==================== lsu_mem_requester_flat
lsu_mem_requester_flat, routing congestion:
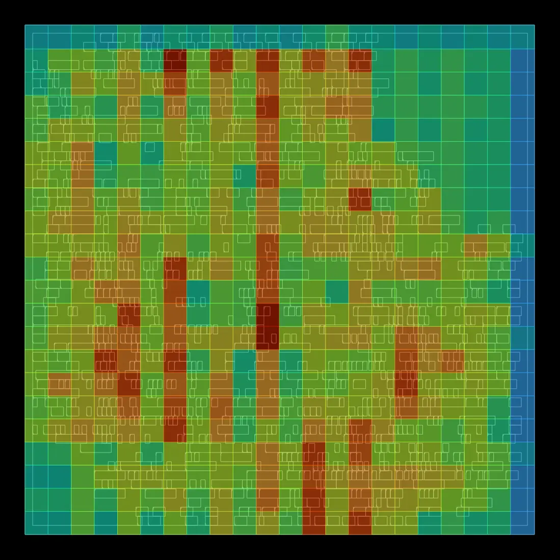
lsu_mem_requester_flat, layout detail:
Window x 26 to 51, y 102 to 127 um. Cells in grey, sequential cells in the stronger grey; small squares are vias.
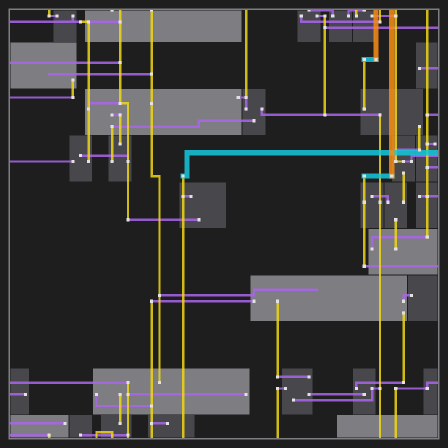
File: config.mk
export PLATFORM = sky130hd
export DESIGN_NAME = lsu_mem_requester_flat
export DESIGN_NICKNAME = d
export VERILOG_FILES = /design/src/rtl/lsu_pkg.sv /design/src/rtl/lsu_mem_requester_if.sv /design/src/rtl/lsu_lane_align.sv /design/src/rtl/lsu_mem_requester.sv /design/src/flat_wrapper.sv
export SDC_FILE = /design/constraint.sdc
export NUM_CORES = 1
export LEC_CHECK = 0
export ABC_AREA = 1
export CORE_MARGIN = 2
export CORE_UTILIZATION = 30
export CTS_BUF_LIST = sky130_fd_sc_hd__clkbuf_4
export CTS_CLUSTER_DIAMETER = 50
export CTS_CLUSTER_SIZE = 12
export DETAILED_ROUTE_END_ITERATION = 10
export GPL_ROUTABILITY_DRIVEN = 0
export PLACE_DENSITY = 0.54
export SLEW_MARGIN = 5
export SYNTH_ARGS = -nofsm -noshare
export SYNTH_HDL_FRONTEND = slang
export SYNTH_SLANG_ARGS = --single-unit
File: constraint.sdc
create_clock -name clk -period 4.7 [get_ports clk]
set_input_delay 0.705 -clock clk [delete_from_list [all_inputs] [get_ports clk]]
set_output_delay 0.705 -clock clk [all_outputs]
set_load 0.05 [all_outputs]
File: src/rtl/lsu_pkg.sv
// Shared LSU types: access size, requester FSM states, byte-lane masks and the
// load extract/extend helper shared with the cache path.
package lsu_pkg;

    typedef enum logic [1:0] {
        SZ_B = 2'd0,
        SZ_H = 2'd1,
        SZ_W = 2'd2
    } size_e;

    typedef enum logic [1:0] {
        S_IDLE = 2'd0,
        S_REQ  = 2'd1,
        S_RESP = 2'd2
    } state_e;

    // Indexed by size; the illegal size 3 maps to an empty mask.
    localparam logic [3:0][3:0] LANE_MASK = {4'b0000, 4'b1111, 4'b0011, 4'b0001};

    function automatic logic access_legal(logic [1:0] addr_lo, logic [1:0] size);
        case (size)
            SZ_B:    return 1'b1;
            SZ_H:    return !addr_lo[0];
            SZ_W:    return addr_lo == 2'b00;
            default: return 1'b0;
        endcase
    endfunction

    function automatic logic [31:0] load_extend(logic [31:0] rdata, logic [1:0] addr_lo,
                                                logic [1:0] size, logic sign_ext);
        logic [31:0] sh;
        sh = rdata >> {addr_lo, 3'b000};
        case (size)
            SZ_B:    return {{24{sign_ext & sh[7]}}, sh[7:0]};
            SZ_H:    return {{16{sign_ext & sh[15]}}, sh[15:0]};
            SZ_W:    return sh;
            default: return '0;
        endcase
    endfunction

endpackage

File: src/rtl/lsu_mem_requester_if.sv
// Pipeline request/response and data-memory request bus of the LSU requester.
interface lsu_mem_requester_if #(
    parameter int ADDR_W = 32,
    parameter int DATA_W = 32
);
    logic              req_valid;
    logic              req_ready;
    logic              req_wen;
    logic [ADDR_W-1:0] req_addr;
    logic [DATA_W-1:0] req_wdata;
    logic [1:0]        req_size;
    logic              req_signed;
    logic              resp_valid;
    logic              resp_ready;
    logic [DATA_W-1:0] resp_rdata;
    logic              resp_err;
    logic              mem_valid;
    logic              mem_wen;
    logic [ADDR_W-1:0] mem_raddr;
    logic [ADDR_W-1:0] mem_waddr;
    logic [DATA_W-1:0] mem_wdata;
    logic [7:0]        mem_wmask;
    logic [DATA_W-1:0] mem_rdata;
    logic              mem_ack;

    modport master (
        input  req_valid, req_wen, req_addr, req_wdata, req_size, req_signed,
               resp_ready, mem_rdata, mem_ack,
        output req_ready, resp_valid, resp_rdata, resp_err,
               mem_valid, mem_wen, mem_raddr, mem_waddr, mem_wdata, mem_wmask
    );

    modport slave (
        output req_valid, req_wen, req_addr, req_wdata, req_size, req_signed,
               resp_ready, mem_rdata, mem_ack,
        input  req_ready, resp_valid, resp_rdata, resp_err,
               mem_valid, mem_wen, mem_raddr, mem_waddr, mem_wdata, mem_wmask
    );
endinterface

File: src/rtl/lsu_lane_align.sv
// Combinational byte-lane steering: store data/mask shift and load extract/extend.
module lsu_lane_align
    import lsu_pkg::*;
(
    input  logic [1:0]  st_addr_lo,
    input  logic [1:0]  st_size,
    input  logic [31:0] st_wdata,
    input  logic [1:0]  ld_addr_lo,
    input  logic [1:0]  ld_size,
    input  logic        ld_signed,
    input  logic [31:0] ld_rdata,
    output logic [31:0] st_data,
    output logic [7:0]  st_mask,
    output logic [31:0] ld_data
);
    logic [31:0] data_m;

    always_comb begin
        data_m = '0;
        case (st_size)
            SZ_B:    data_m = {24'b0, st_wdata[7:0]};
            SZ_H:    data_m = {16'b0, st_wdata[15:0]};
            SZ_W:    data_m = st_wdata;
            default: data_m = '0;
        endcase
        st_data = data_m << {st_addr_lo, 3'b000};
        st_mask = {4'b0000, LANE_MASK[st_size] << st_addr_lo};
        ld_data = load_extend(ld_rdata, ld_addr_lo, ld_size, ld_signed);
    end
endmodule

File: src/rtl/lsu_mem_requester.sv
// Data-memory initiator: one load/store in flight, lane alignment, misalign
// detection and ack timeout; responses held until the pipeline takes them.
module lsu_mem_requester
    import lsu_pkg::*;
#(
    parameter int ADDR_W  = 32,
    parameter int DATA_W  = 32,
    parameter int TIMEOUT = 255
) (
    input  logic               clk,
    input  logic               reset,
    lsu_mem_requester_if.master bus
);
    localparam int CNT_W = (TIMEOUT > 1) ? $clog2(TIMEOUT) : 1;

    state_e            state;
    logic [CNT_W-1:0]  cnt;
    logic [1:0]        addr_lo;
    logic [1:0]        size;
    logic              sign_ext;
    logic              wen;
    logic [DATA_W-1:0] st_wdata;
    logic [DATA_W-1:0] ld_data;
    logic [7:0]        st_wmask;

    lsu_lane_align u_align (
        .st_addr_lo (bus.req_addr[1:0]),
        .st_size    (bus.req_size),
        .st_wdata   (bus.req_wdata),
        .ld_addr_lo (addr_lo),
        .ld_size    (size),
        .ld_signed  (sign_ext),
        .ld_rdata   (bus.mem_rdata),
        .st_data    (st_wdata),
        .st_mask    (st_wmask),
        .ld_data    (ld_data)
    );

    assign bus.req_ready = (state == S_IDLE);

    always_ff @(posedge clk or posedge reset) begin
        if (reset) begin
            state          <= S_IDLE;
            cnt            <= '0;
            addr_lo        <= '0;
            size           <= '0;
            sign_ext       <= 1'b0;
            wen            <= 1'b0;
            bus.mem_valid  <= 1'b0;
            bus.mem_wen    <= 1'b0;
            bus.mem_raddr  <= '0;
            bus.mem_waddr  <= '0;
            bus.mem_wdata  <= '0;
            bus.mem_wmask  <= '0;
            bus.resp_valid <= 1'b0;
            bus.resp_rdata <= '0;
            bus.resp_err   <= 1'b0;
        end else begin
            case (state)
                S_IDLE: if (bus.req_valid) begin
                    addr_lo  <= bus.req_addr[1:0];
                    size     <= bus.req_size;
                    sign_ext <= bus.req_signed;
                    wen      <= bus.req_wen;
                    cnt      <= '0;
                    if (!access_legal(bus.req_addr[1:0], bus.req_size)) begin
                        // Rejected without touching the memory bus.
                        state          <= S_RESP;
                        bus.resp_valid <= 1'b1;
                        bus.resp_err   <= 1'b1;
                        bus.resp_rdata <= '0;
                    end else begin
                        state         <= S_REQ;
                        bus.mem_valid <= 1'b1;
                        bus.mem_wen   <= bus.req_wen;
                        bus.mem_raddr <= {bus.req_addr[ADDR_W-1:2], 2'b00};
                        bus.mem_waddr <= {bus.req_addr[ADDR_W-1:2], 2'b00};
                        bus.mem_wdata <= st_wdata;
                        bus.mem_wmask <= bus.req_wen ? st_wmask : 8'h00;
                    end
                end
                S_REQ: begin
                    // Ack takes priority over a timeout expiring in the same cycle.
                    if (bus.mem_ack) begin
                        state          <= S_RESP;
                        bus.mem_valid  <= 1'b0;
                        bus.mem_wen    <= 1'b0;
                        bus.resp_valid <= 1'b1;
                        bus.resp_err   <= 1'b0;
                        bus.resp_rdata <= wen ? '0 : ld_data;
                    end else if (TIMEOUT != 0 && cnt == CNT_W'(TIMEOUT - 1)) begin
                        state          <= S_RESP;
                        bus.mem_valid  <= 1'b0;
                        bus.mem_wen    <= 1'b0;
                        bus.resp_valid <= 1'b1;
                        bus.resp_err   <= 1'b1;
                        bus.resp_rdata <= '0;
                    end else begin
                        cnt <= cnt + CNT_W'(1);
                    end
                end
                S_RESP: if (bus.resp_ready) begin
                    state          <= S_IDLE;
                    bus.resp_valid <= 1'b0;
                    cnt            <= '0;
                end
                default: state <= S_IDLE;
            endcase
        end
    end
endmodule

File: src/flat_wrapper.sv
// flat-port wrapper written by rule: the top's interface ports become plain ports
module lsu_mem_requester_flat import lsu_pkg::*;
#(
    parameter int ADDR_W  = 32,
    parameter int DATA_W  = 32,
    parameter int TIMEOUT = 255
)
  (clk, reset, bus_req_valid, bus_req_wen, bus_req_addr, bus_req_wdata, bus_req_size, bus_req_signed, bus_resp_ready, bus_mem_rdata, bus_mem_ack, bus_req_ready, bus_resp_valid, bus_resp_rdata, bus_resp_err, bus_mem_valid, bus_mem_wen, bus_mem_raddr, bus_mem_waddr, bus_mem_wdata, bus_mem_wmask);
  lsu_mem_requester_if #(.ADDR_W(ADDR_W), .DATA_W(DATA_W)) bus_i ();
  input  logic clk;
  input  logic reset;
  input wire logic [$bits(bus_i.req_valid)-1:0] bus_req_valid;
  input wire logic [$bits(bus_i.req_wen)-1:0] bus_req_wen;
  input wire logic [$bits(bus_i.req_addr)-1:0] bus_req_addr;
  input wire logic [$bits(bus_i.req_wdata)-1:0] bus_req_wdata;
  input wire logic [$bits(bus_i.req_size)-1:0] bus_req_size;
  input wire logic [$bits(bus_i.req_signed)-1:0] bus_req_signed;
  input wire logic [$bits(bus_i.resp_ready)-1:0] bus_resp_ready;
  input wire logic [$bits(bus_i.mem_rdata)-1:0] bus_mem_rdata;
  input wire logic [$bits(bus_i.mem_ack)-1:0] bus_mem_ack;
  output wire logic [$bits(bus_i.req_ready)-1:0] bus_req_ready;
  output wire logic [$bits(bus_i.resp_valid)-1:0] bus_resp_valid;
  output wire logic [$bits(bus_i.resp_rdata)-1:0] bus_resp_rdata;
  output wire logic [$bits(bus_i.resp_err)-1:0] bus_resp_err;
  output wire logic [$bits(bus_i.mem_valid)-1:0] bus_mem_valid;
  output wire logic [$bits(bus_i.mem_wen)-1:0] bus_mem_wen;
  output wire logic [$bits(bus_i.mem_raddr)-1:0] bus_mem_raddr;
  output wire logic [$bits(bus_i.mem_waddr)-1:0] bus_mem_waddr;
  output wire logic [$bits(bus_i.mem_wdata)-1:0] bus_mem_wdata;
  output wire logic [$bits(bus_i.mem_wmask)-1:0] bus_mem_wmask;
  assign bus_i.req_valid = bus_req_valid;
  assign bus_i.req_wen = bus_req_wen;
  assign bus_i.req_addr = bus_req_addr;
  assign bus_i.req_wdata = bus_req_wdata;
  assign bus_i.req_size = bus_req_size;
  assign bus_i.req_signed = bus_req_signed;
  assign bus_i.resp_ready = bus_resp_ready;
  assign bus_i.mem_rdata = bus_mem_rdata;
  assign bus_i.mem_ack = bus_mem_ack;
  assign bus_req_ready = bus_i.req_ready;
  assign bus_resp_valid = bus_i.resp_valid;
  assign bus_resp_rdata = bus_i.resp_rdata;
  assign bus_resp_err = bus_i.resp_err;
  assign bus_mem_valid = bus_i.mem_valid;
  assign bus_mem_wen = bus_i.mem_wen;
  assign bus_mem_raddr = bus_i.mem_raddr;
  assign bus_mem_waddr = bus_i.mem_waddr;
  assign bus_mem_wdata = bus_i.mem_wdata;
  assign bus_mem_wmask = bus_i.mem_wmask;
  lsu_mem_requester #(.ADDR_W(ADDR_W), .DATA_W(DATA_W), .TIMEOUT(TIMEOUT)) u_core (.clk(clk), .reset(reset), .bus(bus_i));
endmodule
==> impl_metrics.csv <==
group,metric,value,unit
finish,final.fill_count,2234,
run_status,status,"completed",
critical_path,worstRegToRegCells,6,
floorplan,die_h,152,um
sta,period_minus_slack,2920,ps
pwr,power_switching,0.00298,W
clock_network,ctsResizeCount,0,
logic_synthesis,ys_ff,118,
global_routing,grt_antenna_before_repair,1,
critical_path,r2r_start,"u_core.addr_lo[1]",
critical_path,cp-endpoint,"bus_req_ready",
global_routing,grt_first_pass_wirelength,32400,um
pwr,power_combinational,0.00330,W
logic_synthesis,ys_area,0.00658,mm^2
logic_synthesis,ys_sh_adder,1.14,%
critical_path,critPathMaxFanout,5,
hold_path,min_to,"u_core.bus.resp_rdata[19]",
critical_path,r2r_end,"u_core.bus.resp_rdata[16]",
critical_path,startpoint,"u_core.state[1]",
floorplan,core.rowCount,54,
finish,logic_area,0.00293,mm^2
pwr,p_leak,4.48,nW
logic_synthesis,synth_area_per_cell,7.17,um^2
logic_synthesis,ys_seq_share,44.9,%
logic_synthesis,ff_type,"dfrtp_1",
finish,area_growth,39.0,%
clock_network,htreeDepth,4,
sta,hold_viol_final,0,
pwr,power.internal,0.00271,W
finish,layout_top_cell,"nand2_1",
sta,setup_viol,0,
pwr,peakVddDrop,0.000409,V
critical_path,slowest_delay,890,ps
logic_synthesis,topCombFamilyByArea,"simple AND/OR/NAND/NOR gates",
floorplan,fp.dieW,152,um
floorplan,fp_util,30.3,%
Notes on 'routing congestion' of lsu_mem_requester_flat above:
routing usage on met2: 27.6%
drt wl/cell: 14.5 um
Total GRT Usage: 17.4%

Notes on 'layout detail' of lsu_mem_requester_flat above:
- M1: purple
- M2: yellow
- M4: orange
- M3: cyan
- netlist names of flops here include: u_core.bus.mem_wdata (3), u_core.bus.mem_raddr (2)
- most frequent: nand2_1 (13), dfrtp_1 (5)
- sequential cells in the window: 5
- cells with their middle in the window: 23

layout make-up:
cell class / instances / area share (%)
diodes: 1 / 0.0274
multi-input cells: 675 / 32.0
inverters: 45 / 1.90
clock inverters: 14 / 1.94
well taps: 280 / 3.83
clock buffers: 18 / 1.48
repair buffers: 242 / 26.5
flip-flops and latches: 118 / 32.3
metrics by stage:
step           util [%]  cell area [um^2]
6_report           42.2              9140
5_1_grt            42.2              9140
4_1_cts            42.1              9140
3_5_place_dp       40.7              8830
3_3_place_gp       40.7              8830
2_1_floorplan         -              6600
per-layer routing:
layer | up-vias | global-route usage [%] | share of wire (%)
li1 | 3197 | - | -
met1 | 2854 | 23.1 | 46
met3 | 26 | 4.88 | 5.7
met2 | 189 | 27.6 | 47
met4 | 0 | 5.16 | 1.8
met5 | - | 0 | 0
cells in the mapped netlist (6+ instances only):
cell type	n	area (um^2)
dfrtp_1	118	2950
ha_1	6	75.1
buf_4	41	308
o21ai_1	28	140
inv_1	36	135
buf_2	17	85.1
nand3_1	81	405
a21oi_1	12	60.1
o21ai_0	50	250
clkbuf_1	16	60.1
nor2_1	12	45.0
buf_6	9	101
inv_2	8	30.0
nand2_1	456	1710

==================== zxn_ram_arbiter
zxn_ram_arbiter, metal 1:
Drawn at 6 px/um.
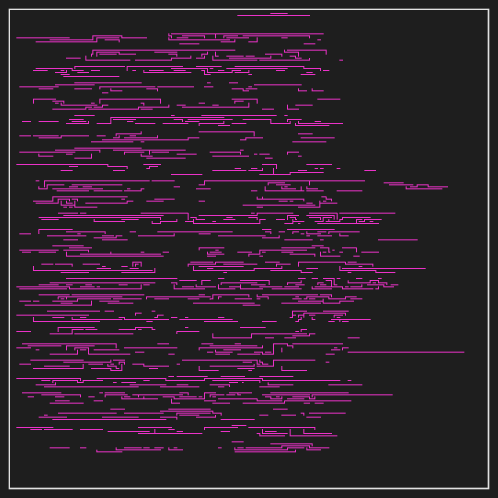
$ cat config.mk
export PLATFORM = sky130hd
export DESIGN_NAME = zxn_ram_arbiter
export DESIGN_NICKNAME = d
export VERILOG_FILES = /design/src/rtl/zxn_ram_pkg.sv /design/src/rtl/zxn_ram_fill.sv /design/src/rtl/zxn_ram_arbiter.sv
export SDC_FILE = /design/constraint.sdc
export NUM_CORES = 1
export LEC_CHECK = 0
export ABC_AREA = 1
export CORE_MARGIN = 3
export CORE_UTILIZATION = 32
export CTS_CLUSTER_SIZE = 8
export DETAILED_ROUTE_END_ITERATION = 16
export PLACE_DENSITY = 0.76
export SLEW_MARGIN = 40
export SYNTH_ARGS = -nofsm -noshare
export SYNTH_HDL_FRONTEND = slang
export SYNTH_HIERARCHICAL = 1
export SYNTH_SLANG_ARGS = --single-unit
$ cat constraint.sdc
create_clock -name clk_sys -period 1.4 [get_ports clk_sys]
set_clock_uncertainty 0.1 [all_clocks]
set_input_delay 0.42 -clock clk_sys [delete_from_list [all_inputs] [get_ports clk_sys]]
set_output_delay 0.42 -clock clk_sys [all_outputs]
set_load 0.01 [all_outputs]
$ cat src/rtl/zxn_ram_pkg.sv
// Shared types and constants for the Next RAM port arbiter.
// No logic of its own; no latency.
// No flow control; consumers decide ownership and grants.
package zxn_ram_pkg;

  typedef enum logic {ST_FILL, ST_RUN} ram_arb_state_t;

  typedef enum logic [1:0] {OWN_NONE, OWN_CORE, OWN_LD, OWN_FILL} ram_owner_t;

  localparam int         ZXN_RAM_DEPTH  = 409600;
  localparam logic [7:0] ZXN_RAM_FILL   = 8'hFF;
  localparam int         ZXN_RAM_STARVE = 1024;

  // Bits needed to count from 0 up to and including n.
  function automatic int cnt_width(input int n);
    return (n < 1) ? 1 : $clog2(n + 1);
  endfunction

endpackage

$ cat src/rtl/zxn_ram_fill.sv
// Fill address generator: walks 0..MEM_DEPTH-1 while active, restarts at 0 on request.
// fill_addr is registered; fill_done is a same-cycle compare against the last address.
// No backpressure: one address per cycle while active, nothing can stall it.
module zxn_ram_fill
  import zxn_ram_pkg::*;
#(
  parameter int ADDR_W    = 19,
  parameter int MEM_DEPTH = ZXN_RAM_DEPTH
) (
  input  logic              clk_sys,
  input  logic              reset_n,
  input  logic              restart,
  input  logic              active,
  output logic [ADDR_W-1:0] fill_addr,
  output logic              fill_done
);

  localparam logic [ADDR_W-1:0] LAST_ADDR = ADDR_W'(MEM_DEPTH - 1);

  assign fill_done = (fill_addr == LAST_ADDR);

  // Advance one location per cycle; park on the last address, restart wins.
  always_ff @(posedge clk_sys or negedge reset_n) begin
    if (!reset_n) begin
      fill_addr <= '0;
    end else if (restart) begin
      fill_addr <= '0;
    end else if (active && !fill_done) begin
      fill_addr <= fill_addr + ADDR_W'(1);
    end
  end

endmodule

$ cat src/rtl/zxn_ram_arbiter.sv
// Single-port Next RAM owner: fill engine > core > loader; optional fill under ZXN_RAM_CLEAR_EN.
// Port mux is combinational; read data returns one cycle after the access (BRAM latency).
// Core never waits; loader is granted only when core_cs is low, ld_starve flags long denial.
module zxn_ram_arbiter
  import zxn_ram_pkg::*;
#(
  parameter int         ADDR_W     = 19,
  parameter int         MEM_DEPTH  = ZXN_RAM_DEPTH,
  parameter logic [7:0] FILL_VALUE = ZXN_RAM_FILL,
  parameter int         STARVE_MAX = ZXN_RAM_STARVE
) (
  input  logic              clk_sys,
  input  logic              reset_n,
  input  logic              clear_req,
  output logic              clear_busy,
  input  logic              core_cs,
  input  logic              core_we,
  input  logic [ADDR_W-1:0] core_addr,
  input  logic [7:0]        core_din,
  output logic [7:0]        core_dout,
  input  logic              ld_req,
  input  logic              ld_we,
  input  logic [ADDR_W-1:0] ld_addr,
  input  logic [7:0]        ld_din,
  output logic              ld_gnt,
  output logic              ld_rvalid,
  output logic [7:0]        ld_dout,
  output logic              ld_starve,
  output logic [ADDR_W-1:0] mem_addr,
  output logic [7:0]        mem_din,
  output logic              mem_we,
  input  logic [7:0]        mem_dout
);

  localparam int CNT_W = cnt_width(STARVE_MAX);

  logic              is_fill;
  logic [ADDR_W-1:0] fill_addr;
  ram_owner_t        owner;
  logic [ADDR_W-1:0] last_addr;
  logic              we_sel;
  logic [CNT_W-1:0]  starve_cnt;

`ifdef ZXN_RAM_CLEAR_EN
  ram_arb_state_t state;
  logic           fill_done;

  zxn_ram_fill #(
    .ADDR_W    (ADDR_W),
    .MEM_DEPTH (MEM_DEPTH)
  ) u_fill (
    .clk_sys   (clk_sys),
    .reset_n   (reset_n),
    .restart   (clear_req),
    .active    (is_fill),
    .fill_addr (fill_addr),
    .fill_done (fill_done)
  );

  // FILL after reset or any clear request; RUN once the last location is written.
  always_ff @(posedge clk_sys or negedge reset_n) begin
    if (!reset_n) begin
      state <= ST_FILL;
    end else if (clear_req) begin
      state <= ST_FILL;
    end else if (state == ST_FILL && fill_done) begin
      state <= ST_RUN;
    end
  end

  assign is_fill = (state == ST_FILL);
`else
  // Without the fill engine the port is always in RUN; the fill leg of the mux is dead.
  assign is_fill   = 1'b0;
  assign fill_addr = ADDR_W'(MEM_DEPTH - 1);
`endif

  assign clear_busy = is_fill;

  // Ownership: fill engine first, then the core, then the loader.
  always_comb begin
    owner = OWN_NONE;
    if (is_fill) begin
      owner = OWN_FILL;
    end else if (core_cs) begin
      owner = OWN_CORE;
    end else if (ld_req) begin
      owner = OWN_LD;
    end
  end

  // Drive the BRAM port from the owner; with no owner the address holds its last value.
  always_comb begin
    mem_addr = last_addr;
    mem_din  = core_din;
    we_sel   = 1'b0;
    case (owner)
      OWN_FILL: begin
        mem_addr = fill_addr;
        mem_din  = FILL_VALUE;
        we_sel   = 1'b1;
      end
      OWN_CORE: begin
        mem_addr = core_addr;
        mem_din  = core_din;
        we_sel   = core_we;
      end
      OWN_LD: begin
        mem_addr = ld_addr;
        mem_din  = ld_din;
        we_sel   = ld_we;
      end
      default: begin
        we_sel = 1'b0;
      end
    endcase
  end

  // Keep the BRAM quiet while reset is held, even though the fill state is already selected.
  assign mem_we = we_sel & reset_n;
  assign ld_gnt = (owner == OWN_LD);

  assign core_dout = mem_dout;
  assign ld_dout   = mem_dout;

  // Remember the last driven address so an idle port does not toggle the BRAM address.
  always_ff @(posedge clk_sys or negedge reset_n) begin
    if (!reset_n) begin
      last_addr <= '0;
    end else begin
      last_addr <= mem_addr;
    end
  end

  // Loader read data is valid the cycle after a granted loader read.
  always_ff @(posedge clk_sys or negedge reset_n) begin
    if (!reset_n) begin
      ld_rvalid <= 1'b0;
    end else begin
      ld_rvalid <= ld_gnt & ~ld_we;
    end
  end

  // Count consecutive denied loader cycles in RUN; the flag is sticky until clear_req.
  always_ff @(posedge clk_sys or negedge reset_n) begin
    if (!reset_n) begin
      starve_cnt <= '0;
      ld_starve  <= 1'b0;
    end else begin
      if (!is_fill) begin
        if (ld_gnt || !ld_req) begin
          starve_cnt <= '0;
        end else if (starve_cnt != CNT_W'(STARVE_MAX)) begin
          starve_cnt <= starve_cnt + CNT_W'(1);
        end
      end
      if (clear_req) begin
        ld_starve <= 1'b0;
      end else if (!is_fill && ld_req && !ld_gnt && starve_cnt >= CNT_W'(STARVE_MAX - 1)) begin
        ld_starve <= 1'b1;
      end
    end
  end

endmodule

==> impl_metrics.csv <==
group,metric,value,unit
run_status,status,"finished with violations",
run_status,violations,"negative setup slack",
sta,setup_viol,37,
sta,setup_ws,-320,ps
pwr,power.internal,0.00187,W
finish,buffer_area_share,39.8,%
finish,ff_latch_area,802,um^2
critical_path,arrival,1200,ps
pwr,switching_share,29.9,%
finish,seq_share,22.2,%
critical_path,worstSetupPathType,"in2out",
placed_design,portBuffers,91,
critical_path,crit_family,"buffers and inverters",
clock_network,clock-sinks,32,
finish,logic_gate_count,142,
logic_synthesis,synth_area_per_cell,8.18,um^2
finish,n_all_buffers,139,
finish,layout.area.top_class,"non-clock buffers",
sta,fin_crit_sh,123,%
floorplan,fp.dieW,79.6,um
global_routing,grt_first_pass_wirelength,9160,um
logic_synthesis,synth_area_leader_cell,"dfrtp_1",
logic_synthesis,synth.cellmix.simpleShare,25.0,%
critical_path,cp_num_buf_inv,5,
clock_network,clockBufferDepth,2,
clock_network,path_clk_slew,70,ps
critical_path,rrSetupSlack,-250,ps
finish,lay_top_cells,"36 x buf_4, 35 x dlymetal6s2s_1, 31 x dfrtp_1",
logic_synthesis,syn-num-nets,283,
## Picture notes: 'metal 1' of zxn_ram_arbiter
- wire length on this layer: 2910 um
- nets with wire on the layer: 344
- longest straight run: 26.7 um

[layer usage]
layer  track usage [%]  vias up
met5                 0        -
met4              8.93        0
met3              7.22       27
met2              31.3      119
met1              22.5      988
li1                  -      919
[synth_stat cells]
| cell type | n |
|---|---|
| nor3_2 | 1 |
| buf_2 | 2 |
| clkbuf_1 | 1 |
| o21ai_0 | 4 |
| buf_6 | 1 |
| inv_2 | 3 |
| nor2_1 | 8 |
| inv_1 | 11 |
| nor3_1 | 1 |
| buf_4 | 20 |
| a31oi_1 | 1 |
| conb_1 | 1 |
| nand2_1 | 76 |
| o21ai_1 | 2 |
| ha_1 | 2 |
| nand3_1 | 9 |
| a22oi_1 | 19 |
| a21oi_2 | 1 |
| nand2_2 | 1 |
| dfrtp_1 | 32 |
| a21oi_1 | 6 |
| nand2_4 | 1 |
| xor2_1 | 2 |
| nand4_1 | 1 |
| or2_2 | 1 |
| nor2_2 | 3 |
| nand3_2 | 1 |
| a21boi_0 | 1 |
[sequential cells by signal, summed over array words and instances (netlist names)]
signal      flops
last_addr      19
ld_rvalid       1
starve_cnt     11
ld_starve       1

==================== led_matrix_scanner_flat
led_matrix_scanner_flat, layout detail:
Window x 35 to 60, y 129 to 154 um. Cells in grey, sequential cells in the stronger grey; small squares are vias.
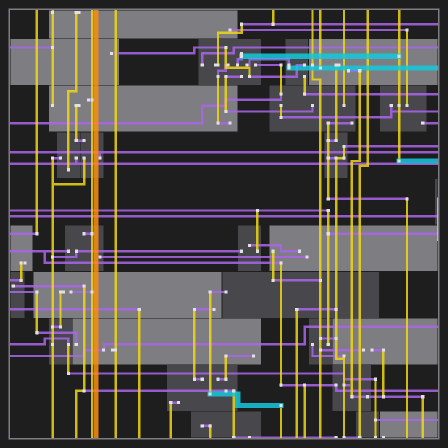
led_matrix_scanner_flat, routing congestion:
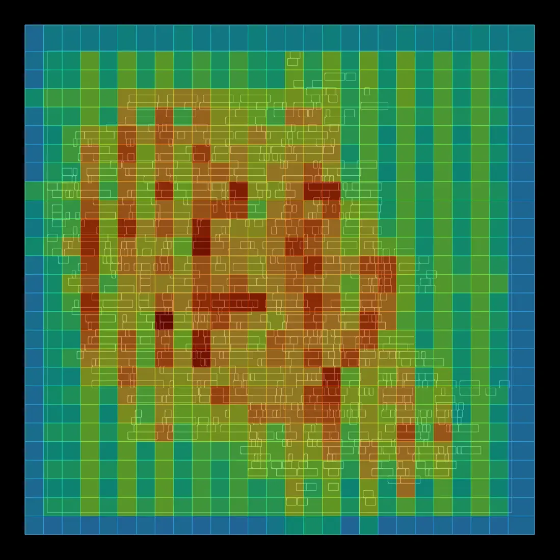
led_matrix_scanner_flat, metal 1:
Drawn at 2 px/um.
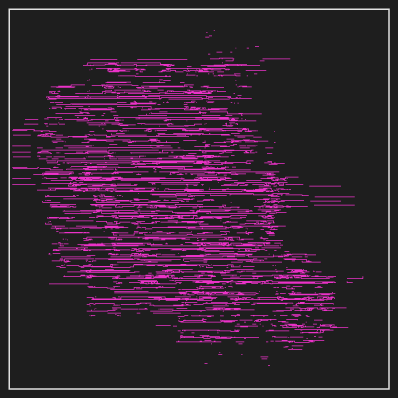
--- src/rtl/led_matrix_pkg.sv ---
// Shared types and helpers for the LED matrix scanner.
//   MAX_ROWS    : widest row strobe the helper can build
//   bank_sel_t  : selects one of the two frame banks
//   BLANK_ROW   : row strobe with every row off (active-low, all ones)
//   row_strobe  : active-low one-hot strobe for row idx of a rows-high
//                 matrix; row 0 maps to the MSB (bit rows-1)
package led_matrix_pkg;

    localparam int MAX_ROWS = 64;
    localparam int SEL_W    = $clog2(MAX_ROWS);

    typedef logic bank_sel_t;

    localparam logic [MAX_ROWS-1:0] BLANK_ROW = '1;

    function automatic logic [MAX_ROWS-1:0] row_strobe(input int unsigned idx,
                                                       input int unsigned rows);
        logic [MAX_ROWS-1:0] pat;
        pat = BLANK_ROW;
        if (idx < rows && rows <= MAX_ROWS)
            pat[SEL_W'(rows - 1 - idx)] = 1'b0;
        return pat;
    endfunction

endpackage

--- src/rtl/led_matrix_scanner_if.sv ---
// Game-logic side of the scanner: row writes into the back buffer and the
// swap handshake.
//   wr_en/wr_row/wr_data : write one row into the back bank
//   swap_req             : ask for a bank exchange at the next frame start
//   swap_ack             : 1-cycle pulse when the banks exchange
//   swap_pending         : a swap is requested but not applied yet
// Modports: master = game logic, slave = scanner.
interface led_matrix_scanner_if #(
    parameter int ROWS = 8,
    parameter int COLS = 8
);
    localparam int RW = $clog2(ROWS);

    logic            wr_en;
    logic [RW-1:0]   wr_row;
    logic [COLS-1:0] wr_data;
    logic            swap_req;
    logic            swap_ack;
    logic            swap_pending;

    modport master (
        output wr_en, wr_row, wr_data, swap_req,
        input  swap_ack, swap_pending
    );

    modport slave (
        input  wr_en, wr_row, wr_data, swap_req,
        output swap_ack, swap_pending
    );

endinterface

--- src/rtl/led_matrix_scanner_bank.sv ---
// frame_bank: two ROWS x COLS register banks forming a front/back pair.
//   clk, reset      : clock, synchronous active-high reset (clears both banks)
//   wr_en/row/data  : write into the current back bank; rows >= ROWS ignored
//   flip            : exchange front and back on this edge
//   rd_row, rd_data : combinational read of the front bank; while flip is
//                     high the read already comes from the bank that is
//                     about to become front
module frame_bank
    import led_matrix_pkg::*;
#(
    parameter int ROWS = 8,
    parameter int COLS = 8
) (
    input  logic                    clk,
    input  logic                    reset,
    input  logic                    wr_en,
    input  logic [$clog2(ROWS)-1:0] wr_row,
    input  logic [COLS-1:0]         wr_data,
    input  logic                    flip,
    input  logic [$clog2(ROWS)-1:0] rd_row,
    output logic [COLS-1:0]         rd_data
);
    localparam int RW = $clog2(ROWS);
    localparam logic [RW:0] ROW_LIM = ROWS;

    logic [COLS-1:0] mem [2][ROWS];
    bank_sel_t       front;
    logic            wr_ok;

    assign wr_ok   = wr_en && ({1'b0, wr_row} < ROW_LIM);
    assign rd_data = mem[flip ? ~front : front][rd_row];

    always_ff @(posedge clk) begin
        if (reset) begin
            front <= 1'b0;
            for (int b = 0; b < 2; b++)
                for (int r = 0; r < ROWS; r++)
                    mem[b][r] <= '0;
        end else begin
            if (flip)
                front <= ~front;
            // Uses the pre-flip back bank even in the flip cycle.
            if (wr_ok)
                mem[~front][wr_row] <= wr_data;
        end
    end

endmodule

--- src/rtl/led_matrix_scanner.sv ---
// led_matrix_scanner: double-buffered multiplexed scan driver for a
// ROWS x COLS LED dot matrix. Each row stays lit for ROW_CYCLES clocks; a
// requested buffer swap is applied only when the scan wraps to row 0.
// Optional feature macro LED_SCAN_PWM_EN adds a brightness port and a
// free-running PWM counter that gates dot_col.
//   clk, reset   : clock, synchronous active-high reset
//   bus          : write/swap interface (slave modport)
//   brightness   : duty level, only with LED_SCAN_PWM_EN
//   dot_row      : active-low one-hot row strobe, row 0 = MSB
//   dot_col      : active-high column drive for the lit row
//   row_idx      : index of the row currently driven
//   frame_start  : 1-cycle pulse when row 0 becomes selected
module led_matrix_scanner
    import led_matrix_pkg::*;
#(
    parameter int ROWS       = 8,
    parameter int COLS       = 8,
    parameter int ROW_CYCLES = 50002
`ifdef LED_SCAN_PWM_EN
    ,
    parameter int BRIGHT_W   = 4
`endif
) (
    input  logic                    clk,
    input  logic                    reset,
    led_matrix_scanner_if.slave     bus,
`ifdef LED_SCAN_PWM_EN
    input  logic [BRIGHT_W-1:0]     brightness,
`endif
    output logic [ROWS-1:0]         dot_row,
    output logic [COLS-1:0]         dot_col,
    output logic [$clog2(ROWS)-1:0] row_idx,
    output logic                    frame_start
);
    localparam int RW = $clog2(ROWS);
    localparam int CW = $clog2(ROW_CYCLES);

    logic [CW-1:0]   div_cnt;
    logic [RW-1:0]   row_q;
    logic [RW-1:0]   next_row;
    logic [ROWS-1:0] next_strobe;
    logic [COLS-1:0] rd_data;
    logic [COLS-1:0] col_q;
    logic            tick;
    logic            wrap;
    logic            do_swap;
    logic            pending_q;
    logic            ack_q;
    logic            fs_q;

    assign tick     = (div_cnt == CW'(ROW_CYCLES - 1));
    assign wrap     = tick && (row_q == RW'(ROWS - 1));
    // A request arriving in the wrap cycle itself is honoured immediately.
    assign do_swap  = wrap && (pending_q || bus.swap_req);
    assign next_row = (row_q == RW'(ROWS - 1)) ? '0 : row_q + 1'b1;

    always_comb begin
        next_strobe = ROWS'(row_strobe(32'(next_row), ROWS));
    end

    frame_bank #(
        .ROWS (ROWS),
        .COLS (COLS)
    ) u_bank (
        .clk     (clk),
        .reset   (reset),
        .wr_en   (bus.wr_en),
        .wr_row  (bus.wr_row),
        .wr_data (bus.wr_data),
        .flip    (do_swap),
        .rd_row  (next_row),
        .rd_data (rd_data)
    );

    always_ff @(posedge clk) begin
        if (reset) begin
            div_cnt   <= '0;
            row_q     <= '0;
            dot_row   <= ROWS'(BLANK_ROW);
            col_q     <= '0;
            pending_q <= 1'b0;
            ack_q     <= 1'b0;
            fs_q      <= 1'b0;
        end else begin
            div_cnt <= tick ? '0 : div_cnt + 1'b1;
            ack_q   <= do_swap;
            fs_q    <= wrap;
            if (do_swap)
                pending_q <= 1'b0;
            else if (bus.swap_req)
                pending_q <= 1'b1;
            // Strobe and column data move together so no ghosting appears.
            if (tick) begin
                row_q   <= next_row;
                dot_row <= next_strobe;
                col_q   <= rd_data;
            end
        end
    end

`ifdef LED_SCAN_PWM_EN
    logic [BRIGHT_W-1:0] pwm_cnt;

    always_ff @(posedge clk) begin
        if (reset)
            pwm_cnt <= '0;
        else
            pwm_cnt <= pwm_cnt + 1'b1;
    end

    assign dot_col = col_q & {COLS{pwm_cnt < brightness}};
`else
    assign dot_col = col_q;
`endif

    assign row_idx          = row_q;
    assign frame_start      = fs_q;
    assign bus.swap_ack     = ack_q;
    assign bus.swap_pending = pending_q;

endmodule

--- src/flat_wrapper.sv ---
// flat-port wrapper written by rule: the top's interface ports become plain ports
module led_matrix_scanner_flat import led_matrix_pkg::*;
#(
    parameter int ROWS       = 8,
    parameter int COLS       = 8,
    parameter int ROW_CYCLES = 50002

)
  (clk, reset, dot_row, dot_col, row_idx, frame_start, bus_wr_en, bus_wr_row, bus_wr_data, bus_swap_req, bus_swap_ack, bus_swap_pending);
  led_matrix_scanner_if #(.ROWS(ROWS), .COLS(COLS)) bus_i ();
  input  logic clk;
  input  logic reset;
  output logic [ROWS-1:0] dot_row;
  output logic [COLS-1:0] dot_col;
  output logic [$clog2(ROWS)-1:0] row_idx;
  output logic frame_start;
  input wire logic [$bits(bus_i.wr_en)-1:0] bus_wr_en;
  input wire logic [$bits(bus_i.wr_row)-1:0] bus_wr_row;
  input wire logic [$bits(bus_i.wr_data)-1:0] bus_wr_data;
  input wire logic [$bits(bus_i.swap_req)-1:0] bus_swap_req;
  output wire logic [$bits(bus_i.swap_ack)-1:0] bus_swap_ack;
  output wire logic [$bits(bus_i.swap_pending)-1:0] bus_swap_pending;
  assign bus_i.wr_en = bus_wr_en;
  assign bus_i.wr_row = bus_wr_row;
  assign bus_i.wr_data = bus_wr_data;
  assign bus_i.swap_req = bus_swap_req;
  assign bus_swap_ack = bus_i.swap_ack;
  assign bus_swap_pending = bus_i.swap_pending;
  led_matrix_scanner #(.ROWS(ROWS), .COLS(COLS), .ROW_CYCLES(ROW_CYCLES)) u_core (.clk(clk), .reset(reset), .bus(bus_i), .dot_row(dot_row), .dot_col(dot_col), .row_idx(row_idx), .frame_start(frame_start));
endmodule
--- config.mk ---
export PLATFORM = sky130hd
export DESIGN_NAME = led_matrix_scanner_flat
export DESIGN_NICKNAME = d
export VERILOG_FILES = /design/src/rtl/led_matrix_pkg.sv /design/src/rtl/led_matrix_scanner_if.sv /design/src/rtl/led_matrix_scanner_bank.sv /design/src/rtl/led_matrix_scanner.sv /design/src/flat_wrapper.sv
export SDC_FILE = /design/constraint.sdc
export NUM_CORES = 1
export LEC_CHECK = 0
export CAP_MARGIN = 20
export CORE_MARGIN = 8
export CORE_UTILIZATION = 25
export CTS_CLUSTER_DIAMETER = 60
export DETAILED_ROUTE_END_ITERATION = 12
export GPL_ROUTABILITY_DRIVEN = 0
export GPL_TIMING_DRIVEN = 0
export PLACE_DENSITY = 0.47
export REMOVE_ABC_BUFFERS = 1
export SLEW_MARGIN = 10
export SYNTH_ARGS = -nofsm -noshare
export SYNTH_HDL_FRONTEND = slang
export SYNTH_SLANG_ARGS = --single-unit
export TNS_END_PERCENT = 5
--- constraint.sdc ---
create_clock -name clk -period 2.6 [get_ports clk]
set_clock_uncertainty 0.2 [all_clocks]
set_input_delay 0.26 -clock clk [delete_from_list [all_inputs] [get_ports clk]]
set_output_delay 0.26 -clock clk [all_outputs]
set_load 0.05 [all_outputs]
==> impl_metrics.csv <==
group,metric,value,unit
finish,antenna_cells,0,
route,vias,5232,
floorplan,die-area,0.0358,mm^2
critical_path,path_cells,"ha_4, ha_4, or2_4, and3_4, buf_6, a222oi_1, o2111ai_1, a211oi_2, o22ai_1",
pwr,power.density,633,mW/mm^2
route,drt_iter0_markers,510,
pwr,top_power_group,"registers",
pwr,p_comb_share,4.1,%
finish,lay_top_cells,"128 x edfxtp_1, 113 x nor2_1, 61 x nand2_1",
sta,setup_viol,6,
run_status,status,"finished with violations",
run_status,violations,"negative setup slack",
logic_synthesis,top_area_share,51.3,%
global_routing,first_global_vias,5253,
route,route.met2.wl,11000,um
critical_path,arrival,2780,ps
sta,fin_crit_sh,103,%
clock_network,htreeDepth,4,
sta,setup_ws,-89.5,ps
pwr,power_frac_clock,43.7,%
sta,rsz0062_at_grt,"yes",
logic_synthesis,ys_ff,167,
hold_path,hold_depth,2,
critical_path,cp-endpoint,"u_core.dot_col[0]",
sta,hold_viol_final,0,
critical_path,cp-start-kind,"register",
route,totalWireLength,23300,um
finish,final_cells,1088,
floorplan,fp_util,25.4,%
floorplan,die_h,189,um
global_routing,gr-total-overflow,0,
pwr,power.internal,0.00445,W
Notes on 'layout detail' of led_matrix_scanner_flat above:
- M2: yellow
- M4: orange
- M1: purple
- M3: cyan
- most frequent: edfxtp_1 (8), nor2_1 (7)
- cells with their middle in the window: 24
- sequential cells in the window: 8
- netlist names of flops here include: u_core.u_bank.mem (8)

Notes on 'routing congestion' of led_matrix_scanner_flat above:
busiest metal layer after global routing: met2
routing usage on met2: 21.4%
fin util: 31.3%
global routing met3 resource utilization: 2.54%
Total GRT Usage: 13.2%

Notes on 'metal 1' of led_matrix_scanner_flat above:
- wire length on this layer: 10800 um
- nets with wire on the layer: 684

[metrics by stage]
stage | util [%] | hold WS [ps] | setup TNS, ps
detailed placement | 27.9 | 250 | -58160
global placement | 27.7 | 247 | -395020
CTS | 31.1 | 213 | -287
global route | 31.3 | 228 | -793
floorplan | - | 129 | -20810
finish | 31.3 | 218 | -318
[layout make-up]
type,instances,area [um^2]
Clock inverter,15,161
Sequential cell,167,4630
Multi-Input combinational cell,423,2890
Fill cell,2976,20300
Tap cell,390,488
Clock buffer,17,425
Inverter,13,48.8
Timing Repair Buffer,63,606
[worst min-delay path by stage]
stage	to	slack (ps)
2_1_floorplan	u_core.row_idx[0]	130
3_3_place_gp	u_core.dot_row[4]	250
3_5_place_dp	u_core.dot_row[2]	250
4_1_cts	u_core.dot_row[0]	210
5_1_grt	u_core.dot_row[0]	230
6_report	u_core.dot_row[0]	220
[flip-flops by register name, summed over array words and instances, names as in the netlist]
name	count
u_core.u_bank.mem	128
u_core.div_cnt	16
u_core.dot_col	8
u_core.dot_row	8
u_core.row_idx	3
u_core.bus.swap_ack	1
u_core.bus.swap_pending	1
u_core.frame_start	1
u_core.u_bank.front	1

==================== uart_tx_flat
## src/rtl/uart_pkg.sv

```systemverilog
`default_nettype none
// ============================================================================
// Module      : uart_pkg
// Description : Shared UART types and default sizing constants.
// Revision    : 1.0 - initial release
// ============================================================================
package uart_pkg;

    localparam int c_default_data_width = 8;
    localparam int c_default_fifo_depth = 16;
    localparam int c_baud_div_width     = 16;

    typedef enum logic [2:0] {
        IDLE   = 3'd0,
        START  = 3'd1,
        DATA   = 3'd2,
        PARITY = 3'd3,
        STOP   = 3'd4
    } tx_state_t;

endpackage
`default_nettype wire

```

## src/rtl/uart_tx_if.sv

```systemverilog
`default_nettype none
// ============================================================================
// Module      : uart_tx_if
// Description : Host-side bus of the UART transmitter (FIFO, config, line).
// Revision    : 1.0 - initial release
// ============================================================================
interface uart_tx_if
    import uart_pkg::*;
#(
    parameter int DATA_WIDTH = c_default_data_width,
    parameter int FIFO_DEPTH = c_default_fifo_depth
) ();

    logic [DATA_WIDTH-1:0]          write_data;
    logic                           write_en;
    logic                           fifo_clear;
    logic [c_baud_div_width-1:0]    baud_div;
    logic                           tx_enable;
    logic                           parity_en;
    logic                           parity_odd;
    logic                           two_stop;
    logic                           tx;
    logic                           tx_busy;
    logic                           tx_done;
    logic                           fifo_empty;
    logic                           fifo_full;
    logic                           fifo_almost_empty;
    logic                           overflow;
    logic [$clog2(FIFO_DEPTH):0]    data_count;

    modport master (
        output write_data, write_en, fifo_clear, baud_div, tx_enable,
               parity_en, parity_odd, two_stop,
        input  tx, tx_busy, tx_done, fifo_empty, fifo_full,
               fifo_almost_empty, overflow, data_count
    );

    modport slave (
        input  write_data, write_en, fifo_clear, baud_div, tx_enable,
               parity_en, parity_odd, two_stop,
        output tx, tx_busy, tx_done, fifo_empty, fifo_full,
               fifo_almost_empty, overflow, data_count
    );

endinterface
`default_nettype wire

```

## src/rtl/uart_tx_fifo.sv

```systemverilog
`default_nettype none
// ============================================================================
// Module      : uart_tx_fifo
// Description : Transmit FIFO with first-word fall-through read and status.
// Revision    : 1.0 - initial release
// ============================================================================
module uart_tx_fifo #(
    parameter int DATA_WIDTH             = 8,
    parameter int FIFO_DEPTH             = 16,
    parameter int ALMOST_EMPTY_THRESHOLD = 4,
    localparam int PTR_W                 = $clog2(FIFO_DEPTH),
    localparam int CNT_W                 = PTR_W + 1
) (
    input  wire logic                  clk,
    input  wire logic                  rst_n,
    input  wire logic                  clear,
    input  wire logic                  wr_en,
    input  wire logic [DATA_WIDTH-1:0] wr_data,
    input  wire logic                  rd_en,
    output logic      [DATA_WIDTH-1:0] rd_data,
    output logic                       empty,
    output logic                       full,
    output logic                       almost_empty,
    output logic                       overflow,
    output logic      [CNT_W-1:0]      count
);

    logic [DATA_WIDTH-1:0] r_mem [FIFO_DEPTH];
    logic [PTR_W-1:0]      r_wr_ptr;
    logic [PTR_W-1:0]      r_rd_ptr;
    logic [CNT_W-1:0]      r_count;
    logic                  r_overflow;
    logic                  w_empty;
    logic                  w_full;
    logic                  w_push;
    logic                  w_pop;

    assign w_empty = (r_count == '0);
    assign w_full  = (r_count == CNT_W'(FIFO_DEPTH));
    // A pop frees the slot in the same cycle, so a full FIFO still accepts a write then.
    assign w_pop   = rd_en && !w_empty && !clear;
    assign w_push  = wr_en && !clear && (!w_full || w_pop);

    always_ff @(posedge clk) begin
        if (w_push) begin
            r_mem[r_wr_ptr] <= wr_data;
        end
    end

    always_ff @(posedge clk) begin
        if (!rst_n || clear) begin
            r_wr_ptr   <= '0;
            r_rd_ptr   <= '0;
            r_count    <= '0;
            r_overflow <= 1'b0;
        end else begin
            if (w_push) begin
                r_wr_ptr <= r_wr_ptr + PTR_W'(1);
            end
            if (w_pop) begin
                r_rd_ptr <= r_rd_ptr + PTR_W'(1);
            end
            if (w_push && !w_pop) begin
                r_count <= r_count + CNT_W'(1);
            end else if (w_pop && !w_push) begin
                r_count <= r_count - CNT_W'(1);
            end
            if (wr_en && w_full && !w_pop) begin
                r_overflow <= 1'b1;
            end
        end
    end

    assign rd_data      = r_mem[r_rd_ptr];
    assign empty        = w_empty;
    assign full         = w_full;
    assign almost_empty = (r_count <= CNT_W'(ALMOST_EMPTY_THRESHOLD));
    assign overflow     = r_overflow;
    assign count        = r_count;

endmodule
`default_nettype wire

```

## src/rtl/uart_tx.sv

```systemverilog
`default_nettype none
// ============================================================================
// Module      : uart_tx
// Description : FIFO-fed UART transmitter with optional parity and 1/2 stop bits.
// Revision    : 1.0 - initial release
// ============================================================================
module uart_tx
    import uart_pkg::*;
#(
    parameter int DATA_WIDTH             = c_default_data_width,
    parameter int FIFO_DEPTH             = c_default_fifo_depth,
    parameter int ALMOST_EMPTY_THRESHOLD = 4
) (
    input  wire logic clk,
    input  wire logic rst_n,
    uart_tx_if.slave  bus
);

    localparam int c_bit_w = (DATA_WIDTH > 1) ? $clog2(DATA_WIDTH) : 1;
    localparam logic [c_bit_w-1:0] c_last_bit = c_bit_w'(DATA_WIDTH - 1);

    tx_state_t                   r_state;
    tx_state_t                   w_state_next;
    logic [DATA_WIDTH-1:0]       r_shift;
    logic [DATA_WIDTH-1:0]       w_shift_next;
    logic [DATA_WIDTH-1:0]       w_fifo_rdata;
    logic [c_baud_div_width-1:0] r_div;
    logic [c_baud_div_width-1:0] r_baud_cnt;
    logic [c_baud_div_width-1:0] w_baud_next;
    logic [c_bit_w-1:0]          r_bit_cnt;
    logic [c_bit_w-1:0]          w_bit_next;
    logic                        r_par_en;
    logic                        r_two_stop;
    logic                        r_par_bit;
    logic                        r_tx;
    logic                        w_tx_next;
    logic                        w_fifo_empty;
    logic                        w_pop;
    logic                        w_done;
    logic                        w_bit_end;
    logic                        w_can_start;

    uart_tx_fifo #(
        .DATA_WIDTH             (DATA_WIDTH),
        .FIFO_DEPTH             (FIFO_DEPTH),
        .ALMOST_EMPTY_THRESHOLD (ALMOST_EMPTY_THRESHOLD)
    ) u_fifo (
        .clk          (clk),
        .rst_n        (rst_n),
        .clear        (bus.fifo_clear),
        .wr_en        (bus.write_en),
        .wr_data      (bus.write_data),
        .rd_en        (w_pop),
        .rd_data      (w_fifo_rdata),
        .empty        (w_fifo_empty),
        .full         (bus.fifo_full),
        .almost_empty (bus.fifo_almost_empty),
        .overflow     (bus.overflow),
        .count        (bus.data_count)
    );

    always_comb begin
        w_state_next = r_state;
        w_baud_next  = r_baud_cnt + c_baud_div_width'(1);
        w_bit_next   = r_bit_cnt;
        w_shift_next = r_shift;
        w_pop        = 1'b0;
        w_done       = 1'b0;
        w_tx_next    = 1'b1;
        w_bit_end    = (r_baud_cnt == r_div - c_baud_div_width'(1));
        // A flush in the same cycle cancels the pop, so no frame may start then.
        w_can_start  = bus.tx_enable && !w_fifo_empty && !bus.fifo_clear;

        case (r_state)
            IDLE: begin
                w_baud_next = '0;
                if (w_can_start) begin
                    w_pop        = 1'b1;
                    w_state_next = START;
                end
            end
            START: begin
                if (w_bit_end) begin
                    w_baud_next  = '0;
                    w_bit_next   = '0;
                    w_state_next = DATA;
                end
            end
            DATA: begin
                if (w_bit_end) begin
                    w_baud_next  = '0;
                    w_shift_next = r_shift >> 1;
                    if (r_bit_cnt == c_last_bit) begin
                        w_bit_next   = '0;
                        w_state_next = r_par_en ? PARITY : STOP;
                    end else begin
                        w_bit_next = r_bit_cnt + c_bit_w'(1);
                    end
                end
            end
            PARITY: begin
                if (w_bit_end) begin
                    w_baud_next  = '0;
                    w_bit_next   = '0;
                    w_state_next = STOP;
                end
            end
            STOP: begin
                if (w_bit_end) begin
                    w_baud_next = '0;
                    if (r_bit_cnt == c_bit_w'(r_two_stop)) begin
                        w_done     = 1'b1;
                        w_bit_next = '0;
                        if (w_can_start) begin
                            w_pop        = 1'b1;
                            w_state_next = START;
                        end else begin
                            w_state_next = IDLE;
                        end
                    end else begin
                        w_bit_next = r_bit_cnt + c_bit_w'(1);
                    end
                end
            end
            default: begin
                w_state_next = IDLE;
            end
        endcase

        if (w_pop) begin
            w_shift_next = w_fifo_rdata;
        end

        // The line is registered, so it is driven from the level of the upcoming cycle.
        case (w_state_next)
            START:   w_tx_next = 1'b0;
            DATA:    w_tx_next = w_shift_next[0];
            PARITY:  w_tx_next = r_par_bit;
            default: w_tx_next = 1'b1;
        endcase
    end

    always_ff @(posedge clk) begin
        if (!rst_n) begin
            r_state    <= IDLE;
            r_tx       <= 1'b1;
            r_baud_cnt <= '0;
            r_bit_cnt  <= '0;
            r_shift    <= '0;
            r_div      <= c_baud_div_width'(1);
            r_par_en   <= 1'b0;
            r_two_stop <= 1'b0;
            r_par_bit  <= 1'b0;
        end else begin
            r_state    <= w_state_next;
            r_tx       <= w_tx_next;
            r_baud_cnt <= w_baud_next;
            r_bit_cnt  <= w_bit_next;
            r_shift    <= w_shift_next;
            if (w_pop) begin
                r_div      <= (bus.baud_div < c_baud_div_width'(2)) ?
                              c_baud_div_width'(1) : bus.baud_div;
                r_par_en   <= bus.parity_en;
                r_two_stop <= bus.two_stop;
                r_par_bit  <= (^w_fifo_rdata) ^ bus.parity_odd;
            end
        end
    end

    assign bus.tx         = r_tx;
    assign bus.tx_busy    = (r_state != IDLE);
    assign bus.tx_done    = w_done;
    assign bus.fifo_empty = w_fifo_empty;

endmodule
`default_nettype wire

```

## src/flat_wrapper.sv

```systemverilog
// flat-port wrapper written by rule: the top's interface ports become plain ports
module uart_tx_flat import uart_pkg::*;
#(
    parameter int DATA_WIDTH             = c_default_data_width,
    parameter int FIFO_DEPTH             = c_default_fifo_depth,
    parameter int ALMOST_EMPTY_THRESHOLD = 4
)
  (clk, rst_n, bus_write_data, bus_write_en, bus_fifo_clear, bus_baud_div, bus_tx_enable, bus_parity_en, bus_parity_odd, bus_two_stop, bus_tx, bus_tx_busy, bus_tx_done, bus_fifo_empty, bus_fifo_full, bus_fifo_almost_empty, bus_overflow, bus_data_count);
  uart_tx_if #(.DATA_WIDTH(DATA_WIDTH), .FIFO_DEPTH(FIFO_DEPTH)) bus_i ();
  input  wire logic clk;
  input  wire logic rst_n;
  input wire logic [$bits(bus_i.write_data)-1:0] bus_write_data;
  input wire logic [$bits(bus_i.write_en)-1:0] bus_write_en;
  input wire logic [$bits(bus_i.fifo_clear)-1:0] bus_fifo_clear;
  input wire logic [$bits(bus_i.baud_div)-1:0] bus_baud_div;
  input wire logic [$bits(bus_i.tx_enable)-1:0] bus_tx_enable;
  input wire logic [$bits(bus_i.parity_en)-1:0] bus_parity_en;
  input wire logic [$bits(bus_i.parity_odd)-1:0] bus_parity_odd;
  input wire logic [$bits(bus_i.two_stop)-1:0] bus_two_stop;
  output wire logic [$bits(bus_i.tx)-1:0] bus_tx;
  output wire logic [$bits(bus_i.tx_busy)-1:0] bus_tx_busy;
  output wire logic [$bits(bus_i.tx_done)-1:0] bus_tx_done;
  output wire logic [$bits(bus_i.fifo_empty)-1:0] bus_fifo_empty;
  output wire logic [$bits(bus_i.fifo_full)-1:0] bus_fifo_full;
  output wire logic [$bits(bus_i.fifo_almost_empty)-1:0] bus_fifo_almost_empty;
  output wire logic [$bits(bus_i.overflow)-1:0] bus_overflow;
  output wire logic [$bits(bus_i.data_count)-1:0] bus_data_count;
  assign bus_i.write_data = bus_write_data;
  assign bus_i.write_en = bus_write_en;
  assign bus_i.fifo_clear = bus_fifo_clear;
  assign bus_i.baud_div = bus_baud_div;
  assign bus_i.tx_enable = bus_tx_enable;
  assign bus_i.parity_en = bus_parity_en;
  assign bus_i.parity_odd = bus_parity_odd;
  assign bus_i.two_stop = bus_two_stop;
  assign bus_tx = bus_i.tx;
  assign bus_tx_busy = bus_i.tx_busy;
  assign bus_tx_done = bus_i.tx_done;
  assign bus_fifo_empty = bus_i.fifo_empty;
  assign bus_fifo_full = bus_i.fifo_full;
  assign bus_fifo_almost_empty = bus_i.fifo_almost_empty;
  assign bus_overflow = bus_i.overflow;
  assign bus_data_count = bus_i.data_count;
  uart_tx #(.DATA_WIDTH(DATA_WIDTH), .FIFO_DEPTH(FIFO_DEPTH), .ALMOST_EMPTY_THRESHOLD(ALMOST_EMPTY_THRESHOLD)) u_core (.clk(clk), .rst_n(rst_n), .bus(bus_i));
endmodule
```

## config.mk

```make
export PLATFORM = sky130hd
export DESIGN_NAME = uart_tx_flat
export DESIGN_NICKNAME = d
export VERILOG_FILES = /design/src/rtl/uart_pkg.sv /design/src/rtl/uart_tx_if.sv /design/src/rtl/uart_tx_fifo.sv /design/src/rtl/uart_tx.sv /design/src/flat_wrapper.sv
export SDC_FILE = /design/constraint.sdc
export NUM_CORES = 1
export LEC_CHECK = 0
export ABC_CLOCK_PERIOD_IN_PS = 4850
export CORE_MARGIN = 2
export CORE_UTILIZATION = 40
export DETAILED_ROUTE_END_ITERATION = 12
export GPL_TIMING_DRIVEN = 0
export HOLD_SLACK_MARGIN = 0.1
export PLACE_DENSITY_LB_ADDON = 0.25
export SLEW_MARGIN = 30
export SYNTH_ARGS = -nofsm -noshare
export SYNTH_HDL_FRONTEND = slang
export SYNTH_SLANG_ARGS = --single-unit
```

## constraint.sdc

```tcl
create_clock -name clk -period 4.85 [get_ports clk]
set_input_delay 0.97 -clock clk [delete_from_list [all_inputs] [get_ports clk]]
set_output_delay 0.97 -clock clk [all_outputs]
set_load 0.01 [all_outputs]
```

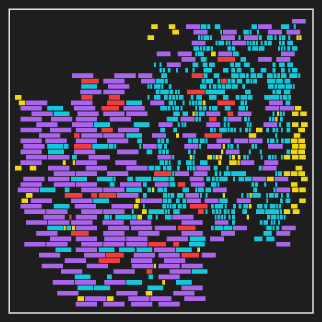
uart_tx_flat: cell classes on the final placement
Drawn at 2 px/um.
- remaining logic cells: cyan (cells 447)
- sequential cells: purple (cells 196)
- clock drivers and dummy loads: red (cells 32)
- remaining buffers and delay cells: yellow (cells 79)
num rows: 53
finished layout cell area: 0.0101 mm^2
fraction of area in registers: 51.4%
Core ar.: 0.0212 mm^2
fin util: 47.9%

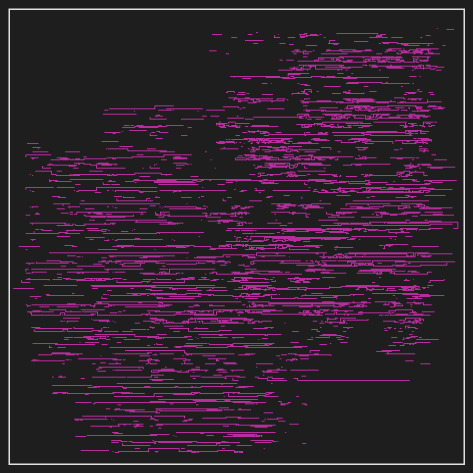
uart_tx_flat: metal 1
Drawn at 3 px/um.
- wire length on this layer: 8620 um
- longest straight run: 48.3 um
- nets with wire on the layer: 736

==> impl_metrics.csv <==
group,metric,value,unit
run_status,status,"completed",
logic_synthesis,syn-num-nets,722,
logic_synthesis,ys_sh_adder,2.25,%
route,met3_length,825,um
sta,worst_slew_pin_slew,941,ps
floorplan,die_h,151,um
finish,lay_top_cells,"128 x edfxtp_1, 67 x dfxtp_1, 66 x nand2_1",
route,topRoutingLayerUsed,"met4",
sta,relSlewSlack,37.0,%
floorplan,die-area,0.0228,mm^2
global_routing,globalRouteMet3Util,3.19,%
logic_synthesis,yosysWarningCount,0,
logic_synthesis,synth_area_leader_cell,"edfxtp_1",
placed_design,place_area,0.00950,mm^2
logic_synthesis,ys_sh_aoi,7.51,%
finish,area_growth,17.0,%
pwr,p_leak,3.37,nW
route,drt_iter0_markers,422,
sta,slew_violations,0,
route,wl_per_cell,18.6,um
route,vias,5589,
[per-stage QoR]
| step | worst slack (ps) | power, W |
|---|---|---|
| floorplan | 805 | 0.00210 |
| global placement | 322 | 0.00221 |
| detailed placement | 232 | 0.00223 |
| CTS | 115 | 0.00365 |
| global route | 72.0 | 0.00376 |
| finish | 273 | 0.00363 |
[worst min path at each step]
stage / from / endpoint / slack [ps] / cells after the start
floorplan: u_core.r_par_bit / u_core.r_par_bit / 430 / 2
global placement: u_core.r_par_bit / u_core.r_par_bit / 450 / 2
detailed placement: u_core.r_par_bit / u_core.r_par_bit / 450 / 2
CTS: u_core.r_par_bit / u_core.r_par_bit / 460 / 2
global route: u_core.r_par_bit / u_core.r_par_bit / 480 / 2
finish: u_core.r_par_bit / u_core.r_par_bit / 450 / 2
[power breakdown]
| part | leakage, nW | total, W | internal (W) | switching (W) |
|---|---|---|---|---|
| logic | 1.37 | 0.000374 | 0.000166 | 0.000208 |
| clock network | 0.296 | 0.00143 | 0.000742 | 0.000690 |
| registers | 1.70 | 0.00182 | 0.00180 | 0.0000236 |

==================== edge_detector_multi
--- config.mk ---
export PLATFORM = sky130hd
export DESIGN_NAME = edge_detector_multi
export DESIGN_NICKNAME = d
export VERILOG_FILES = /design/src/rtl/edge_detector_multi.sv
export SDC_FILE = /design/constraint.sdc
export NUM_CORES = 1
export LEC_CHECK = 0
export ABC_CLOCK_PERIOD_IN_PS = 1930
export CORE_UTILIZATION = 43
export CTS_CLUSTER_DIAMETER = 30
export DETAILED_ROUTE_END_ITERATION = 10
export PLACE_DENSITY = 0.78
export SLEW_MARGIN = 20
export SYNTH_ARGS = -nofsm -noshare
export SYNTH_HDL_FRONTEND = slang
export SYNTH_SLANG_ARGS = --single-unit
--- constraint.sdc ---
create_clock -name sys_clk -period 1.93 [get_ports sys_clk]
set_input_delay 0.193 -clock sys_clk [delete_from_list [all_inputs] [get_ports sys_clk]]
set_output_delay 0.193 -clock sys_clk [all_outputs]
set_load 0.1 [all_outputs]
--- src/rtl/edge_detector_multi.sv ---
// Multi-channel edge detector: per-channel synchroniser, debounce filter and
// mode-gated rise/fall pulse generation, plus sticky flags and a shared irq.

// One channel: sync chain, debounce counter, filtered level and pulse regs.
module edge_detector_ch #(
    parameter int   SYNC_STAGES = 2,
    parameter int   DEB_CYCLES  = 1,
    parameter logic INIT_LEVEL  = 1'b0
) (
    input  logic       sys_clk,
    input  logic       sys_rst_n,
    input  logic       sig_in,
    input  logic [1:0] mode,
    output logic       level_out,
    output logic       rise_pulse,
    output logic       fall_pulse,
    output logic       rise_nxt,
    output logic       fall_nxt
);
    localparam int CW = $clog2(DEB_CYCLES + 1);

    logic [SYNC_STAGES-1:0] sync_q;
    logic [CW-1:0]          cnt;
    logic                   sync_out;
    logic                   differ;
    logic                   accept;

    assign sync_out = sync_q[SYNC_STAGES-1];
    assign differ   = (sync_out != level_out);
    // A new level is accepted on the DEB_CYCLES-th consecutive differing sample.
    assign accept   = differ && (cnt == CW'(DEB_CYCLES - 1));
    // Mode is sampled at the accepting edge only; level tracking ignores it.
    assign rise_nxt = accept &  sync_out & mode[0];
    assign fall_nxt = accept & ~sync_out & mode[1];

    // Synchroniser chain; sig_in is never used past the first stage.
    always_ff @(posedge sys_clk or negedge sys_rst_n) begin
        if (!sys_rst_n) sync_q <= {SYNC_STAGES{INIT_LEVEL}};
        else            sync_q <= {sync_q[SYNC_STAGES-2:0], sig_in};
    end

    // Debounce counter and filtered level; any return to the old level restarts the count.
    always_ff @(posedge sys_clk or negedge sys_rst_n) begin
        if (!sys_rst_n) begin
            cnt       <= '0;
            level_out <= INIT_LEVEL;
        end else if (!differ) begin
            cnt <= '0;
        end else if (accept) begin
            cnt       <= '0;
            level_out <= sync_out;
        end else begin
            cnt <= cnt + 1'b1;
        end
    end

    // Registered single-cycle pulses.
    always_ff @(posedge sys_clk or negedge sys_rst_n) begin
        if (!sys_rst_n) begin
            rise_pulse <= 1'b0;
            fall_pulse <= 1'b0;
        end else begin
            rise_pulse <= rise_nxt;
            fall_pulse <= fall_nxt;
        end
    end
endmodule

module edge_detector_multi #(
    parameter int   CH          = 8,
    parameter int   SYNC_STAGES = 2,
    parameter int   DEB_CYCLES  = 1,
    parameter logic INIT_LEVEL  = 1'b0
) (
    input  logic            sys_clk,
    input  logic            sys_rst_n,
    input  logic [CH-1:0]   sig_in,
    input  logic [2*CH-1:0] mode,
    input  logic [CH-1:0]   flag_clr,
    output logic [CH-1:0]   level_out,
    output logic [CH-1:0]   rise_pulse,
    output logic [CH-1:0]   fall_pulse,
    output logic [CH-1:0]   edge_pulse,
    output logic [CH-1:0]   edge_flag,
    output logic            irq
);
    logic [CH-1:0] rise_nxt;
    logic [CH-1:0] fall_nxt;
    logic [CH-1:0] edge_flag_nxt;

    for (genvar g = 0; g < CH; g++) begin : g_ch
        edge_detector_ch #(
            .SYNC_STAGES(SYNC_STAGES),
            .DEB_CYCLES (DEB_CYCLES),
            .INIT_LEVEL (INIT_LEVEL)
        ) u_ch (
            .sys_clk   (sys_clk),
            .sys_rst_n (sys_rst_n),
            .sig_in    (sig_in[g]),
            .mode      (mode[2*g +: 2]),
            .level_out (level_out[g]),
            .rise_pulse(rise_pulse[g]),
            .fall_pulse(fall_pulse[g]),
            .rise_nxt  (rise_nxt[g]),
            .fall_nxt  (fall_nxt[g])
        );
    end

    // Both pulse sources are registers, so the OR is glitch-free and aligned.
    assign edge_pulse = rise_pulse | fall_pulse;

    // Sticky flag next state: a new edge wins over a same-cycle clear.
    always_comb begin
        edge_flag_nxt = (rise_nxt | fall_nxt) | (edge_flag & ~flag_clr);
    end

    // Flags and irq; irq follows next-state flags so it rises with the flag.
    always_ff @(posedge sys_clk or negedge sys_rst_n) begin
        if (!sys_rst_n) begin
            edge_flag <= '0;
            irq       <= 1'b0;
        end else begin
            edge_flag <= edge_flag_nxt;
            irq       <= |edge_flag_nxt;
        end
    end
endmodule

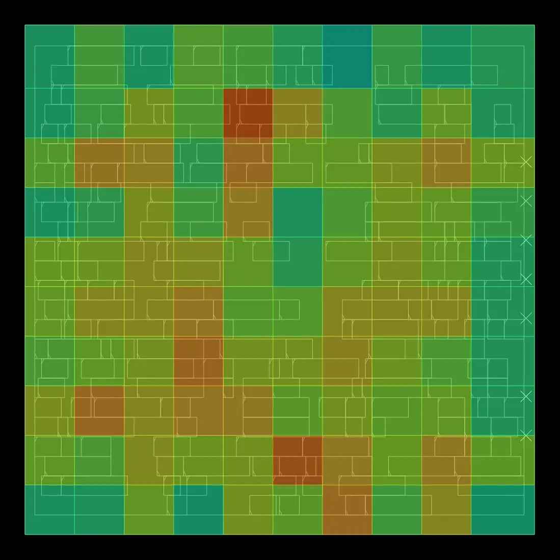
edge_detector_multi: routing congestion
global routing met3 resource utilization: 5.70%
fin util: 62.9%
drt wl/cell: 14.0 um
busiest metal layer after global routing: met2
grt met1 use: 17.1%

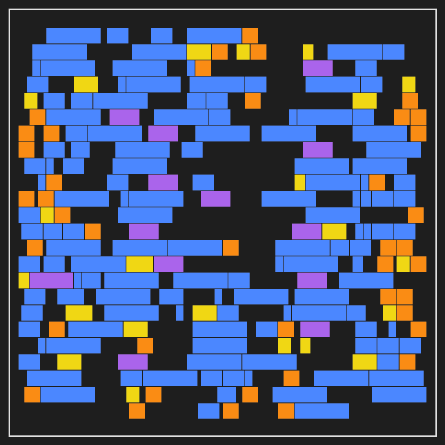
edge_detector_multi: drive-strength map
Drawn at 6 px/um.
- x2: yellow (cells 22; share 11%)
- x1 and smaller: blue (cells 133; share 64%)
- x3 and x4: orange (cells 41; share 20%)
- x6 and larger: purple (cells 13; share 6.2%)

==> impl_metrics.csv <==
group,metric,value,unit
sta,slew_violations,0,
route,vias,1232,
sta,period_minus_slack,1450,ps
clock_network,numCtsBuffers,9,
logic_synthesis,ys_cells,135,
clock_network,postCtsSetupRepairBufs,0,
clock_network,path_clk_slew,60,ps
sta,hold_viol_final,0,
pwr,finalPower,0.00302,W
run_status,violations,"design-rule violations",
sta,fmax,690,MHz
critical_path,startpoint,"g_ch[4].u_ch.level_out",
run_status,status,"finished with violations",
route,drc_errors,14,
route,totalWireLength,3650,um
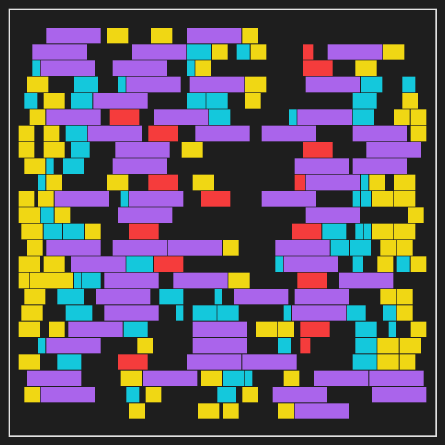
edge_detector_multi: cell classes on the final placement
Drawn at 6 px/um.
- clock drivers and dummy loads: red (cells 15)
- remaining logic cells: cyan (cells 61)
- sequential cells: purple (cells 57)
- remaining buffers and delay cells: yellow (cells 76)

-- power by group --
part           internal [W]  switching (W)  total, W
logic              0.000194       0.000538  0.000732
registers           0.00127      0.0000495   0.00132
clock network      0.000556       0.000415  0.000972
-- cell families after synthesis --
family,share of synthesized area (%)
AND-OR/OR-AND,3.25
buffers and inverters,10.3
flip-flops,69.9
other,0.184
AND/OR/NAND/NOR,12.0
multiplexers,4.41
-- worst max-delay path: cells and delay by family, from the launching register on --
kind	cells	cell delay, ps
simple gates	3	660
flops	1	400
compound gates	1	250
-- state kept, by name (all words and copies together), names as in the netlist --
signal and cells:
g_ch.u_ch.sync_q 16, edge_flag 8, g_ch.u_ch.cnt 8, g_ch.u_ch.fall_pulse 8
g_ch.u_ch.level_out 8, g_ch.u_ch.rise_pulse 8, irq 1
-- area by class of cell --
class	count	area [um^2]
timing repair buffer	76	663
clock inverter	3	15.0
inverter	8	30.0
fill	358	1650
clock buffer	12	165
sequential	57	1430
tap	52	65.1
multi-input combinational	53	432
-- how the worst max path moves through the flow --
stage	endpoint	slack (ps)
2_1_floorplan	irq	310
3_3_place_gp	irq	340
3_5_place_dp	irq	290
4_1_cts	irq	480
5_1_grt	irq	400
6_report	irq	480

==================== countdown_timer
File: src/rtl/countdown_timer.sv
// countdown_timer: loadable down-counter with prescaler, done pulse and optional auto-reload.
// The decrement is formed as ~inc(~count) so it shares the half-adder increment chain.
module countdown_timer #(
    parameter int unsigned WIDTH    = 16,
    parameter int unsigned PRESCALE = 1
) (
    input  logic             clk,
    input  logic             rst_n,
    input  logic             load,
    input  logic [WIDTH-1:0] load_val,
    input  logic             start,
    input  logic             pause,
    input  logic             stop,
    input  logic             reload_en,
    output logic [WIDTH-1:0] count,
    output logic             busy,
    output logic             done
);

    localparam int unsigned PW = (PRESCALE > 1) ? $clog2(PRESCALE) : 1;
    localparam logic [PW-1:0] PS_LAST = PW'(PRESCALE - 1);

    typedef enum logic [1:0] {
        IDLE = 2'd0,
        RUN  = 2'd1,
        HOLD = 2'd2
    } state_t;

    state_t            state_q, state_d;
    logic [WIDTH-1:0]  count_q, count_d;
    logic [WIDTH-1:0]  reload_q, reload_d;
    logic [PW-1:0]     presc_q, presc_d;
    logic              busy_q, busy_d;
    logic              done_q, done_d;
    logic [WIDTH-1:0]  count_dec_c;

    // Ripple half-adder increment chain.
    function automatic logic [WIDTH-1:0] inc(input logic [WIDTH-1:0] a);
        logic             c;
        logic [WIDTH-1:0] s;
        c = 1'b1;
        s = '0;
        for (int i = 0; i < WIDTH; i++) begin
            s[i] = a[i] ^ c;
            c    = a[i] & c;
        end
        return s;
    endfunction

    // count - 1 via the increment chain on inverted operands.
    assign count_dec_c = ~inc(~count_q);

    // State register and all registered outputs.
    always_ff @(posedge clk or negedge rst_n) begin
        if (!rst_n) begin
            state_q  <= IDLE;
            count_q  <= '0;
            reload_q <= '0;
            presc_q  <= '0;
            busy_q   <= 1'b0;
            done_q   <= 1'b0;
        end else begin
            state_q  <= state_d;
            count_q  <= count_d;
            reload_q <= reload_d;
            presc_q  <= presc_d;
            busy_q   <= busy_d;
            done_q   <= done_d;
        end
    end

    // Next-state logic; priority stop > load > pause > start.
    always_comb begin
        state_d  = state_q;
        count_d  = count_q;
        reload_d = reload_q;
        presc_d  = presc_q;
        done_d   = 1'b0;

        if (stop) begin
            state_d = IDLE;
            presc_d = '0;
        end else if (load) begin
            count_d  = load_val;
            reload_d = load_val;
            presc_d  = '0;
            if (state_q != IDLE && load_val == '0) begin
                state_d = IDLE;
                done_d  = 1'b1;
            end
        end else begin
            case (state_q)
                IDLE: begin
                    if (start) begin
                        if (count_q == '0) begin
                            done_d = 1'b1;
                        end else begin
                            state_d = RUN;
                            presc_d = '0;
                        end
                    end
                end
                RUN, HOLD: begin
                    if (pause) begin
                        state_d = HOLD;
                    end else begin
                        state_d = RUN;
                        if (presc_q != PS_LAST) begin
                            presc_d = presc_q + PW'(1);
                        end else begin
                            presc_d = '0;
                            if (count_q == WIDTH'(1)) begin
                                count_d = '0;
                                done_d  = 1'b1;
                                if (!reload_en || reload_q == '0) begin
                                    state_d = IDLE;
                                end
                            end else if (count_q == '0) begin
                                // Zero has been held one full period; reload or retire.
                                if (reload_en && reload_q != '0) begin
                                    count_d = reload_q;
                                end else begin
                                    state_d = IDLE;
                                end
                            end else begin
                                count_d = count_dec_c;
                            end
                        end
                    end
                end
                default: begin
                    state_d = IDLE;
                    presc_d = '0;
                end
            endcase
        end

        busy_d = (state_d != IDLE);
    end

    assign count = count_q;
    assign busy  = busy_q;
    assign done  = done_q;

endmodule

File: config.mk
export PLATFORM = sky130hd
export DESIGN_NAME = countdown_timer
export DESIGN_NICKNAME = d
export VERILOG_FILES = /design/src/rtl/countdown_timer.sv
export SDC_FILE = /design/constraint.sdc
export NUM_CORES = 1
export LEC_CHECK = 0
export CAP_MARGIN = 0
export CORE_MARGIN = 4
export CORE_UTILIZATION = 56
export DETAILED_ROUTE_END_ITERATION = 12
export PLACE_DENSITY = 0.85
export SYNTH_ARGS = -nofsm -noshare
export SYNTH_HDL_FRONTEND = slang
export SYNTH_SLANG_ARGS = --single-unit
File: constraint.sdc
create_clock -name clk -period 6.7 [get_ports clk]
set_input_delay 1.675 -clock clk [delete_from_list [all_inputs] [get_ports clk]]
set_output_delay 1.675 -clock clk [all_outputs]
set_load 0.005 [all_outputs]
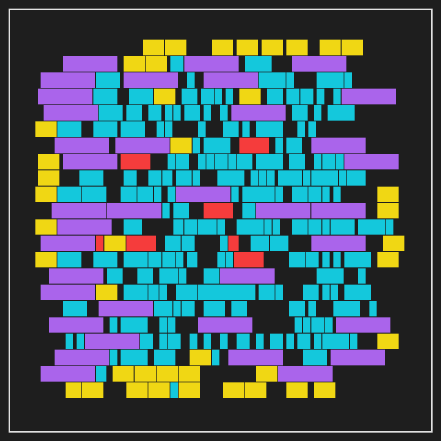
countdown_timer: cell classes on the final placement
Drawn at 6 px/um.
- sequential cells: purple (cells 36)
- remaining logic cells: cyan (cells 180)
- remaining buffers and delay cells: yellow (cells 41)
- clock drivers and dummy loads: red (cells 7)

==> impl_metrics.csv <==
group,metric,value,unit
run_status,status,"completed",
global_routing,grt_first_pass_wirelength,8940,um
logic_synthesis,top_cell,"dfrtp_1",
finish,nNetsFinal,304,
finish,n_all_buffers,41,
logic_synthesis,syn-cell-area,0.00216,mm^2
logic_synthesis,ys_ff,36,
pwr,seqPwrFrac,47.6,%
route,drc_errors,0,
hold_path,hp-start,"reload_q[5]",
pwr,switching_share,31.2,%
logic_synthesis,synth_area_per_cell,9.54,um^2
placed_design,place_congestion,0.975,
pwr,power_frac_clock,23.0,%
finish,utilization,72.2,%
finish,area_growth,22.9,%
critical_path,startpoint,"load",
route,vias,1865,
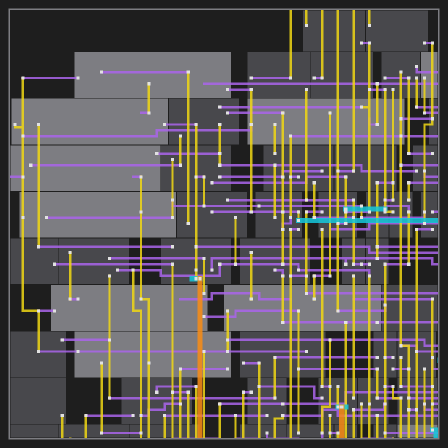
countdown_timer: layout detail
Window x 5 to 30, y 40 to 65 um. Cells in grey, sequential cells in the stronger grey; small squares are vias.
- M3: cyan
- M4: orange
- M1: purple
- M2: yellow
- netlist names of flops here include: reload_q (8)
- sequential cells in the window: 8
- most frequent: clkdlybuf4s50_1 (9), mux2_2 (8), dfrtp_1 (8)
- cells with their middle in the window: 40

==> cells in the final DEF (no fill, tap or decap), drive strengths merged <==
cell type	count
nor3b	1
mux2	15
a31oi	20
buf	1
a21oi	2
dfrtp	36
o41a	1
ha	17
nor4b	2
nand4b	1
nor2b	2
o41ai	1
clkinv	1
clkdlybuf4s50	40
a21boi	2
nand2	33
nor2	25
inv	20
or4	9
xnor2	1
o211ai	15
o211a	1
nand4	1
o22a	1
nor4	2
a32o	2
or3b	2
a311oi	1
o21ai	3
clkbuf	6
==> stage by stage <==
| stage | cell area, um^2 | hold WS (ps) |
|---|---|---|
| 4_1_cts | 2660 | 550 |
| 5_1_grt | 2660 | 589 |
| 6_report | 2660 | 550 |
| 3_3_place_gp | 2580 | 522 |
| 2_1_floorplan | 2160 | 495 |
| 3_5_place_dp | 2580 | 534 |
==> logic make-up after synthesis <==
logic type / share of synthesized area (%)
fa+ha+maj: 9.83
compound gates: 16.0
buf+inv: 6.53
xor+xnor: 0.405
simple gates: 17.8
flops: 41.6
mux: 7.80
==> registers in the layout, summed over array words and instances (netlist names) <==
name      flops
reload_q     16
done          1
count        16
busy          1
state_q       2

==================== uart_word_xcvr
uart_word_xcvr, metal 1:
Drawn at 2 px/um.
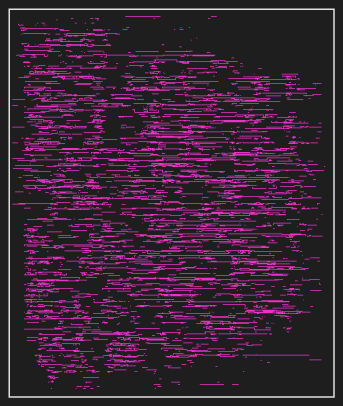
### src/rtl/uart_word_xcvr.sv
// Full-duplex UART moving BYTES_PER_WORD-byte words MSB-byte first, with receive FIFO.
// Optional even parity bit on every byte when UART_XCVR_PARITY_EN is defined.
module uart_word_xcvr #(
  parameter int BYTES_PER_WORD = 4,
  parameter int OVERSAMPLE     = 16,
  parameter int RX_FIFO_DEPTH  = 4,
  localparam int W             = 8 * BYTES_PER_WORD
) (
  input  logic         clk,
  input  logic         rst_n,
  input  logic [15:0]  baud_div,
  input  logic [W-1:0] tx_data,
  input  logic         tx_valid,
  output logic         tx_ready,
  output logic         tx_busy,
  output logic         txd,
  input  logic         rxd,
  output logic [W-1:0] rx_data,
  output logic         rx_err,
  output logic         rx_valid,
  input  logic         rx_ready,
  output logic         rx_overrun
);

  localparam int OW = $clog2(OVERSAMPLE);
  localparam int BW = (BYTES_PER_WORD > 1) ? $clog2(BYTES_PER_WORD) : 1;
  localparam int AW = (RX_FIFO_DEPTH > 1) ? $clog2(RX_FIFO_DEPTH) : 1;
  localparam logic [OW-1:0] OS_LAST   = OW'(OVERSAMPLE - 1);
  localparam logic [OW-1:0] OS_MID    = OW'(OVERSAMPLE / 2 - 1);
  localparam logic [BW-1:0] BYTE_LAST = BW'(BYTES_PER_WORD - 1);

  typedef enum logic [2:0] {
    S_IDLE,
    S_START,
    S_DATA,
`ifdef UART_XCVR_PARITY_EN
    S_PARITY,
`endif
    S_STOP
  } state_t;

`ifdef UART_XCVR_PARITY_EN
  function automatic logic even_par(input logic [7:0] b);
    return ^b;
  endfunction
`endif

  function automatic logic [AW-1:0] ptr_inc(input logic [AW-1:0] p);
    return (p == AW'(RX_FIFO_DEPTH - 1)) ? '0 : p + 1'b1;
  endfunction

  // tick generator
  logic [15:0] tick_cnt;
  logic        tick;

  assign tick = (tick_cnt == baud_div);

  always_ff @(posedge clk or negedge rst_n) begin
    if (!rst_n) tick_cnt <= '0;
    else        tick_cnt <= tick ? 16'd0 : tick_cnt + 16'd1;
  end

  // transmitter
  state_t         tx_state;
  logic [OW-1:0]  tx_os;
  logic [2:0]     tx_bit;
  logic [BW-1:0]  tx_byte;
  logic [W-1:0]   tx_buf;
  logic [7:0]     tx_cur;
  logic           tx_val;

  assign tx_cur = tx_buf[W-1 -: 8];

  always_comb begin
    tx_val = 1'b1;
    case (tx_state)
      S_START:  tx_val = 1'b0;
      S_DATA:   tx_val = tx_cur[tx_bit];
`ifdef UART_XCVR_PARITY_EN
      S_PARITY: tx_val = even_par(tx_cur);
`endif
      default:  tx_val = 1'b1;
    endcase
  end

  always_ff @(posedge clk or negedge rst_n) begin
    if (!rst_n) begin
      tx_state <= S_IDLE;
      tx_os    <= '0;
      tx_bit   <= '0;
      tx_byte  <= '0;
      tx_buf   <= '0;
      txd      <= 1'b1;
      tx_ready <= 1'b1;
      tx_busy  <= 1'b0;
    end else if (tx_state == S_IDLE) begin
      if (tx_valid && tx_ready) begin
        tx_buf   <= tx_data;
        tx_state <= S_START;
        tx_os    <= '0;
        tx_byte  <= '0;
        tx_ready <= 1'b0;
        tx_busy  <= 1'b1;
      end
    end else if (tick) begin
      // the line only moves on the first tick of a bit period
      if (tx_os == '0) txd <= tx_val;
      if (tx_os != OS_LAST) begin
        tx_os <= tx_os + 1'b1;
      end else begin
        tx_os <= '0;
        case (tx_state)
          S_START: begin
            tx_state <= S_DATA;
            tx_bit   <= '0;
          end
          S_DATA: begin
            if (tx_bit == 3'd7) begin
`ifdef UART_XCVR_PARITY_EN
              tx_state <= S_PARITY;
`else
              tx_state <= S_STOP;
`endif
            end
            tx_bit <= tx_bit + 1'b1;
          end
`ifdef UART_XCVR_PARITY_EN
          S_PARITY: tx_state <= S_STOP;
`endif
          default: begin
            tx_buf <= tx_buf << 8;
            if (tx_byte == BYTE_LAST) begin
              tx_state <= S_IDLE;
              tx_ready <= 1'b1;
              tx_busy  <= 1'b0;
            end else begin
              tx_byte  <= tx_byte + 1'b1;
              tx_state <= S_START;
            end
          end
        endcase
      end
    end
  end

  // receiver: two synchroniser flops plus one history flop for edge detection
  logic rxd_p0, rxd_p1, rxd_p2;

  always_ff @(posedge clk or negedge rst_n) begin
    if (!rst_n) begin
      rxd_p0 <= 1'b1;
      rxd_p1 <= 1'b1;
      rxd_p2 <= 1'b1;
    end else begin
      rxd_p0 <= rxd;
      rxd_p1 <= rxd_p0;
      rxd_p2 <= rxd_p1;
    end
  end

  state_t         rx_state;
  logic [OW-1:0]  rx_os;
  logic [2:0]     rx_bit;
  logic [BW-1:0]  rx_byte;
  logic [7:0]     rx_sh;
  logic [W-1:0]   rx_word;
  logic           rx_werr;
  logic [W-1:0]   push_word;
  logic           push_err;
  logic           rx_push;

  assign push_word = W'({rx_word, rx_sh});
  assign push_err  = rx_werr | ~rxd_p1;
  assign rx_push   = tick && (rx_state == S_STOP) && (rx_os == OS_LAST) && (rx_byte == BYTE_LAST);

  always_ff @(posedge clk or negedge rst_n) begin
    if (!rst_n) begin
      rx_state <= S_IDLE;
      rx_os    <= '0;
      rx_bit   <= '0;
      rx_byte  <= '0;
      rx_sh    <= '0;
      rx_word  <= '0;
      rx_werr  <= 1'b0;
    end else if (rx_state == S_IDLE) begin
      if (rxd_p2 && !rxd_p1) begin
        rx_state <= S_START;
        rx_os    <= '0;
      end
    end else if (tick) begin
      if (rx_state == S_START) begin
        // a start bit that is high at mid-bit was only a glitch
        if (rx_os == OS_MID) begin
          rx_os    <= '0;
          rx_bit   <= '0;
          rx_state <= rxd_p1 ? S_IDLE : S_DATA;
        end else begin
          rx_os <= rx_os + 1'b1;
        end
      end else if (rx_os != OS_LAST) begin
        rx_os <= rx_os + 1'b1;
      end else begin
        rx_os <= '0;
        case (rx_state)
          S_DATA: begin
            rx_sh <= {rxd_p1, rx_sh[7:1]};
            if (rx_bit == 3'd7) begin
`ifdef UART_XCVR_PARITY_EN
              rx_state <= S_PARITY;
`else
              rx_state <= S_STOP;
`endif
            end
            rx_bit <= rx_bit + 1'b1;
          end
`ifdef UART_XCVR_PARITY_EN
          S_PARITY: begin
            if (rxd_p1 != even_par(rx_sh)) rx_werr <= 1'b1;
            rx_state <= S_STOP;
          end
`endif
          default: begin
            rx_state <= S_IDLE;
            if (rx_byte == BYTE_LAST) begin
              rx_byte <= '0;
              rx_word <= '0;
              rx_werr <= 1'b0;
            end else begin
              rx_byte <= rx_byte + 1'b1;
              rx_word <= push_word;
              rx_werr <= push_err;
            end
          end
        endcase
      end
    end
  end

  // receive FIFO with a registered show-ahead head
  logic [W-1:0]  fifo_mem [RX_FIFO_DEPTH];
  logic          fifo_err [RX_FIFO_DEPTH];
  logic [AW-1:0] rd_ptr, wr_ptr;
  logic [AW:0]   fifo_cnt, cnt_d;
  logic          pop, full, wr_en;
  logic [W-1:0]  head_d;
  logic          herr_d;

  assign pop   = rx_valid && rx_ready;
  assign full  = (fifo_cnt == (AW+1)'(RX_FIFO_DEPTH));
  assign wr_en = rx_push && (!full || pop);

  always_comb begin
    head_d = rx_data;
    herr_d = rx_err;
    cnt_d  = fifo_cnt;
    case ({wr_en, pop})
      2'b10:   cnt_d = fifo_cnt + 1'b1;
      2'b01:   cnt_d = fifo_cnt - 1'b1;
      default: cnt_d = fifo_cnt;
    endcase
    if (pop) begin
      if (fifo_cnt > (AW+1)'(1)) begin
        head_d = fifo_mem[ptr_inc(rd_ptr)];
        herr_d = fifo_err[ptr_inc(rd_ptr)];
      end else if (rx_push) begin
        head_d = push_word;
        herr_d = push_err;
      end
    end else if (fifo_cnt == '0 && rx_push) begin
      head_d = push_word;
      herr_d = push_err;
    end
  end

  always_ff @(posedge clk) begin
    if (wr_en) begin
      fifo_mem[wr_ptr] <= push_word;
      fifo_err[wr_ptr] <= push_err;
    end
  end

  always_ff @(posedge clk or negedge rst_n) begin
    if (!rst_n) begin
      rd_ptr     <= '0;
      wr_ptr     <= '0;
      fifo_cnt   <= '0;
      rx_data    <= '0;
      rx_err     <= 1'b0;
      rx_valid   <= 1'b0;
      rx_overrun <= 1'b0;
    end else begin
      if (wr_en) wr_ptr <= ptr_inc(wr_ptr);
      if (pop)   rd_ptr <= ptr_inc(rd_ptr);
      fifo_cnt   <= cnt_d;
      rx_data    <= head_d;
      rx_err     <= herr_d;
      rx_valid   <= (cnt_d != '0);
      rx_overrun <= rx_push && full && !pop;
    end
  end

endmodule

### config.mk
export PLATFORM = sky130hd
export DESIGN_NAME = uart_word_xcvr
export DESIGN_NICKNAME = d
export VERILOG_FILES = /design/src/rtl/uart_word_xcvr.sv
export SDC_FILE = /design/constraint.sdc
export NUM_CORES = 1
export LEC_CHECK = 0
export ABC_AREA = 1
export CORE_ASPECT_RATIO = 1.2
export CORE_MARGIN = 2
export CORE_UTILIZATION = 42
export CTS_BUF_LIST = sky130_fd_sc_hd__clkbuf_16
export DETAILED_ROUTE_END_ITERATION = 10
export GPL_TIMING_DRIVEN = 1
export PLACE_DENSITY = 0.59
export SLEW_MARGIN = 20
export SYNTH_ARGS = -nofsm -noshare
export SYNTH_HDL_FRONTEND = slang
export SYNTH_SLANG_ARGS = --single-unit
### constraint.sdc
create_clock -name clk -period 8.2 [get_ports clk]
set_clock_uncertainty 0.2 [all_clocks]
set_input_delay 2.46 -clock clk [delete_from_list [all_inputs] [get_ports clk]]
set_output_delay 2.46 -clock clk [all_outputs]
set_load 0.005 [all_outputs]
==> impl_metrics.csv <==
group,metric,value,unit
logic_synthesis,ys_seq_share,61.9,%
finish,nNetsFinal,1401,
logic_synthesis,yosysWarningCount,0,
floorplan,fp_util,42.5,%
logic_synthesis,ys_sh_mux,0,%
clock_network,clock-sinks,283,
route,met1_length,11700,um
logic_synthesis,ys_ff,283,
pwr,p_leak,6.01,nW
floorplan,coreArea,0.0294,mm^2
logic_synthesis,ff_type,"dfrtp_1",
global_routing,gr-total-overflow,0,
sta,worst_slew_pin_slew,947,ps
finish,final.fill_count,2683,
critical_path,arrival,5170,ps
floorplan,die-area,0.0312,mm^2
logic_synthesis,async_reset_ff_share,53.4,%
sta,finalSetupTns,0,ps
route,dr.pass1.iters,4,
global_routing,track_usage,17.0,%
finish,area_growth,18.6,%
placed_design,portBuffers,90,
pwr,power.density,287,mW/mm^2
logic_synthesis,ys_area,0.0125,mm^2
run_status,status,"completed",
finish,drive_gt1_share,7.81,%
global_routing,grt_max_degree,77,
sta,setup_viol,0,
Notes on 'metal 1' of uart_word_xcvr above:
- longest straight run: 55.2 um
- main direction: horizontal
vias after detailed routing: 8710
drt total wl: 26400 um

-- stage by stage --
| step | cell area [um^2] | hold WS [ps] | power [W] | utilization (%) |
|---|---|---|---|---|
| 3_5_place_dp | 13700 | 148 | 0.00281 | 46.7 |
| 2_1_floorplan | 12500 | 145 | 0.00240 | - |
| 5_1_grt | 14800 | 162 | 0.00450 | 50.4 |
| 4_1_cts | 14800 | 158 | 0.00431 | 50.4 |
| 6_report | 14800 | 157 | 0.00426 | 50.4 |
| 3_3_place_gp | 13700 | 154 | 0.00280 | 46.7 |
-- power groups by stage --
stage	Sequential (W)	Combinational, W	Clock, W
final	0.00166	0.00111	0.00149
after CTS	0.00166	0.00112	0.00152
after global routing	0.00167	0.00125	0.00157
after detailed placement	0.00169	0.00112	0
after floorplan	0.00167	0.000727	0
after global placement	0.00169	0.00111	0
-- cells by family after synthesis --
group | after synthesis
flip-flops | 283
AND-OR/OR-AND | 279
adder cells (fa/ha/maj) | 26
buffers and inverters | 212
XOR/XNOR | 7
AND/OR/NAND/NOR | 438

==================== uart_rx
uart_rx, cell classes on the final placement:
Drawn at 4 px/um.
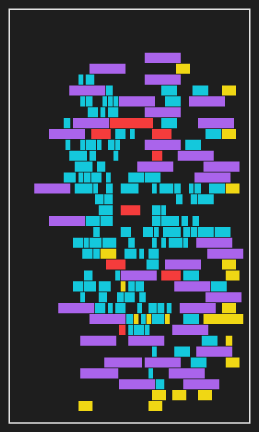
`config.mk`:
```
export PLATFORM = sky130hd
export DESIGN_NAME = uart_rx
export DESIGN_NICKNAME = d
export VERILOG_FILES = /design/src/rtl/uart_pkg.sv /design/src/rtl/bit_sync.sv /design/src/rtl/uart_rx.sv
export SDC_FILE = /design/constraint.sdc
export NUM_CORES = 1
export LEC_CHECK = 0
export CORE_ASPECT_RATIO = 1.75
export CORE_UTILIZATION = 30
export CTS_BUF_LIST = sky130_fd_sc_hd__clkbuf_4 sky130_fd_sc_hd__clkbuf_8
export DETAILED_ROUTE_END_ITERATION = 6
export GPL_TIMING_DRIVEN = 0
export SLEW_MARGIN = 20
export SYNTH_ARGS = -nofsm -noshare
export SYNTH_HDL_FRONTEND = slang
export SYNTH_HIERARCHICAL = 1
export SYNTH_SLANG_ARGS = --single-unit
export TNS_END_PERCENT = 100
```
`constraint.sdc`:
```
create_clock -name clk -period 2.61 [get_ports clk]
set_clock_uncertainty 0.05 [all_clocks]
set_input_delay 0.783 -clock clk [delete_from_list [all_inputs] [get_ports clk]]
set_output_delay 0.783 -clock clk [all_outputs]
set_load 0.005 [all_outputs]
```
`src/rtl/uart_pkg.sv`:
```
// Shared definitions for the 8N1 UART receiver: FSM encoding, default bit
// period and frame geometry.
package uart_pkg;

    typedef enum logic [2:0] {
        ST_IDLE    = 3'd0,
        ST_START   = 3'd1,
        ST_DATA    = 3'd2,
        ST_STOP    = 3'd3,
        ST_WAIT_HI = 3'd4
    } rx_state_t;

    // 50 MHz system clock at 115200 baud
    localparam int DEFAULT_CLKS_PER_BIT = 434;
    localparam int DATA_BITS            = 8;
    localparam int STOP_BITS            = 1;

endpackage

```
`src/rtl/bit_sync.sv`:
```
// Two-flop synchronizer for a single asynchronous bit; both stages reset to
// RESET_VAL so an idle-high line never looks like an edge after reset.
module bit_sync #(
    parameter logic RESET_VAL = 1'b1
) (
    input  logic clk,
    input  logic nRst,
    input  logic d_i,
    output logic q_o
);

    logic meta_q;
    logic sync_q;

    always_ff @(posedge clk or negedge nRst) begin
        if (!nRst) begin
            meta_q <= RESET_VAL;
            sync_q <= RESET_VAL;
        end else begin
            meta_q <= d_i;
            sync_q <= meta_q;
        end
    end

    assign q_o = sync_q;

endmodule

```
`src/rtl/uart_rx.sv`:
```
// 8N1 UART receiver with a one-entry holding register, valid/ready handoff,
// and single-cycle frame-error and overrun pulses.
module uart_rx
    import uart_pkg::*;
#(
    parameter int CLKS_PER_BIT = DEFAULT_CLKS_PER_BIT
) (
    input  logic       clk,
    input  logic       nRst,
    input  logic       rx,
    output logic [7:0] data,
    output logic       valid,
    input  logic       ready,
    output logic       frame_err,
    output logic       overrun
);

    localparam int CNT_W     = $clog2(CLKS_PER_BIT);
    localparam int BIT_IDX_W = $clog2(DATA_BITS);

    localparam logic [CNT_W-1:0]     CNT_FULL = CNT_W'(CLKS_PER_BIT - 1);
    localparam logic [CNT_W-1:0]     CNT_HALF = CNT_W'(CLKS_PER_BIT / 2 - 1);
    localparam logic [BIT_IDX_W-1:0] BIT_LAST = BIT_IDX_W'(DATA_BITS - 1);

    logic                 rs;
    rx_state_t            state_q, state_d;
    logic [CNT_W-1:0]     cnt_q, cnt_d;
    logic [BIT_IDX_W-1:0] bit_idx_q, bit_idx_d;
    logic [7:0]           shift_q, shift_d;
    logic [7:0]           data_q, data_d;
    logic                 valid_q, valid_d;
    logic                 frame_err_q, frame_err_d;
    logic                 overrun_q, overrun_d;
    logic                 byte_done;
    logic                 stop_bad;

    bit_sync #(
        .RESET_VAL(1'b1)
    ) u_rx_sync (
        .clk (clk),
        .nRst(nRst),
        .d_i (rx),
        .q_o (rs)
    );

    always_ff @(posedge clk or negedge nRst) begin
        if (!nRst) begin
            state_q     <= ST_IDLE;
            cnt_q       <= '0;
            bit_idx_q   <= '0;
            shift_q     <= '0;
            data_q      <= '0;
            valid_q     <= 1'b0;
            frame_err_q <= 1'b0;
            overrun_q   <= 1'b0;
        end else begin
            state_q     <= state_d;
            cnt_q       <= cnt_d;
            bit_idx_q   <= bit_idx_d;
            shift_q     <= shift_d;
            data_q      <= data_d;
            valid_q     <= valid_d;
            frame_err_q <= frame_err_d;
            overrun_q   <= overrun_d;
        end
    end

    always_comb begin
        state_d   = state_q;
        cnt_d     = cnt_q;
        bit_idx_d = bit_idx_q;
        shift_d   = shift_q;
        byte_done = 1'b0;
        stop_bad  = 1'b0;

        case (state_q)
            ST_IDLE: begin
                bit_idx_d = '0;
                if (!rs) begin
                    state_d = ST_START;
                    cnt_d   = '0;
                end
            end
            // Half a bit in, a start bit must still be low; otherwise it was a glitch.
            ST_START: begin
                if (cnt_q == CNT_HALF) begin
                    cnt_d   = '0;
                    state_d = rs ? ST_IDLE : ST_DATA;
                end else begin
                    cnt_d = cnt_q + 1'b1;
                end
            end
            ST_DATA: begin
                if (cnt_q == CNT_FULL) begin
                    cnt_d             = '0;
                    shift_d[bit_idx_q] = rs;
                    if (bit_idx_q == BIT_LAST) begin
                        state_d = ST_STOP;
                    end else begin
                        bit_idx_d = bit_idx_q + 1'b1;
                    end
                end else begin
                    cnt_d = cnt_q + 1'b1;
                end
            end
            ST_STOP: begin
                if (cnt_q == CNT_FULL) begin
                    cnt_d = '0;
                    if (rs) begin
                        byte_done = 1'b1;
                        state_d   = ST_IDLE;
                    end else begin
                        stop_bad = 1'b1;
                        state_d  = ST_WAIT_HI;
                    end
                end else begin
                    cnt_d = cnt_q + 1'b1;
                end
            end
            // A broken frame leaves the line low; wait for idle before hunting again.
            ST_WAIT_HI: begin
                if (rs) begin
                    state_d = ST_IDLE;
                end
            end
            default: begin
                state_d = ST_IDLE;
            end
        endcase
    end

    always_comb begin
        data_d      = data_q;
        valid_d     = valid_q;
        frame_err_d = stop_bad;
        overrun_d   = 1'b0;

        if (valid_q && ready) begin
            valid_d = 1'b0;
        end
        // A byte landing in the same cycle the consumer drains the register is kept.
        if (byte_done) begin
            if (!valid_q || ready) begin
                data_d  = shift_q;
                valid_d = 1'b1;
            end else begin
                overrun_d = 1'b1;
            end
        end
    end

    assign data      = data_q;
    assign valid     = valid_q;
    assign frame_err = frame_err_q;
    assign overrun   = overrun_q;

endmodule

```
==> impl_metrics.csv <==
group,metric,value,unit
sta,slew_violations,0,
placed_design,dp_hpwl,2660,um
hold_path,hold_path.class,"reg2reg",
clock_network,htreeDepth,2,
floorplan,fp.dieW,59.8,um
logic_synthesis,ys_types,39,
route,via_per_inst,4.97,
sta,hold_viol_final,0,
run_status,status,"completed",
logic_synthesis,ys_sh_mux,12.1,%
route,drt_iter0_markers,24,
critical_path,worst-path-stages,7,
clock_network,clockBufferDepth,2,
sta,fmax,437,MHz
global_routing,gr-usage-met2,23.8,%
finish,antenna_cells,0,
route,totalWireLength,3460,um
route,met1_length,1310,um
critical_path,crit_family,"simple AND/OR/NAND/NOR gates",
About 'cell classes on the final placement' of uart_rx:
- sequential cells: purple (cells 36)
- remaining buffers and delay cells: yellow (cells 20)
- clock drivers and dummy loads: red (cells 8)
- remaining logic cells: cyan (cells 120)
fraction of area in registers: 42.6%
finished layout cell area: 0.00212 mm^2
Core ar.: 0.00559 mm^2

registers in the layout (all words and copies together) (netlist names), 3 cells and up:
signal     flops
bit_idx_q      3
data           8
shift_q        8
cnt_q          9
state_q        3
area by class of cell:
class	count	area [um^2]	area share, %
clock inverter	2	35.0	1.65
tap	76	95.1	4.48
inverter	5	18.8	0.885
sequential	36	903	42.6
multi-input combinational	115	803	37.9
buffer	5	26.3	1.24
clock buffer	6	76.3	3.60
timing repair buffer	15	163	7.67
final timing paths:
kind	startpoint	to	slack (ps)
max in group asynchronous	nRst	cnt_q[7]	1660
setup reg to reg	cnt_q[0]	cnt_q[2]	320
min in group asynchronous	nRst	data[7]	400
setup / recovery	cnt_q[0]	cnt_q[2]	320
hold / removal	u_rx_sync/meta_q	u_rx_sync/q_o	310
hold reg to reg	u_rx_sync/meta_q	u_rx_sync/q_o	310
where the power goes:
part	internal [W]	total (W)	leakage [nW]	switching, W
sequential	0.000561	0.000562	0.481	0.00000128
clock	0.000294	0.000484	0.0586	0.000190
combinational	0.00000825	0.0000226	0.383	0.0000143
total	0.000862	0.00107	0.923	0.000206

==================== burst_mem_arbiter
burst_mem_arbiter, layout detail:
Window x 98 to 123, y 322 to 347 um. Cells in grey, sequential cells in the stronger grey; small squares are vias.
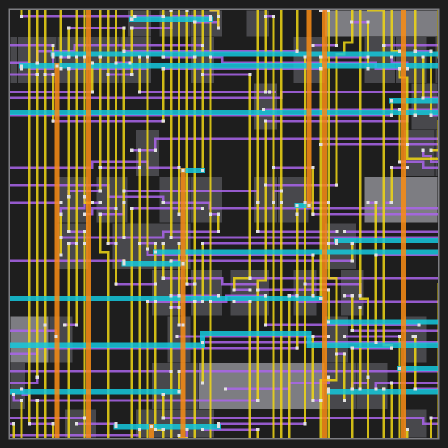
burst_mem_arbiter, cell classes on the final placement:
Drawn at 1 px/um.
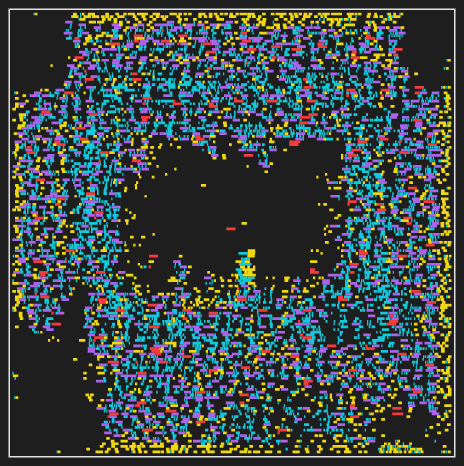
burst_mem_arbiter, metal 1:
Drawn at 1 px/um.
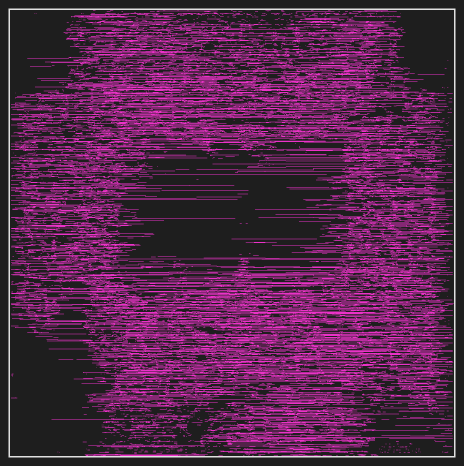
File: src/rtl/burst_mem_arbiter.sv
// Round-robin arbiter moving whole cache lines between the I/D caches and one burst memory port.
// Optional grant/contention counters are built when BURST_ARB_PERF_EN is defined.
module burst_mem_arbiter #(
    parameter int ADDR_W = 32,
    parameter int BEAT_W = 64,
    parameter int BEATS  = 4,
    localparam int LINE_W = BEATS * BEAT_W
) (
    input  logic              clk,
    input  logic              rst,
    input  logic [ADDR_W-1:0] dfp_addr,
    input  logic              dfp_read,
    output logic [LINE_W-1:0] dfp_rdata,
    output logic              dfp_resp,
    input  logic [ADDR_W-1:0] dfp_daddr,
    input  logic              dfp_dread,
    input  logic              dfp_dwrite,
    input  logic [LINE_W-1:0] dfp_dwdata,
    output logic [LINE_W-1:0] dfp_drdata,
    output logic              dfp_dresp,
    output logic [ADDR_W-1:0] bmem_addr,
    output logic              bmem_read,
    output logic              bmem_write,
    output logic [BEAT_W-1:0] bmem_wdata,
    input  logic              bmem_ready,
    input  logic [ADDR_W-1:0] bmem_raddr,
    input  logic [BEAT_W-1:0] bmem_rdata,
    input  logic              bmem_rvalid,
    output logic [31:0]       perf_icache_grants,
    output logic [31:0]       perf_dcache_grants,
    output logic [31:0]       perf_contention
);
    localparam int OFF_W = $clog2(LINE_W / 8);
    localparam int CNT_W = (BEATS > 1) ? $clog2(BEATS) : 1;
    localparam logic [ADDR_W-1:0] ADDR_MASK = {{(ADDR_W-OFF_W){1'b1}}, {OFF_W{1'b0}}};
    localparam logic [CNT_W-1:0]  LAST_BEAT = CNT_W'(BEATS - 1);

    typedef enum logic [2:0] {
        IDLE      = 3'd0,
        RD_CMD    = 3'd1,
        RD_GATHER = 3'd2,
        WR_BURST  = 3'd3,
        RESP      = 3'd4
    } state_t;

    state_t             state_r;
    logic               last_grant_d_r;
    logic               gnt_d_r;
    logic [CNT_W-1:0]   cnt_r;
    logic [LINE_W-1:0]  line_r;

    logic               req_i_s;
    logic               req_d_s;
    logic               both_req_s;
    logic               grant_valid_s;
    logic               grant_d_s;
    logic               grant_wr_s;
    logic [ADDR_W-1:0]  grant_addr_s;
    logic               beat_hit_s;
    logic               last_beat_s;
    logic [CNT_W-1:0]   next_cnt_s;
    logic [LINE_W-1:0]  line_merge_s;

    // Arbitration: single requester wins outright, simultaneous requests alternate.
    always_comb begin
        req_i_s       = dfp_read;
        req_d_s       = dfp_dread | dfp_dwrite;
        both_req_s    = req_i_s & req_d_s;
        grant_valid_s = req_i_s | req_d_s;
        grant_d_s     = 1'b0;
        grant_wr_s    = 1'b0;
        grant_addr_s  = {ADDR_W{1'b0}};
        if (both_req_s) begin
            grant_d_s = ~last_grant_d_r;
        end else if (req_d_s) begin
            grant_d_s = 1'b1;
        end else begin
            grant_d_s = 1'b0;
        end
        if (grant_d_s) begin
            grant_addr_s = dfp_daddr & ADDR_MASK;
            grant_wr_s   = dfp_dwrite;
        end else begin
            grant_addr_s = dfp_addr & ADDR_MASK;
            grant_wr_s   = 1'b0;
        end
    end

    // Beat bookkeeping and the line as it will look once the current read beat lands.
    always_comb begin
        beat_hit_s   = bmem_rvalid && (bmem_raddr == bmem_addr);
        last_beat_s  = (cnt_r == LAST_BEAT);
        next_cnt_s   = cnt_r + {{(CNT_W-1){1'b0}}, 1'b1};
        line_merge_s = line_r;
        line_merge_s[int'(cnt_r) * BEAT_W +: BEAT_W] = bmem_rdata;
    end

    // Transaction FSM; all memory and cache-side outputs are registered here.
    always_ff @(posedge clk) begin
        if (rst) begin
            state_r        <= IDLE;
            last_grant_d_r <= 1'b1;
            gnt_d_r        <= 1'b0;
            cnt_r          <= {CNT_W{1'b0}};
            line_r         <= {LINE_W{1'b0}};
            dfp_rdata      <= {LINE_W{1'b0}};
            dfp_drdata     <= {LINE_W{1'b0}};
            dfp_resp       <= 1'b0;
            dfp_dresp      <= 1'b0;
            bmem_addr      <= {ADDR_W{1'b0}};
            bmem_read      <= 1'b0;
            bmem_write     <= 1'b0;
            bmem_wdata     <= {BEAT_W{1'b0}};
        end else begin
            case (state_r)
                IDLE: begin
                    dfp_resp  <= 1'b0;
                    dfp_dresp <= 1'b0;
                    if (grant_valid_s) begin
                        gnt_d_r        <= grant_d_s;
                        last_grant_d_r <= grant_d_s;
                        bmem_addr      <= grant_addr_s;
                        cnt_r          <= {CNT_W{1'b0}};
                        if (grant_wr_s) begin
                            line_r     <= dfp_dwdata;
                            bmem_write <= 1'b1;
                            bmem_wdata <= dfp_dwdata[BEAT_W-1:0];
                            state_r    <= WR_BURST;
                        end else begin
                            bmem_read  <= 1'b1;
                            state_r    <= RD_CMD;
                        end
                    end else begin
                        state_r <= IDLE;
                    end
                end
                RD_CMD: begin
                    if (bmem_ready) begin
                        bmem_read <= 1'b0;
                        state_r   <= RD_GATHER;
                    end else begin
                        state_r   <= RD_CMD;
                    end
                end
                RD_GATHER: begin
                    // Beats tagged with another address belong to someone else and are dropped.
                    if (beat_hit_s) begin
                        line_r <= line_merge_s;
                        if (last_beat_s) begin
                            cnt_r   <= {CNT_W{1'b0}};
                            state_r <= RESP;
                            if (gnt_d_r) begin
                                dfp_drdata <= line_merge_s;
                                dfp_dresp  <= 1'b1;
                            end else begin
                                dfp_rdata  <= line_merge_s;
                                dfp_resp   <= 1'b1;
                            end
                        end else begin
                            cnt_r <= next_cnt_s;
                        end
                    end else begin
                        state_r <= RD_GATHER;
                    end
                end
                WR_BURST: begin
                    if (bmem_ready) begin
                        if (last_beat_s) begin
                            bmem_write <= 1'b0;
                            cnt_r      <= {CNT_W{1'b0}};
                            dfp_dresp  <= 1'b1;
                            state_r    <= RESP;
                        end else begin
                            cnt_r      <= next_cnt_s;
                            bmem_wdata <= line_r[int'(next_cnt_s) * BEAT_W +: BEAT_W];
                        end
                    end else begin
                        state_r <= WR_BURST;
                    end
                end
                RESP: begin
                    dfp_resp  <= 1'b0;
                    dfp_dresp <= 1'b0;
                    state_r   <= IDLE;
                end
                default: begin
                    dfp_resp   <= 1'b0;
                    dfp_dresp  <= 1'b0;
                    bmem_read  <= 1'b0;
                    bmem_write <= 1'b0;
                    cnt_r      <= {CNT_W{1'b0}};
                    state_r    <= IDLE;
                end
            endcase
        end
    end

`ifdef BURST_ARB_PERF_EN
    logic [31:0] perf_i_r;
    logic [31:0] perf_d_r;
    logic [31:0] perf_c_r;
    logic        in_idle_s;

    function automatic logic [31:0] sat_inc(input logic [31:0] v, input logic en);
        if (en && (v != 32'hFFFF_FFFF)) begin
            sat_inc = v + 32'd1;
        end else begin
            sat_inc = v;
        end
    endfunction

    // Decode when an IDLE cycle hands out a grant.
    always_comb begin
        in_idle_s = (state_r == IDLE);
    end

    // Saturating performance counters.
    always_ff @(posedge clk) begin
        if (rst) begin
            perf_i_r <= 32'd0;
            perf_d_r <= 32'd0;
            perf_c_r <= 32'd0;
        end else begin
            perf_i_r <= sat_inc(perf_i_r, in_idle_s & grant_valid_s & ~grant_d_s);
            perf_d_r <= sat_inc(perf_d_r, in_idle_s & grant_valid_s & grant_d_s);
            perf_c_r <= sat_inc(perf_c_r, in_idle_s & both_req_s);
        end
    end

    assign perf_icache_grants = perf_i_r;
    assign perf_dcache_grants = perf_d_r;
    assign perf_contention    = perf_c_r;
`else
    assign perf_icache_grants = 32'd0;
    assign perf_dcache_grants = 32'd0;
    assign perf_contention    = 32'd0;
`endif

endmodule

File: config.mk
export PLATFORM = sky130hd
export DESIGN_NAME = burst_mem_arbiter
export DESIGN_NICKNAME = d
export VERILOG_FILES = /design/src/rtl/burst_mem_arbiter.sv
export SDC_FILE = /design/constraint.sdc
export NUM_CORES = 2
export LEC_CHECK = 0
export ABC_AREA = 1
export CAP_MARGIN = 20
export CORE_AREA = 2 2 442 444
export CTS_CLUSTER_DIAMETER = 200
export DETAILED_ROUTE_END_ITERATION = 7
export DIE_AREA = 0 0 444 446
export GPL_TIMING_DRIVEN = 0
export PLACE_DENSITY = 0.48
export SYNTH_ARGS = -nofsm -noshare
export SYNTH_HDL_FRONTEND = slang
export SYNTH_SLANG_ARGS = --single-unit
File: constraint.sdc
create_clock -name clk -period 2.95 [get_ports clk]
set_input_delay 0.7375 -clock clk [delete_from_list [all_inputs] [get_ports clk]]
set_output_delay 0.7375 -clock clk [all_outputs]
set_load 0.01 [all_outputs]
==> impl_metrics.csv <==
group,metric,value,unit
run_status,status,"completed",
logic_synthesis,top_area_share,39.0,%
logic_synthesis,ys_sh_aoi,12.6,%
floorplan,pin_count,1131,
critical_path,worst_ep_required_time,3650,ps
pwr,top_power_group,"combinational cells",
finish,fin_area,0.0655,mm^2
logic_synthesis,syn-cell-area,0.0446,mm^2
sta,fmax,340,MHz
route,vias,51900,
logic_synthesis,synth_cells,7168,
placed_design,place_congestion,0.956,
floorplan,coreArea,0.194,mm^2
pwr,p_leak,29.7,nW
finish,n_all_buffers,1666,
pwr,power_combinational,0.0182,W
clock_network,postCtsSetupRepairBufs,34,
logic_synthesis,ys_area,0.0446,mm^2
clock_network,ctsResizeCount,461,
logic_synthesis,topCombFamilyByArea,"simple AND/OR/NAND/NOR gates",
route,via_per_inst,4.67,
pwr,p_seq,0.0134,W
pwr,switching_share,42.2,%
finish,final_cells,11100,
placed_design,dpl.cell_count,10800,
finish,layout.area.top_class,"logic gates",
critical_path,path_common_cell,"nand2_1",
sta,skew,29.3,ps
critical_path,critPathMaxFanout,10,
finish,logic_area,0.0229,mm^2
critical_path,rrSetupSlack,6,ps
floorplan,die-area,0.198,mm^2
pwr,p_clk,0.0142,W
run,maxCapViolations,0,
pwr,power.internal,0.0265,W
finish,area_growth,46.7,%
clock_network,clockBufferDepth,3,
logic_synthesis,yosysWarningCount,0,
placed_design,portBuffers,1019,
sta,timing.hold.ws,454,ps
floorplan,core.rowCount,162,
logic_synthesis,synth-xor-area-share,0.0196,%
finish,utilization,33.8,%
floorplan,well_tap_count,2542,
## Picture notes: 'layout detail' of burst_mem_arbiter
- M2: yellow
- M1: purple
- M4: orange
- M3: cyan
- cells with their middle in the window: 43
- netlist names of flops here include: line_r (3)
- sequential cells in the window: 3
- most frequent: a21oi_1 (10)

## Picture notes: 'cell classes on the final placement' of burst_mem_arbiter
- remaining buffers and delay cells: yellow (cells 1666)
- sequential cells: purple (cells 870)
- remaining logic cells: cyan (cells 5808)
- clock drivers and dummy loads: red (cells 198)

## Picture notes: 'metal 1' of burst_mem_arbiter
- nets with wire on the layer: 8342
- share of all routed wire: 40%
- wire length on this layer: 121 mm
- main direction: horizontal
- longest straight run: 174 um

==> synth_stat cells <==
cell and n:
buf_1 13, o21ai_2 1, buf_2 132, buf_6 65
buf_4 107, inv_1 959, buf_8 2, a211oi_1 1
conb_1 1, xnor2_1 1, nand4_1 8, a21oi_1 552
nor2_4 1, nand3_1 291, o22ai_1 256, inv_2 9
nor2_2 1, o21ai_0 196, ha_1 6, nor2_1 1076
clkinv_1 1, nand4_2 2, nand2_1 2270, nor3_1 2
dfxtp_1 870, o21ai_1 1, clkbuf_1 270, and2_1 1
nand3_2 44, buf_12 1, a221oi_1 26, o31ai_1 1
o41ai_1 1
==> routing by layer <==
| metal | up-vias | part of all wire [%] | GRT usage (%) |
|---|---|---|---|
| met5 | - | 0.057 | 0 |
| met4 | 26 | 6.2 | 16.2 |
| met3 | 519 | 7.1 | 5.49 |
| met2 | 2291 | 47 | 49.1 |
| met1 | 24600 | 40 | 35.5 |
| li1 | 24500 | - | - |
==> how the worst max path moves through the flow <==
stage	slack (ps)	end	cells after the start
after floorplan	230	line_r[10]	14
after global placement	-3350	line_r[255]	13
after detailed placement	-2970	line_r[114]	14
after CTS	-30	line_r[92]	14
after global routing	-10	dfp_rdata[246]	14
final	6	line_r[194]	10

==================== hermes_output_arbiter
hermes_output_arbiter, drive-strength map:
Drawn at 4 px/um.
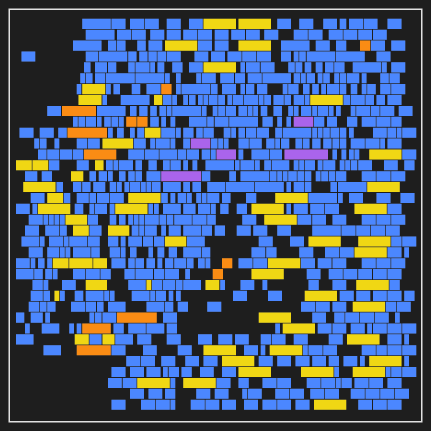
## src/rtl/hermes_output_arbiter.sv

```systemverilog
// Hermes router output-port arbiter: round-robin selection among the input
// buffers, packet lock from header to last payload flit, and a credit-gated
// flit mux onto the output link.
module hermes_output_arbiter #(
    parameter int FLIT_WIDTH = 32,
    parameter int NPORTS     = 5,
    parameter int SIZE_WIDTH = 16
) (
    input  logic                         clock,
    input  logic                         reset,
    input  logic [NPORTS-1:0]            req_i,
    input  logic [NPORTS-1:0]            rx_i,
    input  logic [NPORTS*FLIT_WIDTH-1:0] data_i,
    output logic [NPORTS-1:0]            ack_o,
    output logic [NPORTS-1:0]            grant_o,
    output logic                         tx_o,
    output logic [FLIT_WIDTH-1:0]        data_o,
    input  logic                         credit_i,
    output logic                         busy_o
);

    localparam int PTR_W = (NPORTS > 1) ? $clog2(NPORTS) : 1;

    typedef enum logic [1:0] {
        IDLE    = 2'd0,
        HEADER  = 2'd1,
        SIZE    = 2'd2,
        PAYLOAD = 2'd3
    } state_t;

    state_t                state_q, state_d;
    logic [NPORTS-1:0]     grant_q, grant_d;
    logic [PTR_W-1:0]      ptr_q, ptr_d;
    logic [SIZE_WIDTH-1:0] remaining_q, remaining_d;

    logic                  sel_valid;
    logic [PTR_W-1:0]      sel_idx;
    logic                  xfer;
    logic [FLIT_WIDTH-1:0] data_sel;
    logic [FLIT_WIDTH-1:0] flit_arr [NPORTS];

    // Unflatten the input flit bus so the granted slice can be picked by index.
    generate
        for (genvar gi = 0; gi < NPORTS; gi++) begin : g_slice
            assign flit_arr[gi] = data_i[gi*FLIT_WIDTH +: FLIT_WIDTH];
        end
    endgenerate

    // Round-robin search: first requester found scanning cyclically from ptr+1.
    // Scanning from the far end down lets the nearest hit win the last assignment.
    always_comb begin
        int idx;
        sel_valid = 1'b0;
        sel_idx   = '0;
        idx       = 0;
        for (int k = NPORTS; k >= 1; k--) begin
            idx = (int'(ptr_q) + k) % NPORTS;
            if (req_i[idx]) begin
                sel_valid = 1'b1;
                sel_idx   = idx[PTR_W-1:0];
            end
        end
    end

    // Output mux: while locked, ptr_q names the granted port.
    always_comb begin
        busy_o   = (state_q != IDLE);
        data_sel = busy_o ? flit_arr[ptr_q] : '0;
        tx_o     = busy_o & rx_i[ptr_q];
        xfer     = tx_o & credit_i;
        data_o   = data_sel;
        ack_o    = grant_q & {NPORTS{xfer}};
        grant_o  = grant_q;
    end

    // Next-state logic: arbitrate in IDLE, then walk header/size/payload flits.
    always_comb begin
        state_d     = state_q;
        grant_d     = grant_q;
        ptr_d       = ptr_q;
        remaining_d = remaining_q;
        case (state_q)
            IDLE: begin
                if (sel_valid) begin
                    grant_d = NPORTS'(1) << sel_idx;
                    ptr_d   = sel_idx;
                    state_d = HEADER;
                end
            end
            HEADER: begin
                if (xfer) begin
                    state_d = SIZE;
                end
            end
            SIZE: begin
                if (xfer) begin
                    remaining_d = data_sel[SIZE_WIDTH-1:0];
                    if (data_sel[SIZE_WIDTH-1:0] == '0) begin
                        state_d = IDLE;
                        grant_d = '0;
                    end else begin
                        state_d = PAYLOAD;
                    end
                end
            end
            PAYLOAD: begin
                if (xfer) begin
                    remaining_d = remaining_q - SIZE_WIDTH'(1);
                    if (remaining_q == SIZE_WIDTH'(1)) begin
                        state_d = IDLE;
                        grant_d = '0;
                    end
                end
            end
            default: begin
                state_d = IDLE;
                grant_d = '0;
            end
        endcase
    end

    // State register; reset parks the pointer on the last port so port 0 is searched first.
    always_ff @(posedge clock) begin
        if (reset) begin
            state_q     <= IDLE;
            grant_q     <= '0;
            ptr_q       <= PTR_W'(NPORTS - 1);
            remaining_q <= '0;
        end else begin
            state_q     <= state_d;
            grant_q     <= grant_d;
            ptr_q       <= ptr_d;
            remaining_q <= remaining_d;
        end
    end

endmodule

```

## config.mk

```make
export PLATFORM = sky130hd
export DESIGN_NAME = hermes_output_arbiter
export DESIGN_NICKNAME = d
export VERILOG_FILES = /design/src/rtl/hermes_output_arbiter.sv
export SDC_FILE = /design/constraint.sdc
export NUM_CORES = 1
export LEC_CHECK = 0
export ABC_AREA = 0
export CAP_MARGIN = 10
export CORE_UTILIZATION = 46
export CTS_CLUSTER_DIAMETER = 50
export DETAILED_ROUTE_END_ITERATION = 6
export GPL_ROUTABILITY_DRIVEN = 0
export GPL_TIMING_DRIVEN = 1
export PLACE_DENSITY = 0.95
export REMOVE_ABC_BUFFERS = 1
export SLEW_MARGIN = 20
export SYNTH_ARGS = -nofsm -noshare
export SYNTH_HDL_FRONTEND = slang
export SYNTH_SLANG_ARGS = --single-unit
```

## constraint.sdc

```tcl
create_clock -name clock -period 14.9 [get_ports clock]
set_input_delay 2.98 -clock clock [delete_from_list [all_inputs] [get_ports clock]]
set_output_delay 2.98 -clock clock [all_outputs]
set_load 0.03 [all_outputs]
```

==> impl_metrics.csv <==
group,metric,value,unit
critical_path,rrSetupSlack,8880,ps
run_status,status,"completed",
clock_network,clock-sinks,26,
sta,timing.hold.ws,487,ps
pwr,power_switching,0.000754,W
floorplan,well_tap_count,133,
critical_path,arrival,4970,ps
global_routing,grt_busiest_layer,"met2",
pwr,switching_share,54.4,%
finish,antenna_cells,1,
global_routing,grt_antenna_before_repair,2,
floorplan,die-area,0.0106,mm^2
pwr,power.density,199,mW/mm^2
critical_path,cp-endpoint,"ack_o[4]",
critical_path,r2r_start,"ptr_q[0]",
logic_synthesis,ys_sh_mux,21.2,%
logic_synthesis,topCombFamilyByArea,"AND-OR/OR-AND gates",
pwr,top_power_group,"combinational cells",
clock_network,cts_tree,"done",
finish,nNetsFinal,969,
pwr,finalPower,0.00139,W
Notes on 'drive-strength map' of hermes_output_arbiter above:
- x6 and larger: purple (cells 5; share 0.65%)
- x1 and smaller: blue (cells 690; share 90%)
- x2: yellow (cells 60; share 7.8%)
- x3 and x4: orange (cells 12; share 1.6%)
setup ws final: 6950 ps
finished layout cell area: 0.00696 mm^2

logic make-up (layout without fill, tap and decap cells):
family,Yosys count,in the layout
flops,26,26
compound gates,182,182
xor+xnor,10,10
buf+inv,71,253
mux,52,52
fa+ha+maj,28,28
simple gates,216,216
other cells,0,1
cell usage after synthesis, drive strengths merged, types with 4 or more instances:
library cell	number	share of area, %
a21oi	44	4.8
ha	28	7.5
clkbuf	28	2.3
nand4	5	0.67
nor2b	6	0.80
o31ai	4	0.64
buf	17	2.1
o21ai	28	3.0
o211ai	5	0.80
nor3	12	1.4
nor4	11	1.5
o31a	4	0.75
dfxtp	26	11
mux2	5	1.2
mux4	37	18
nor3b	5	0.80
nor2	71	5.7
nand3	8	0.86
and4b	4	0.86
mux2i	10	2.1
and3	7	0.94
inv	24	1.9
a211o	6	1.1
a211oi	12	2.2
a22oi	39	6.3
and2	8	1.1
xnor2	8	1.7
nand2	57	4.6
nand2b	11	1.5
flip-flops by register name, indices dropped and copies added, names as in the netlist:
| name | count |
|---|---|
| grant_o | 5 |
| ptr_q | 3 |
| remaining_q | 16 |
| state_q | 2 |
metal layers:
metal,share of wire [%],vias to the layer above
met2,48,373
met5,0,-
met1,35,2730
met4,5.8,0
met3,12,94
li1,-,2590


==> gallery <==
Metal 1.
shot_01.png
Drawn at 6 px/um.
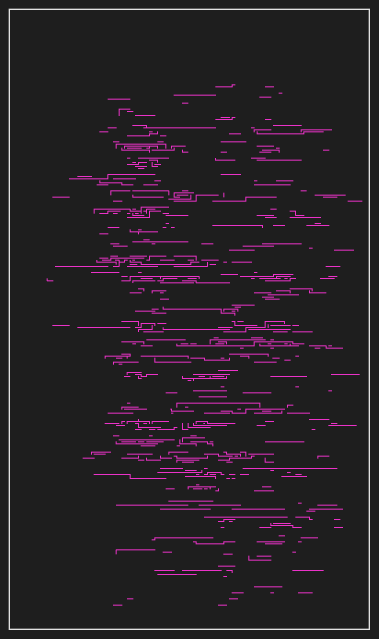
shot_02.png
Drawn at 6 px/um.
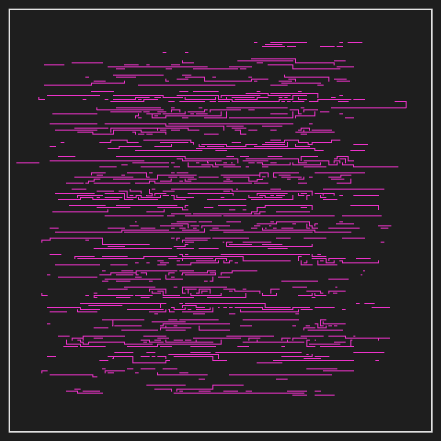
shot_03.png
Drawn at 3 px/um.
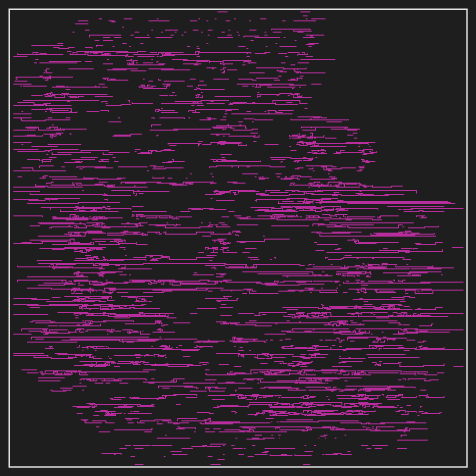
shot_04.png
Drawn at 6 px/um.
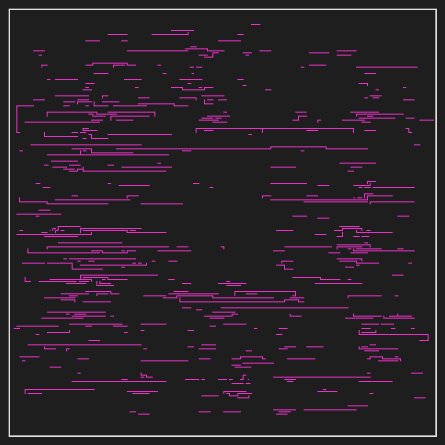
shot_05.png
Drawn at 4 px/um.
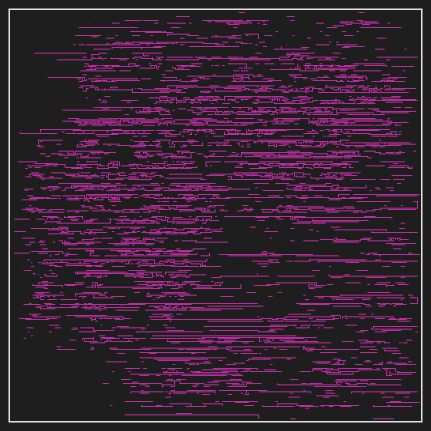
- largest die: shot_03.png
countdown_timer -> shot_02.png
uart_rx -> shot_01.png
edge_detector_multi -> shot_04.png
lsu_mem_requester_flat -> shot_03.png
hermes_output_arbiter -> shot_05.png


==> layout pictures side by side <==
Drive-strength map.
(a)
Drawn at 4 px/um.
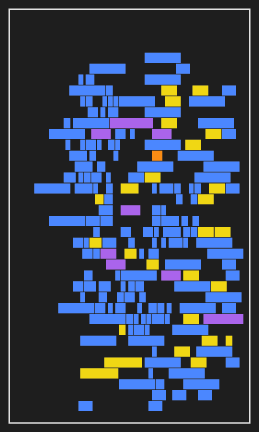
(b)
Drawn at 2 px/um.
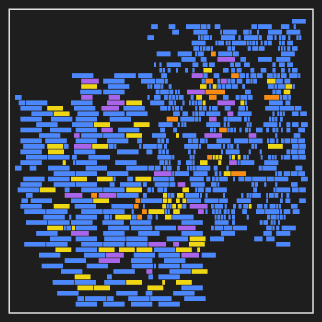
(c)
Drawn at 2 px/um.
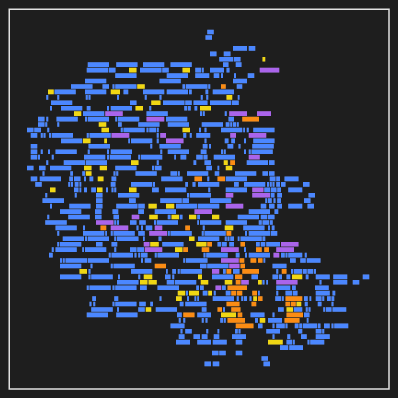
(d)
Drawn at 2 px/um.
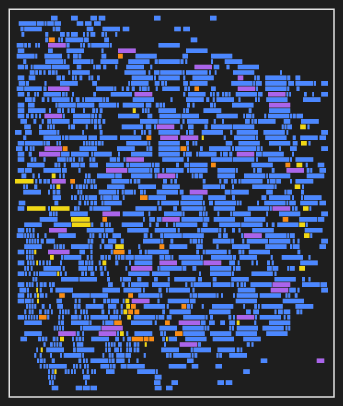
(e)
Drawn at 6 px/um.
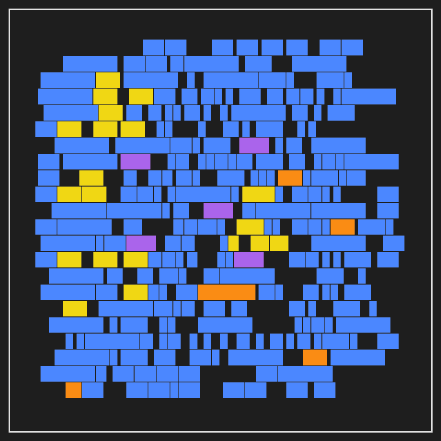
(f)
Drawn at 2 px/um.
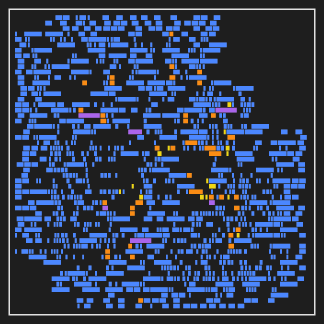
lsu_mem_requester_flat: (f)
countdown_timer: (e)
uart_word_xcvr: (d)
uart_tx_flat: (b)
uart_rx: (a)
led_matrix_scanner_flat: (c)
The one with the smallest die is (e).
The one with the fewest cells is (a).

Key to (b):
- x2: yellow (cells 70; share 9.3%)
- x1 and smaller: blue (cells 637; share 84%)
- x6 and larger: purple (cells 32; share 4.2%)
- x3 and x4: orange (cells 15; share 2.0%)

Power is estimated from default activity; no workload was simulated.
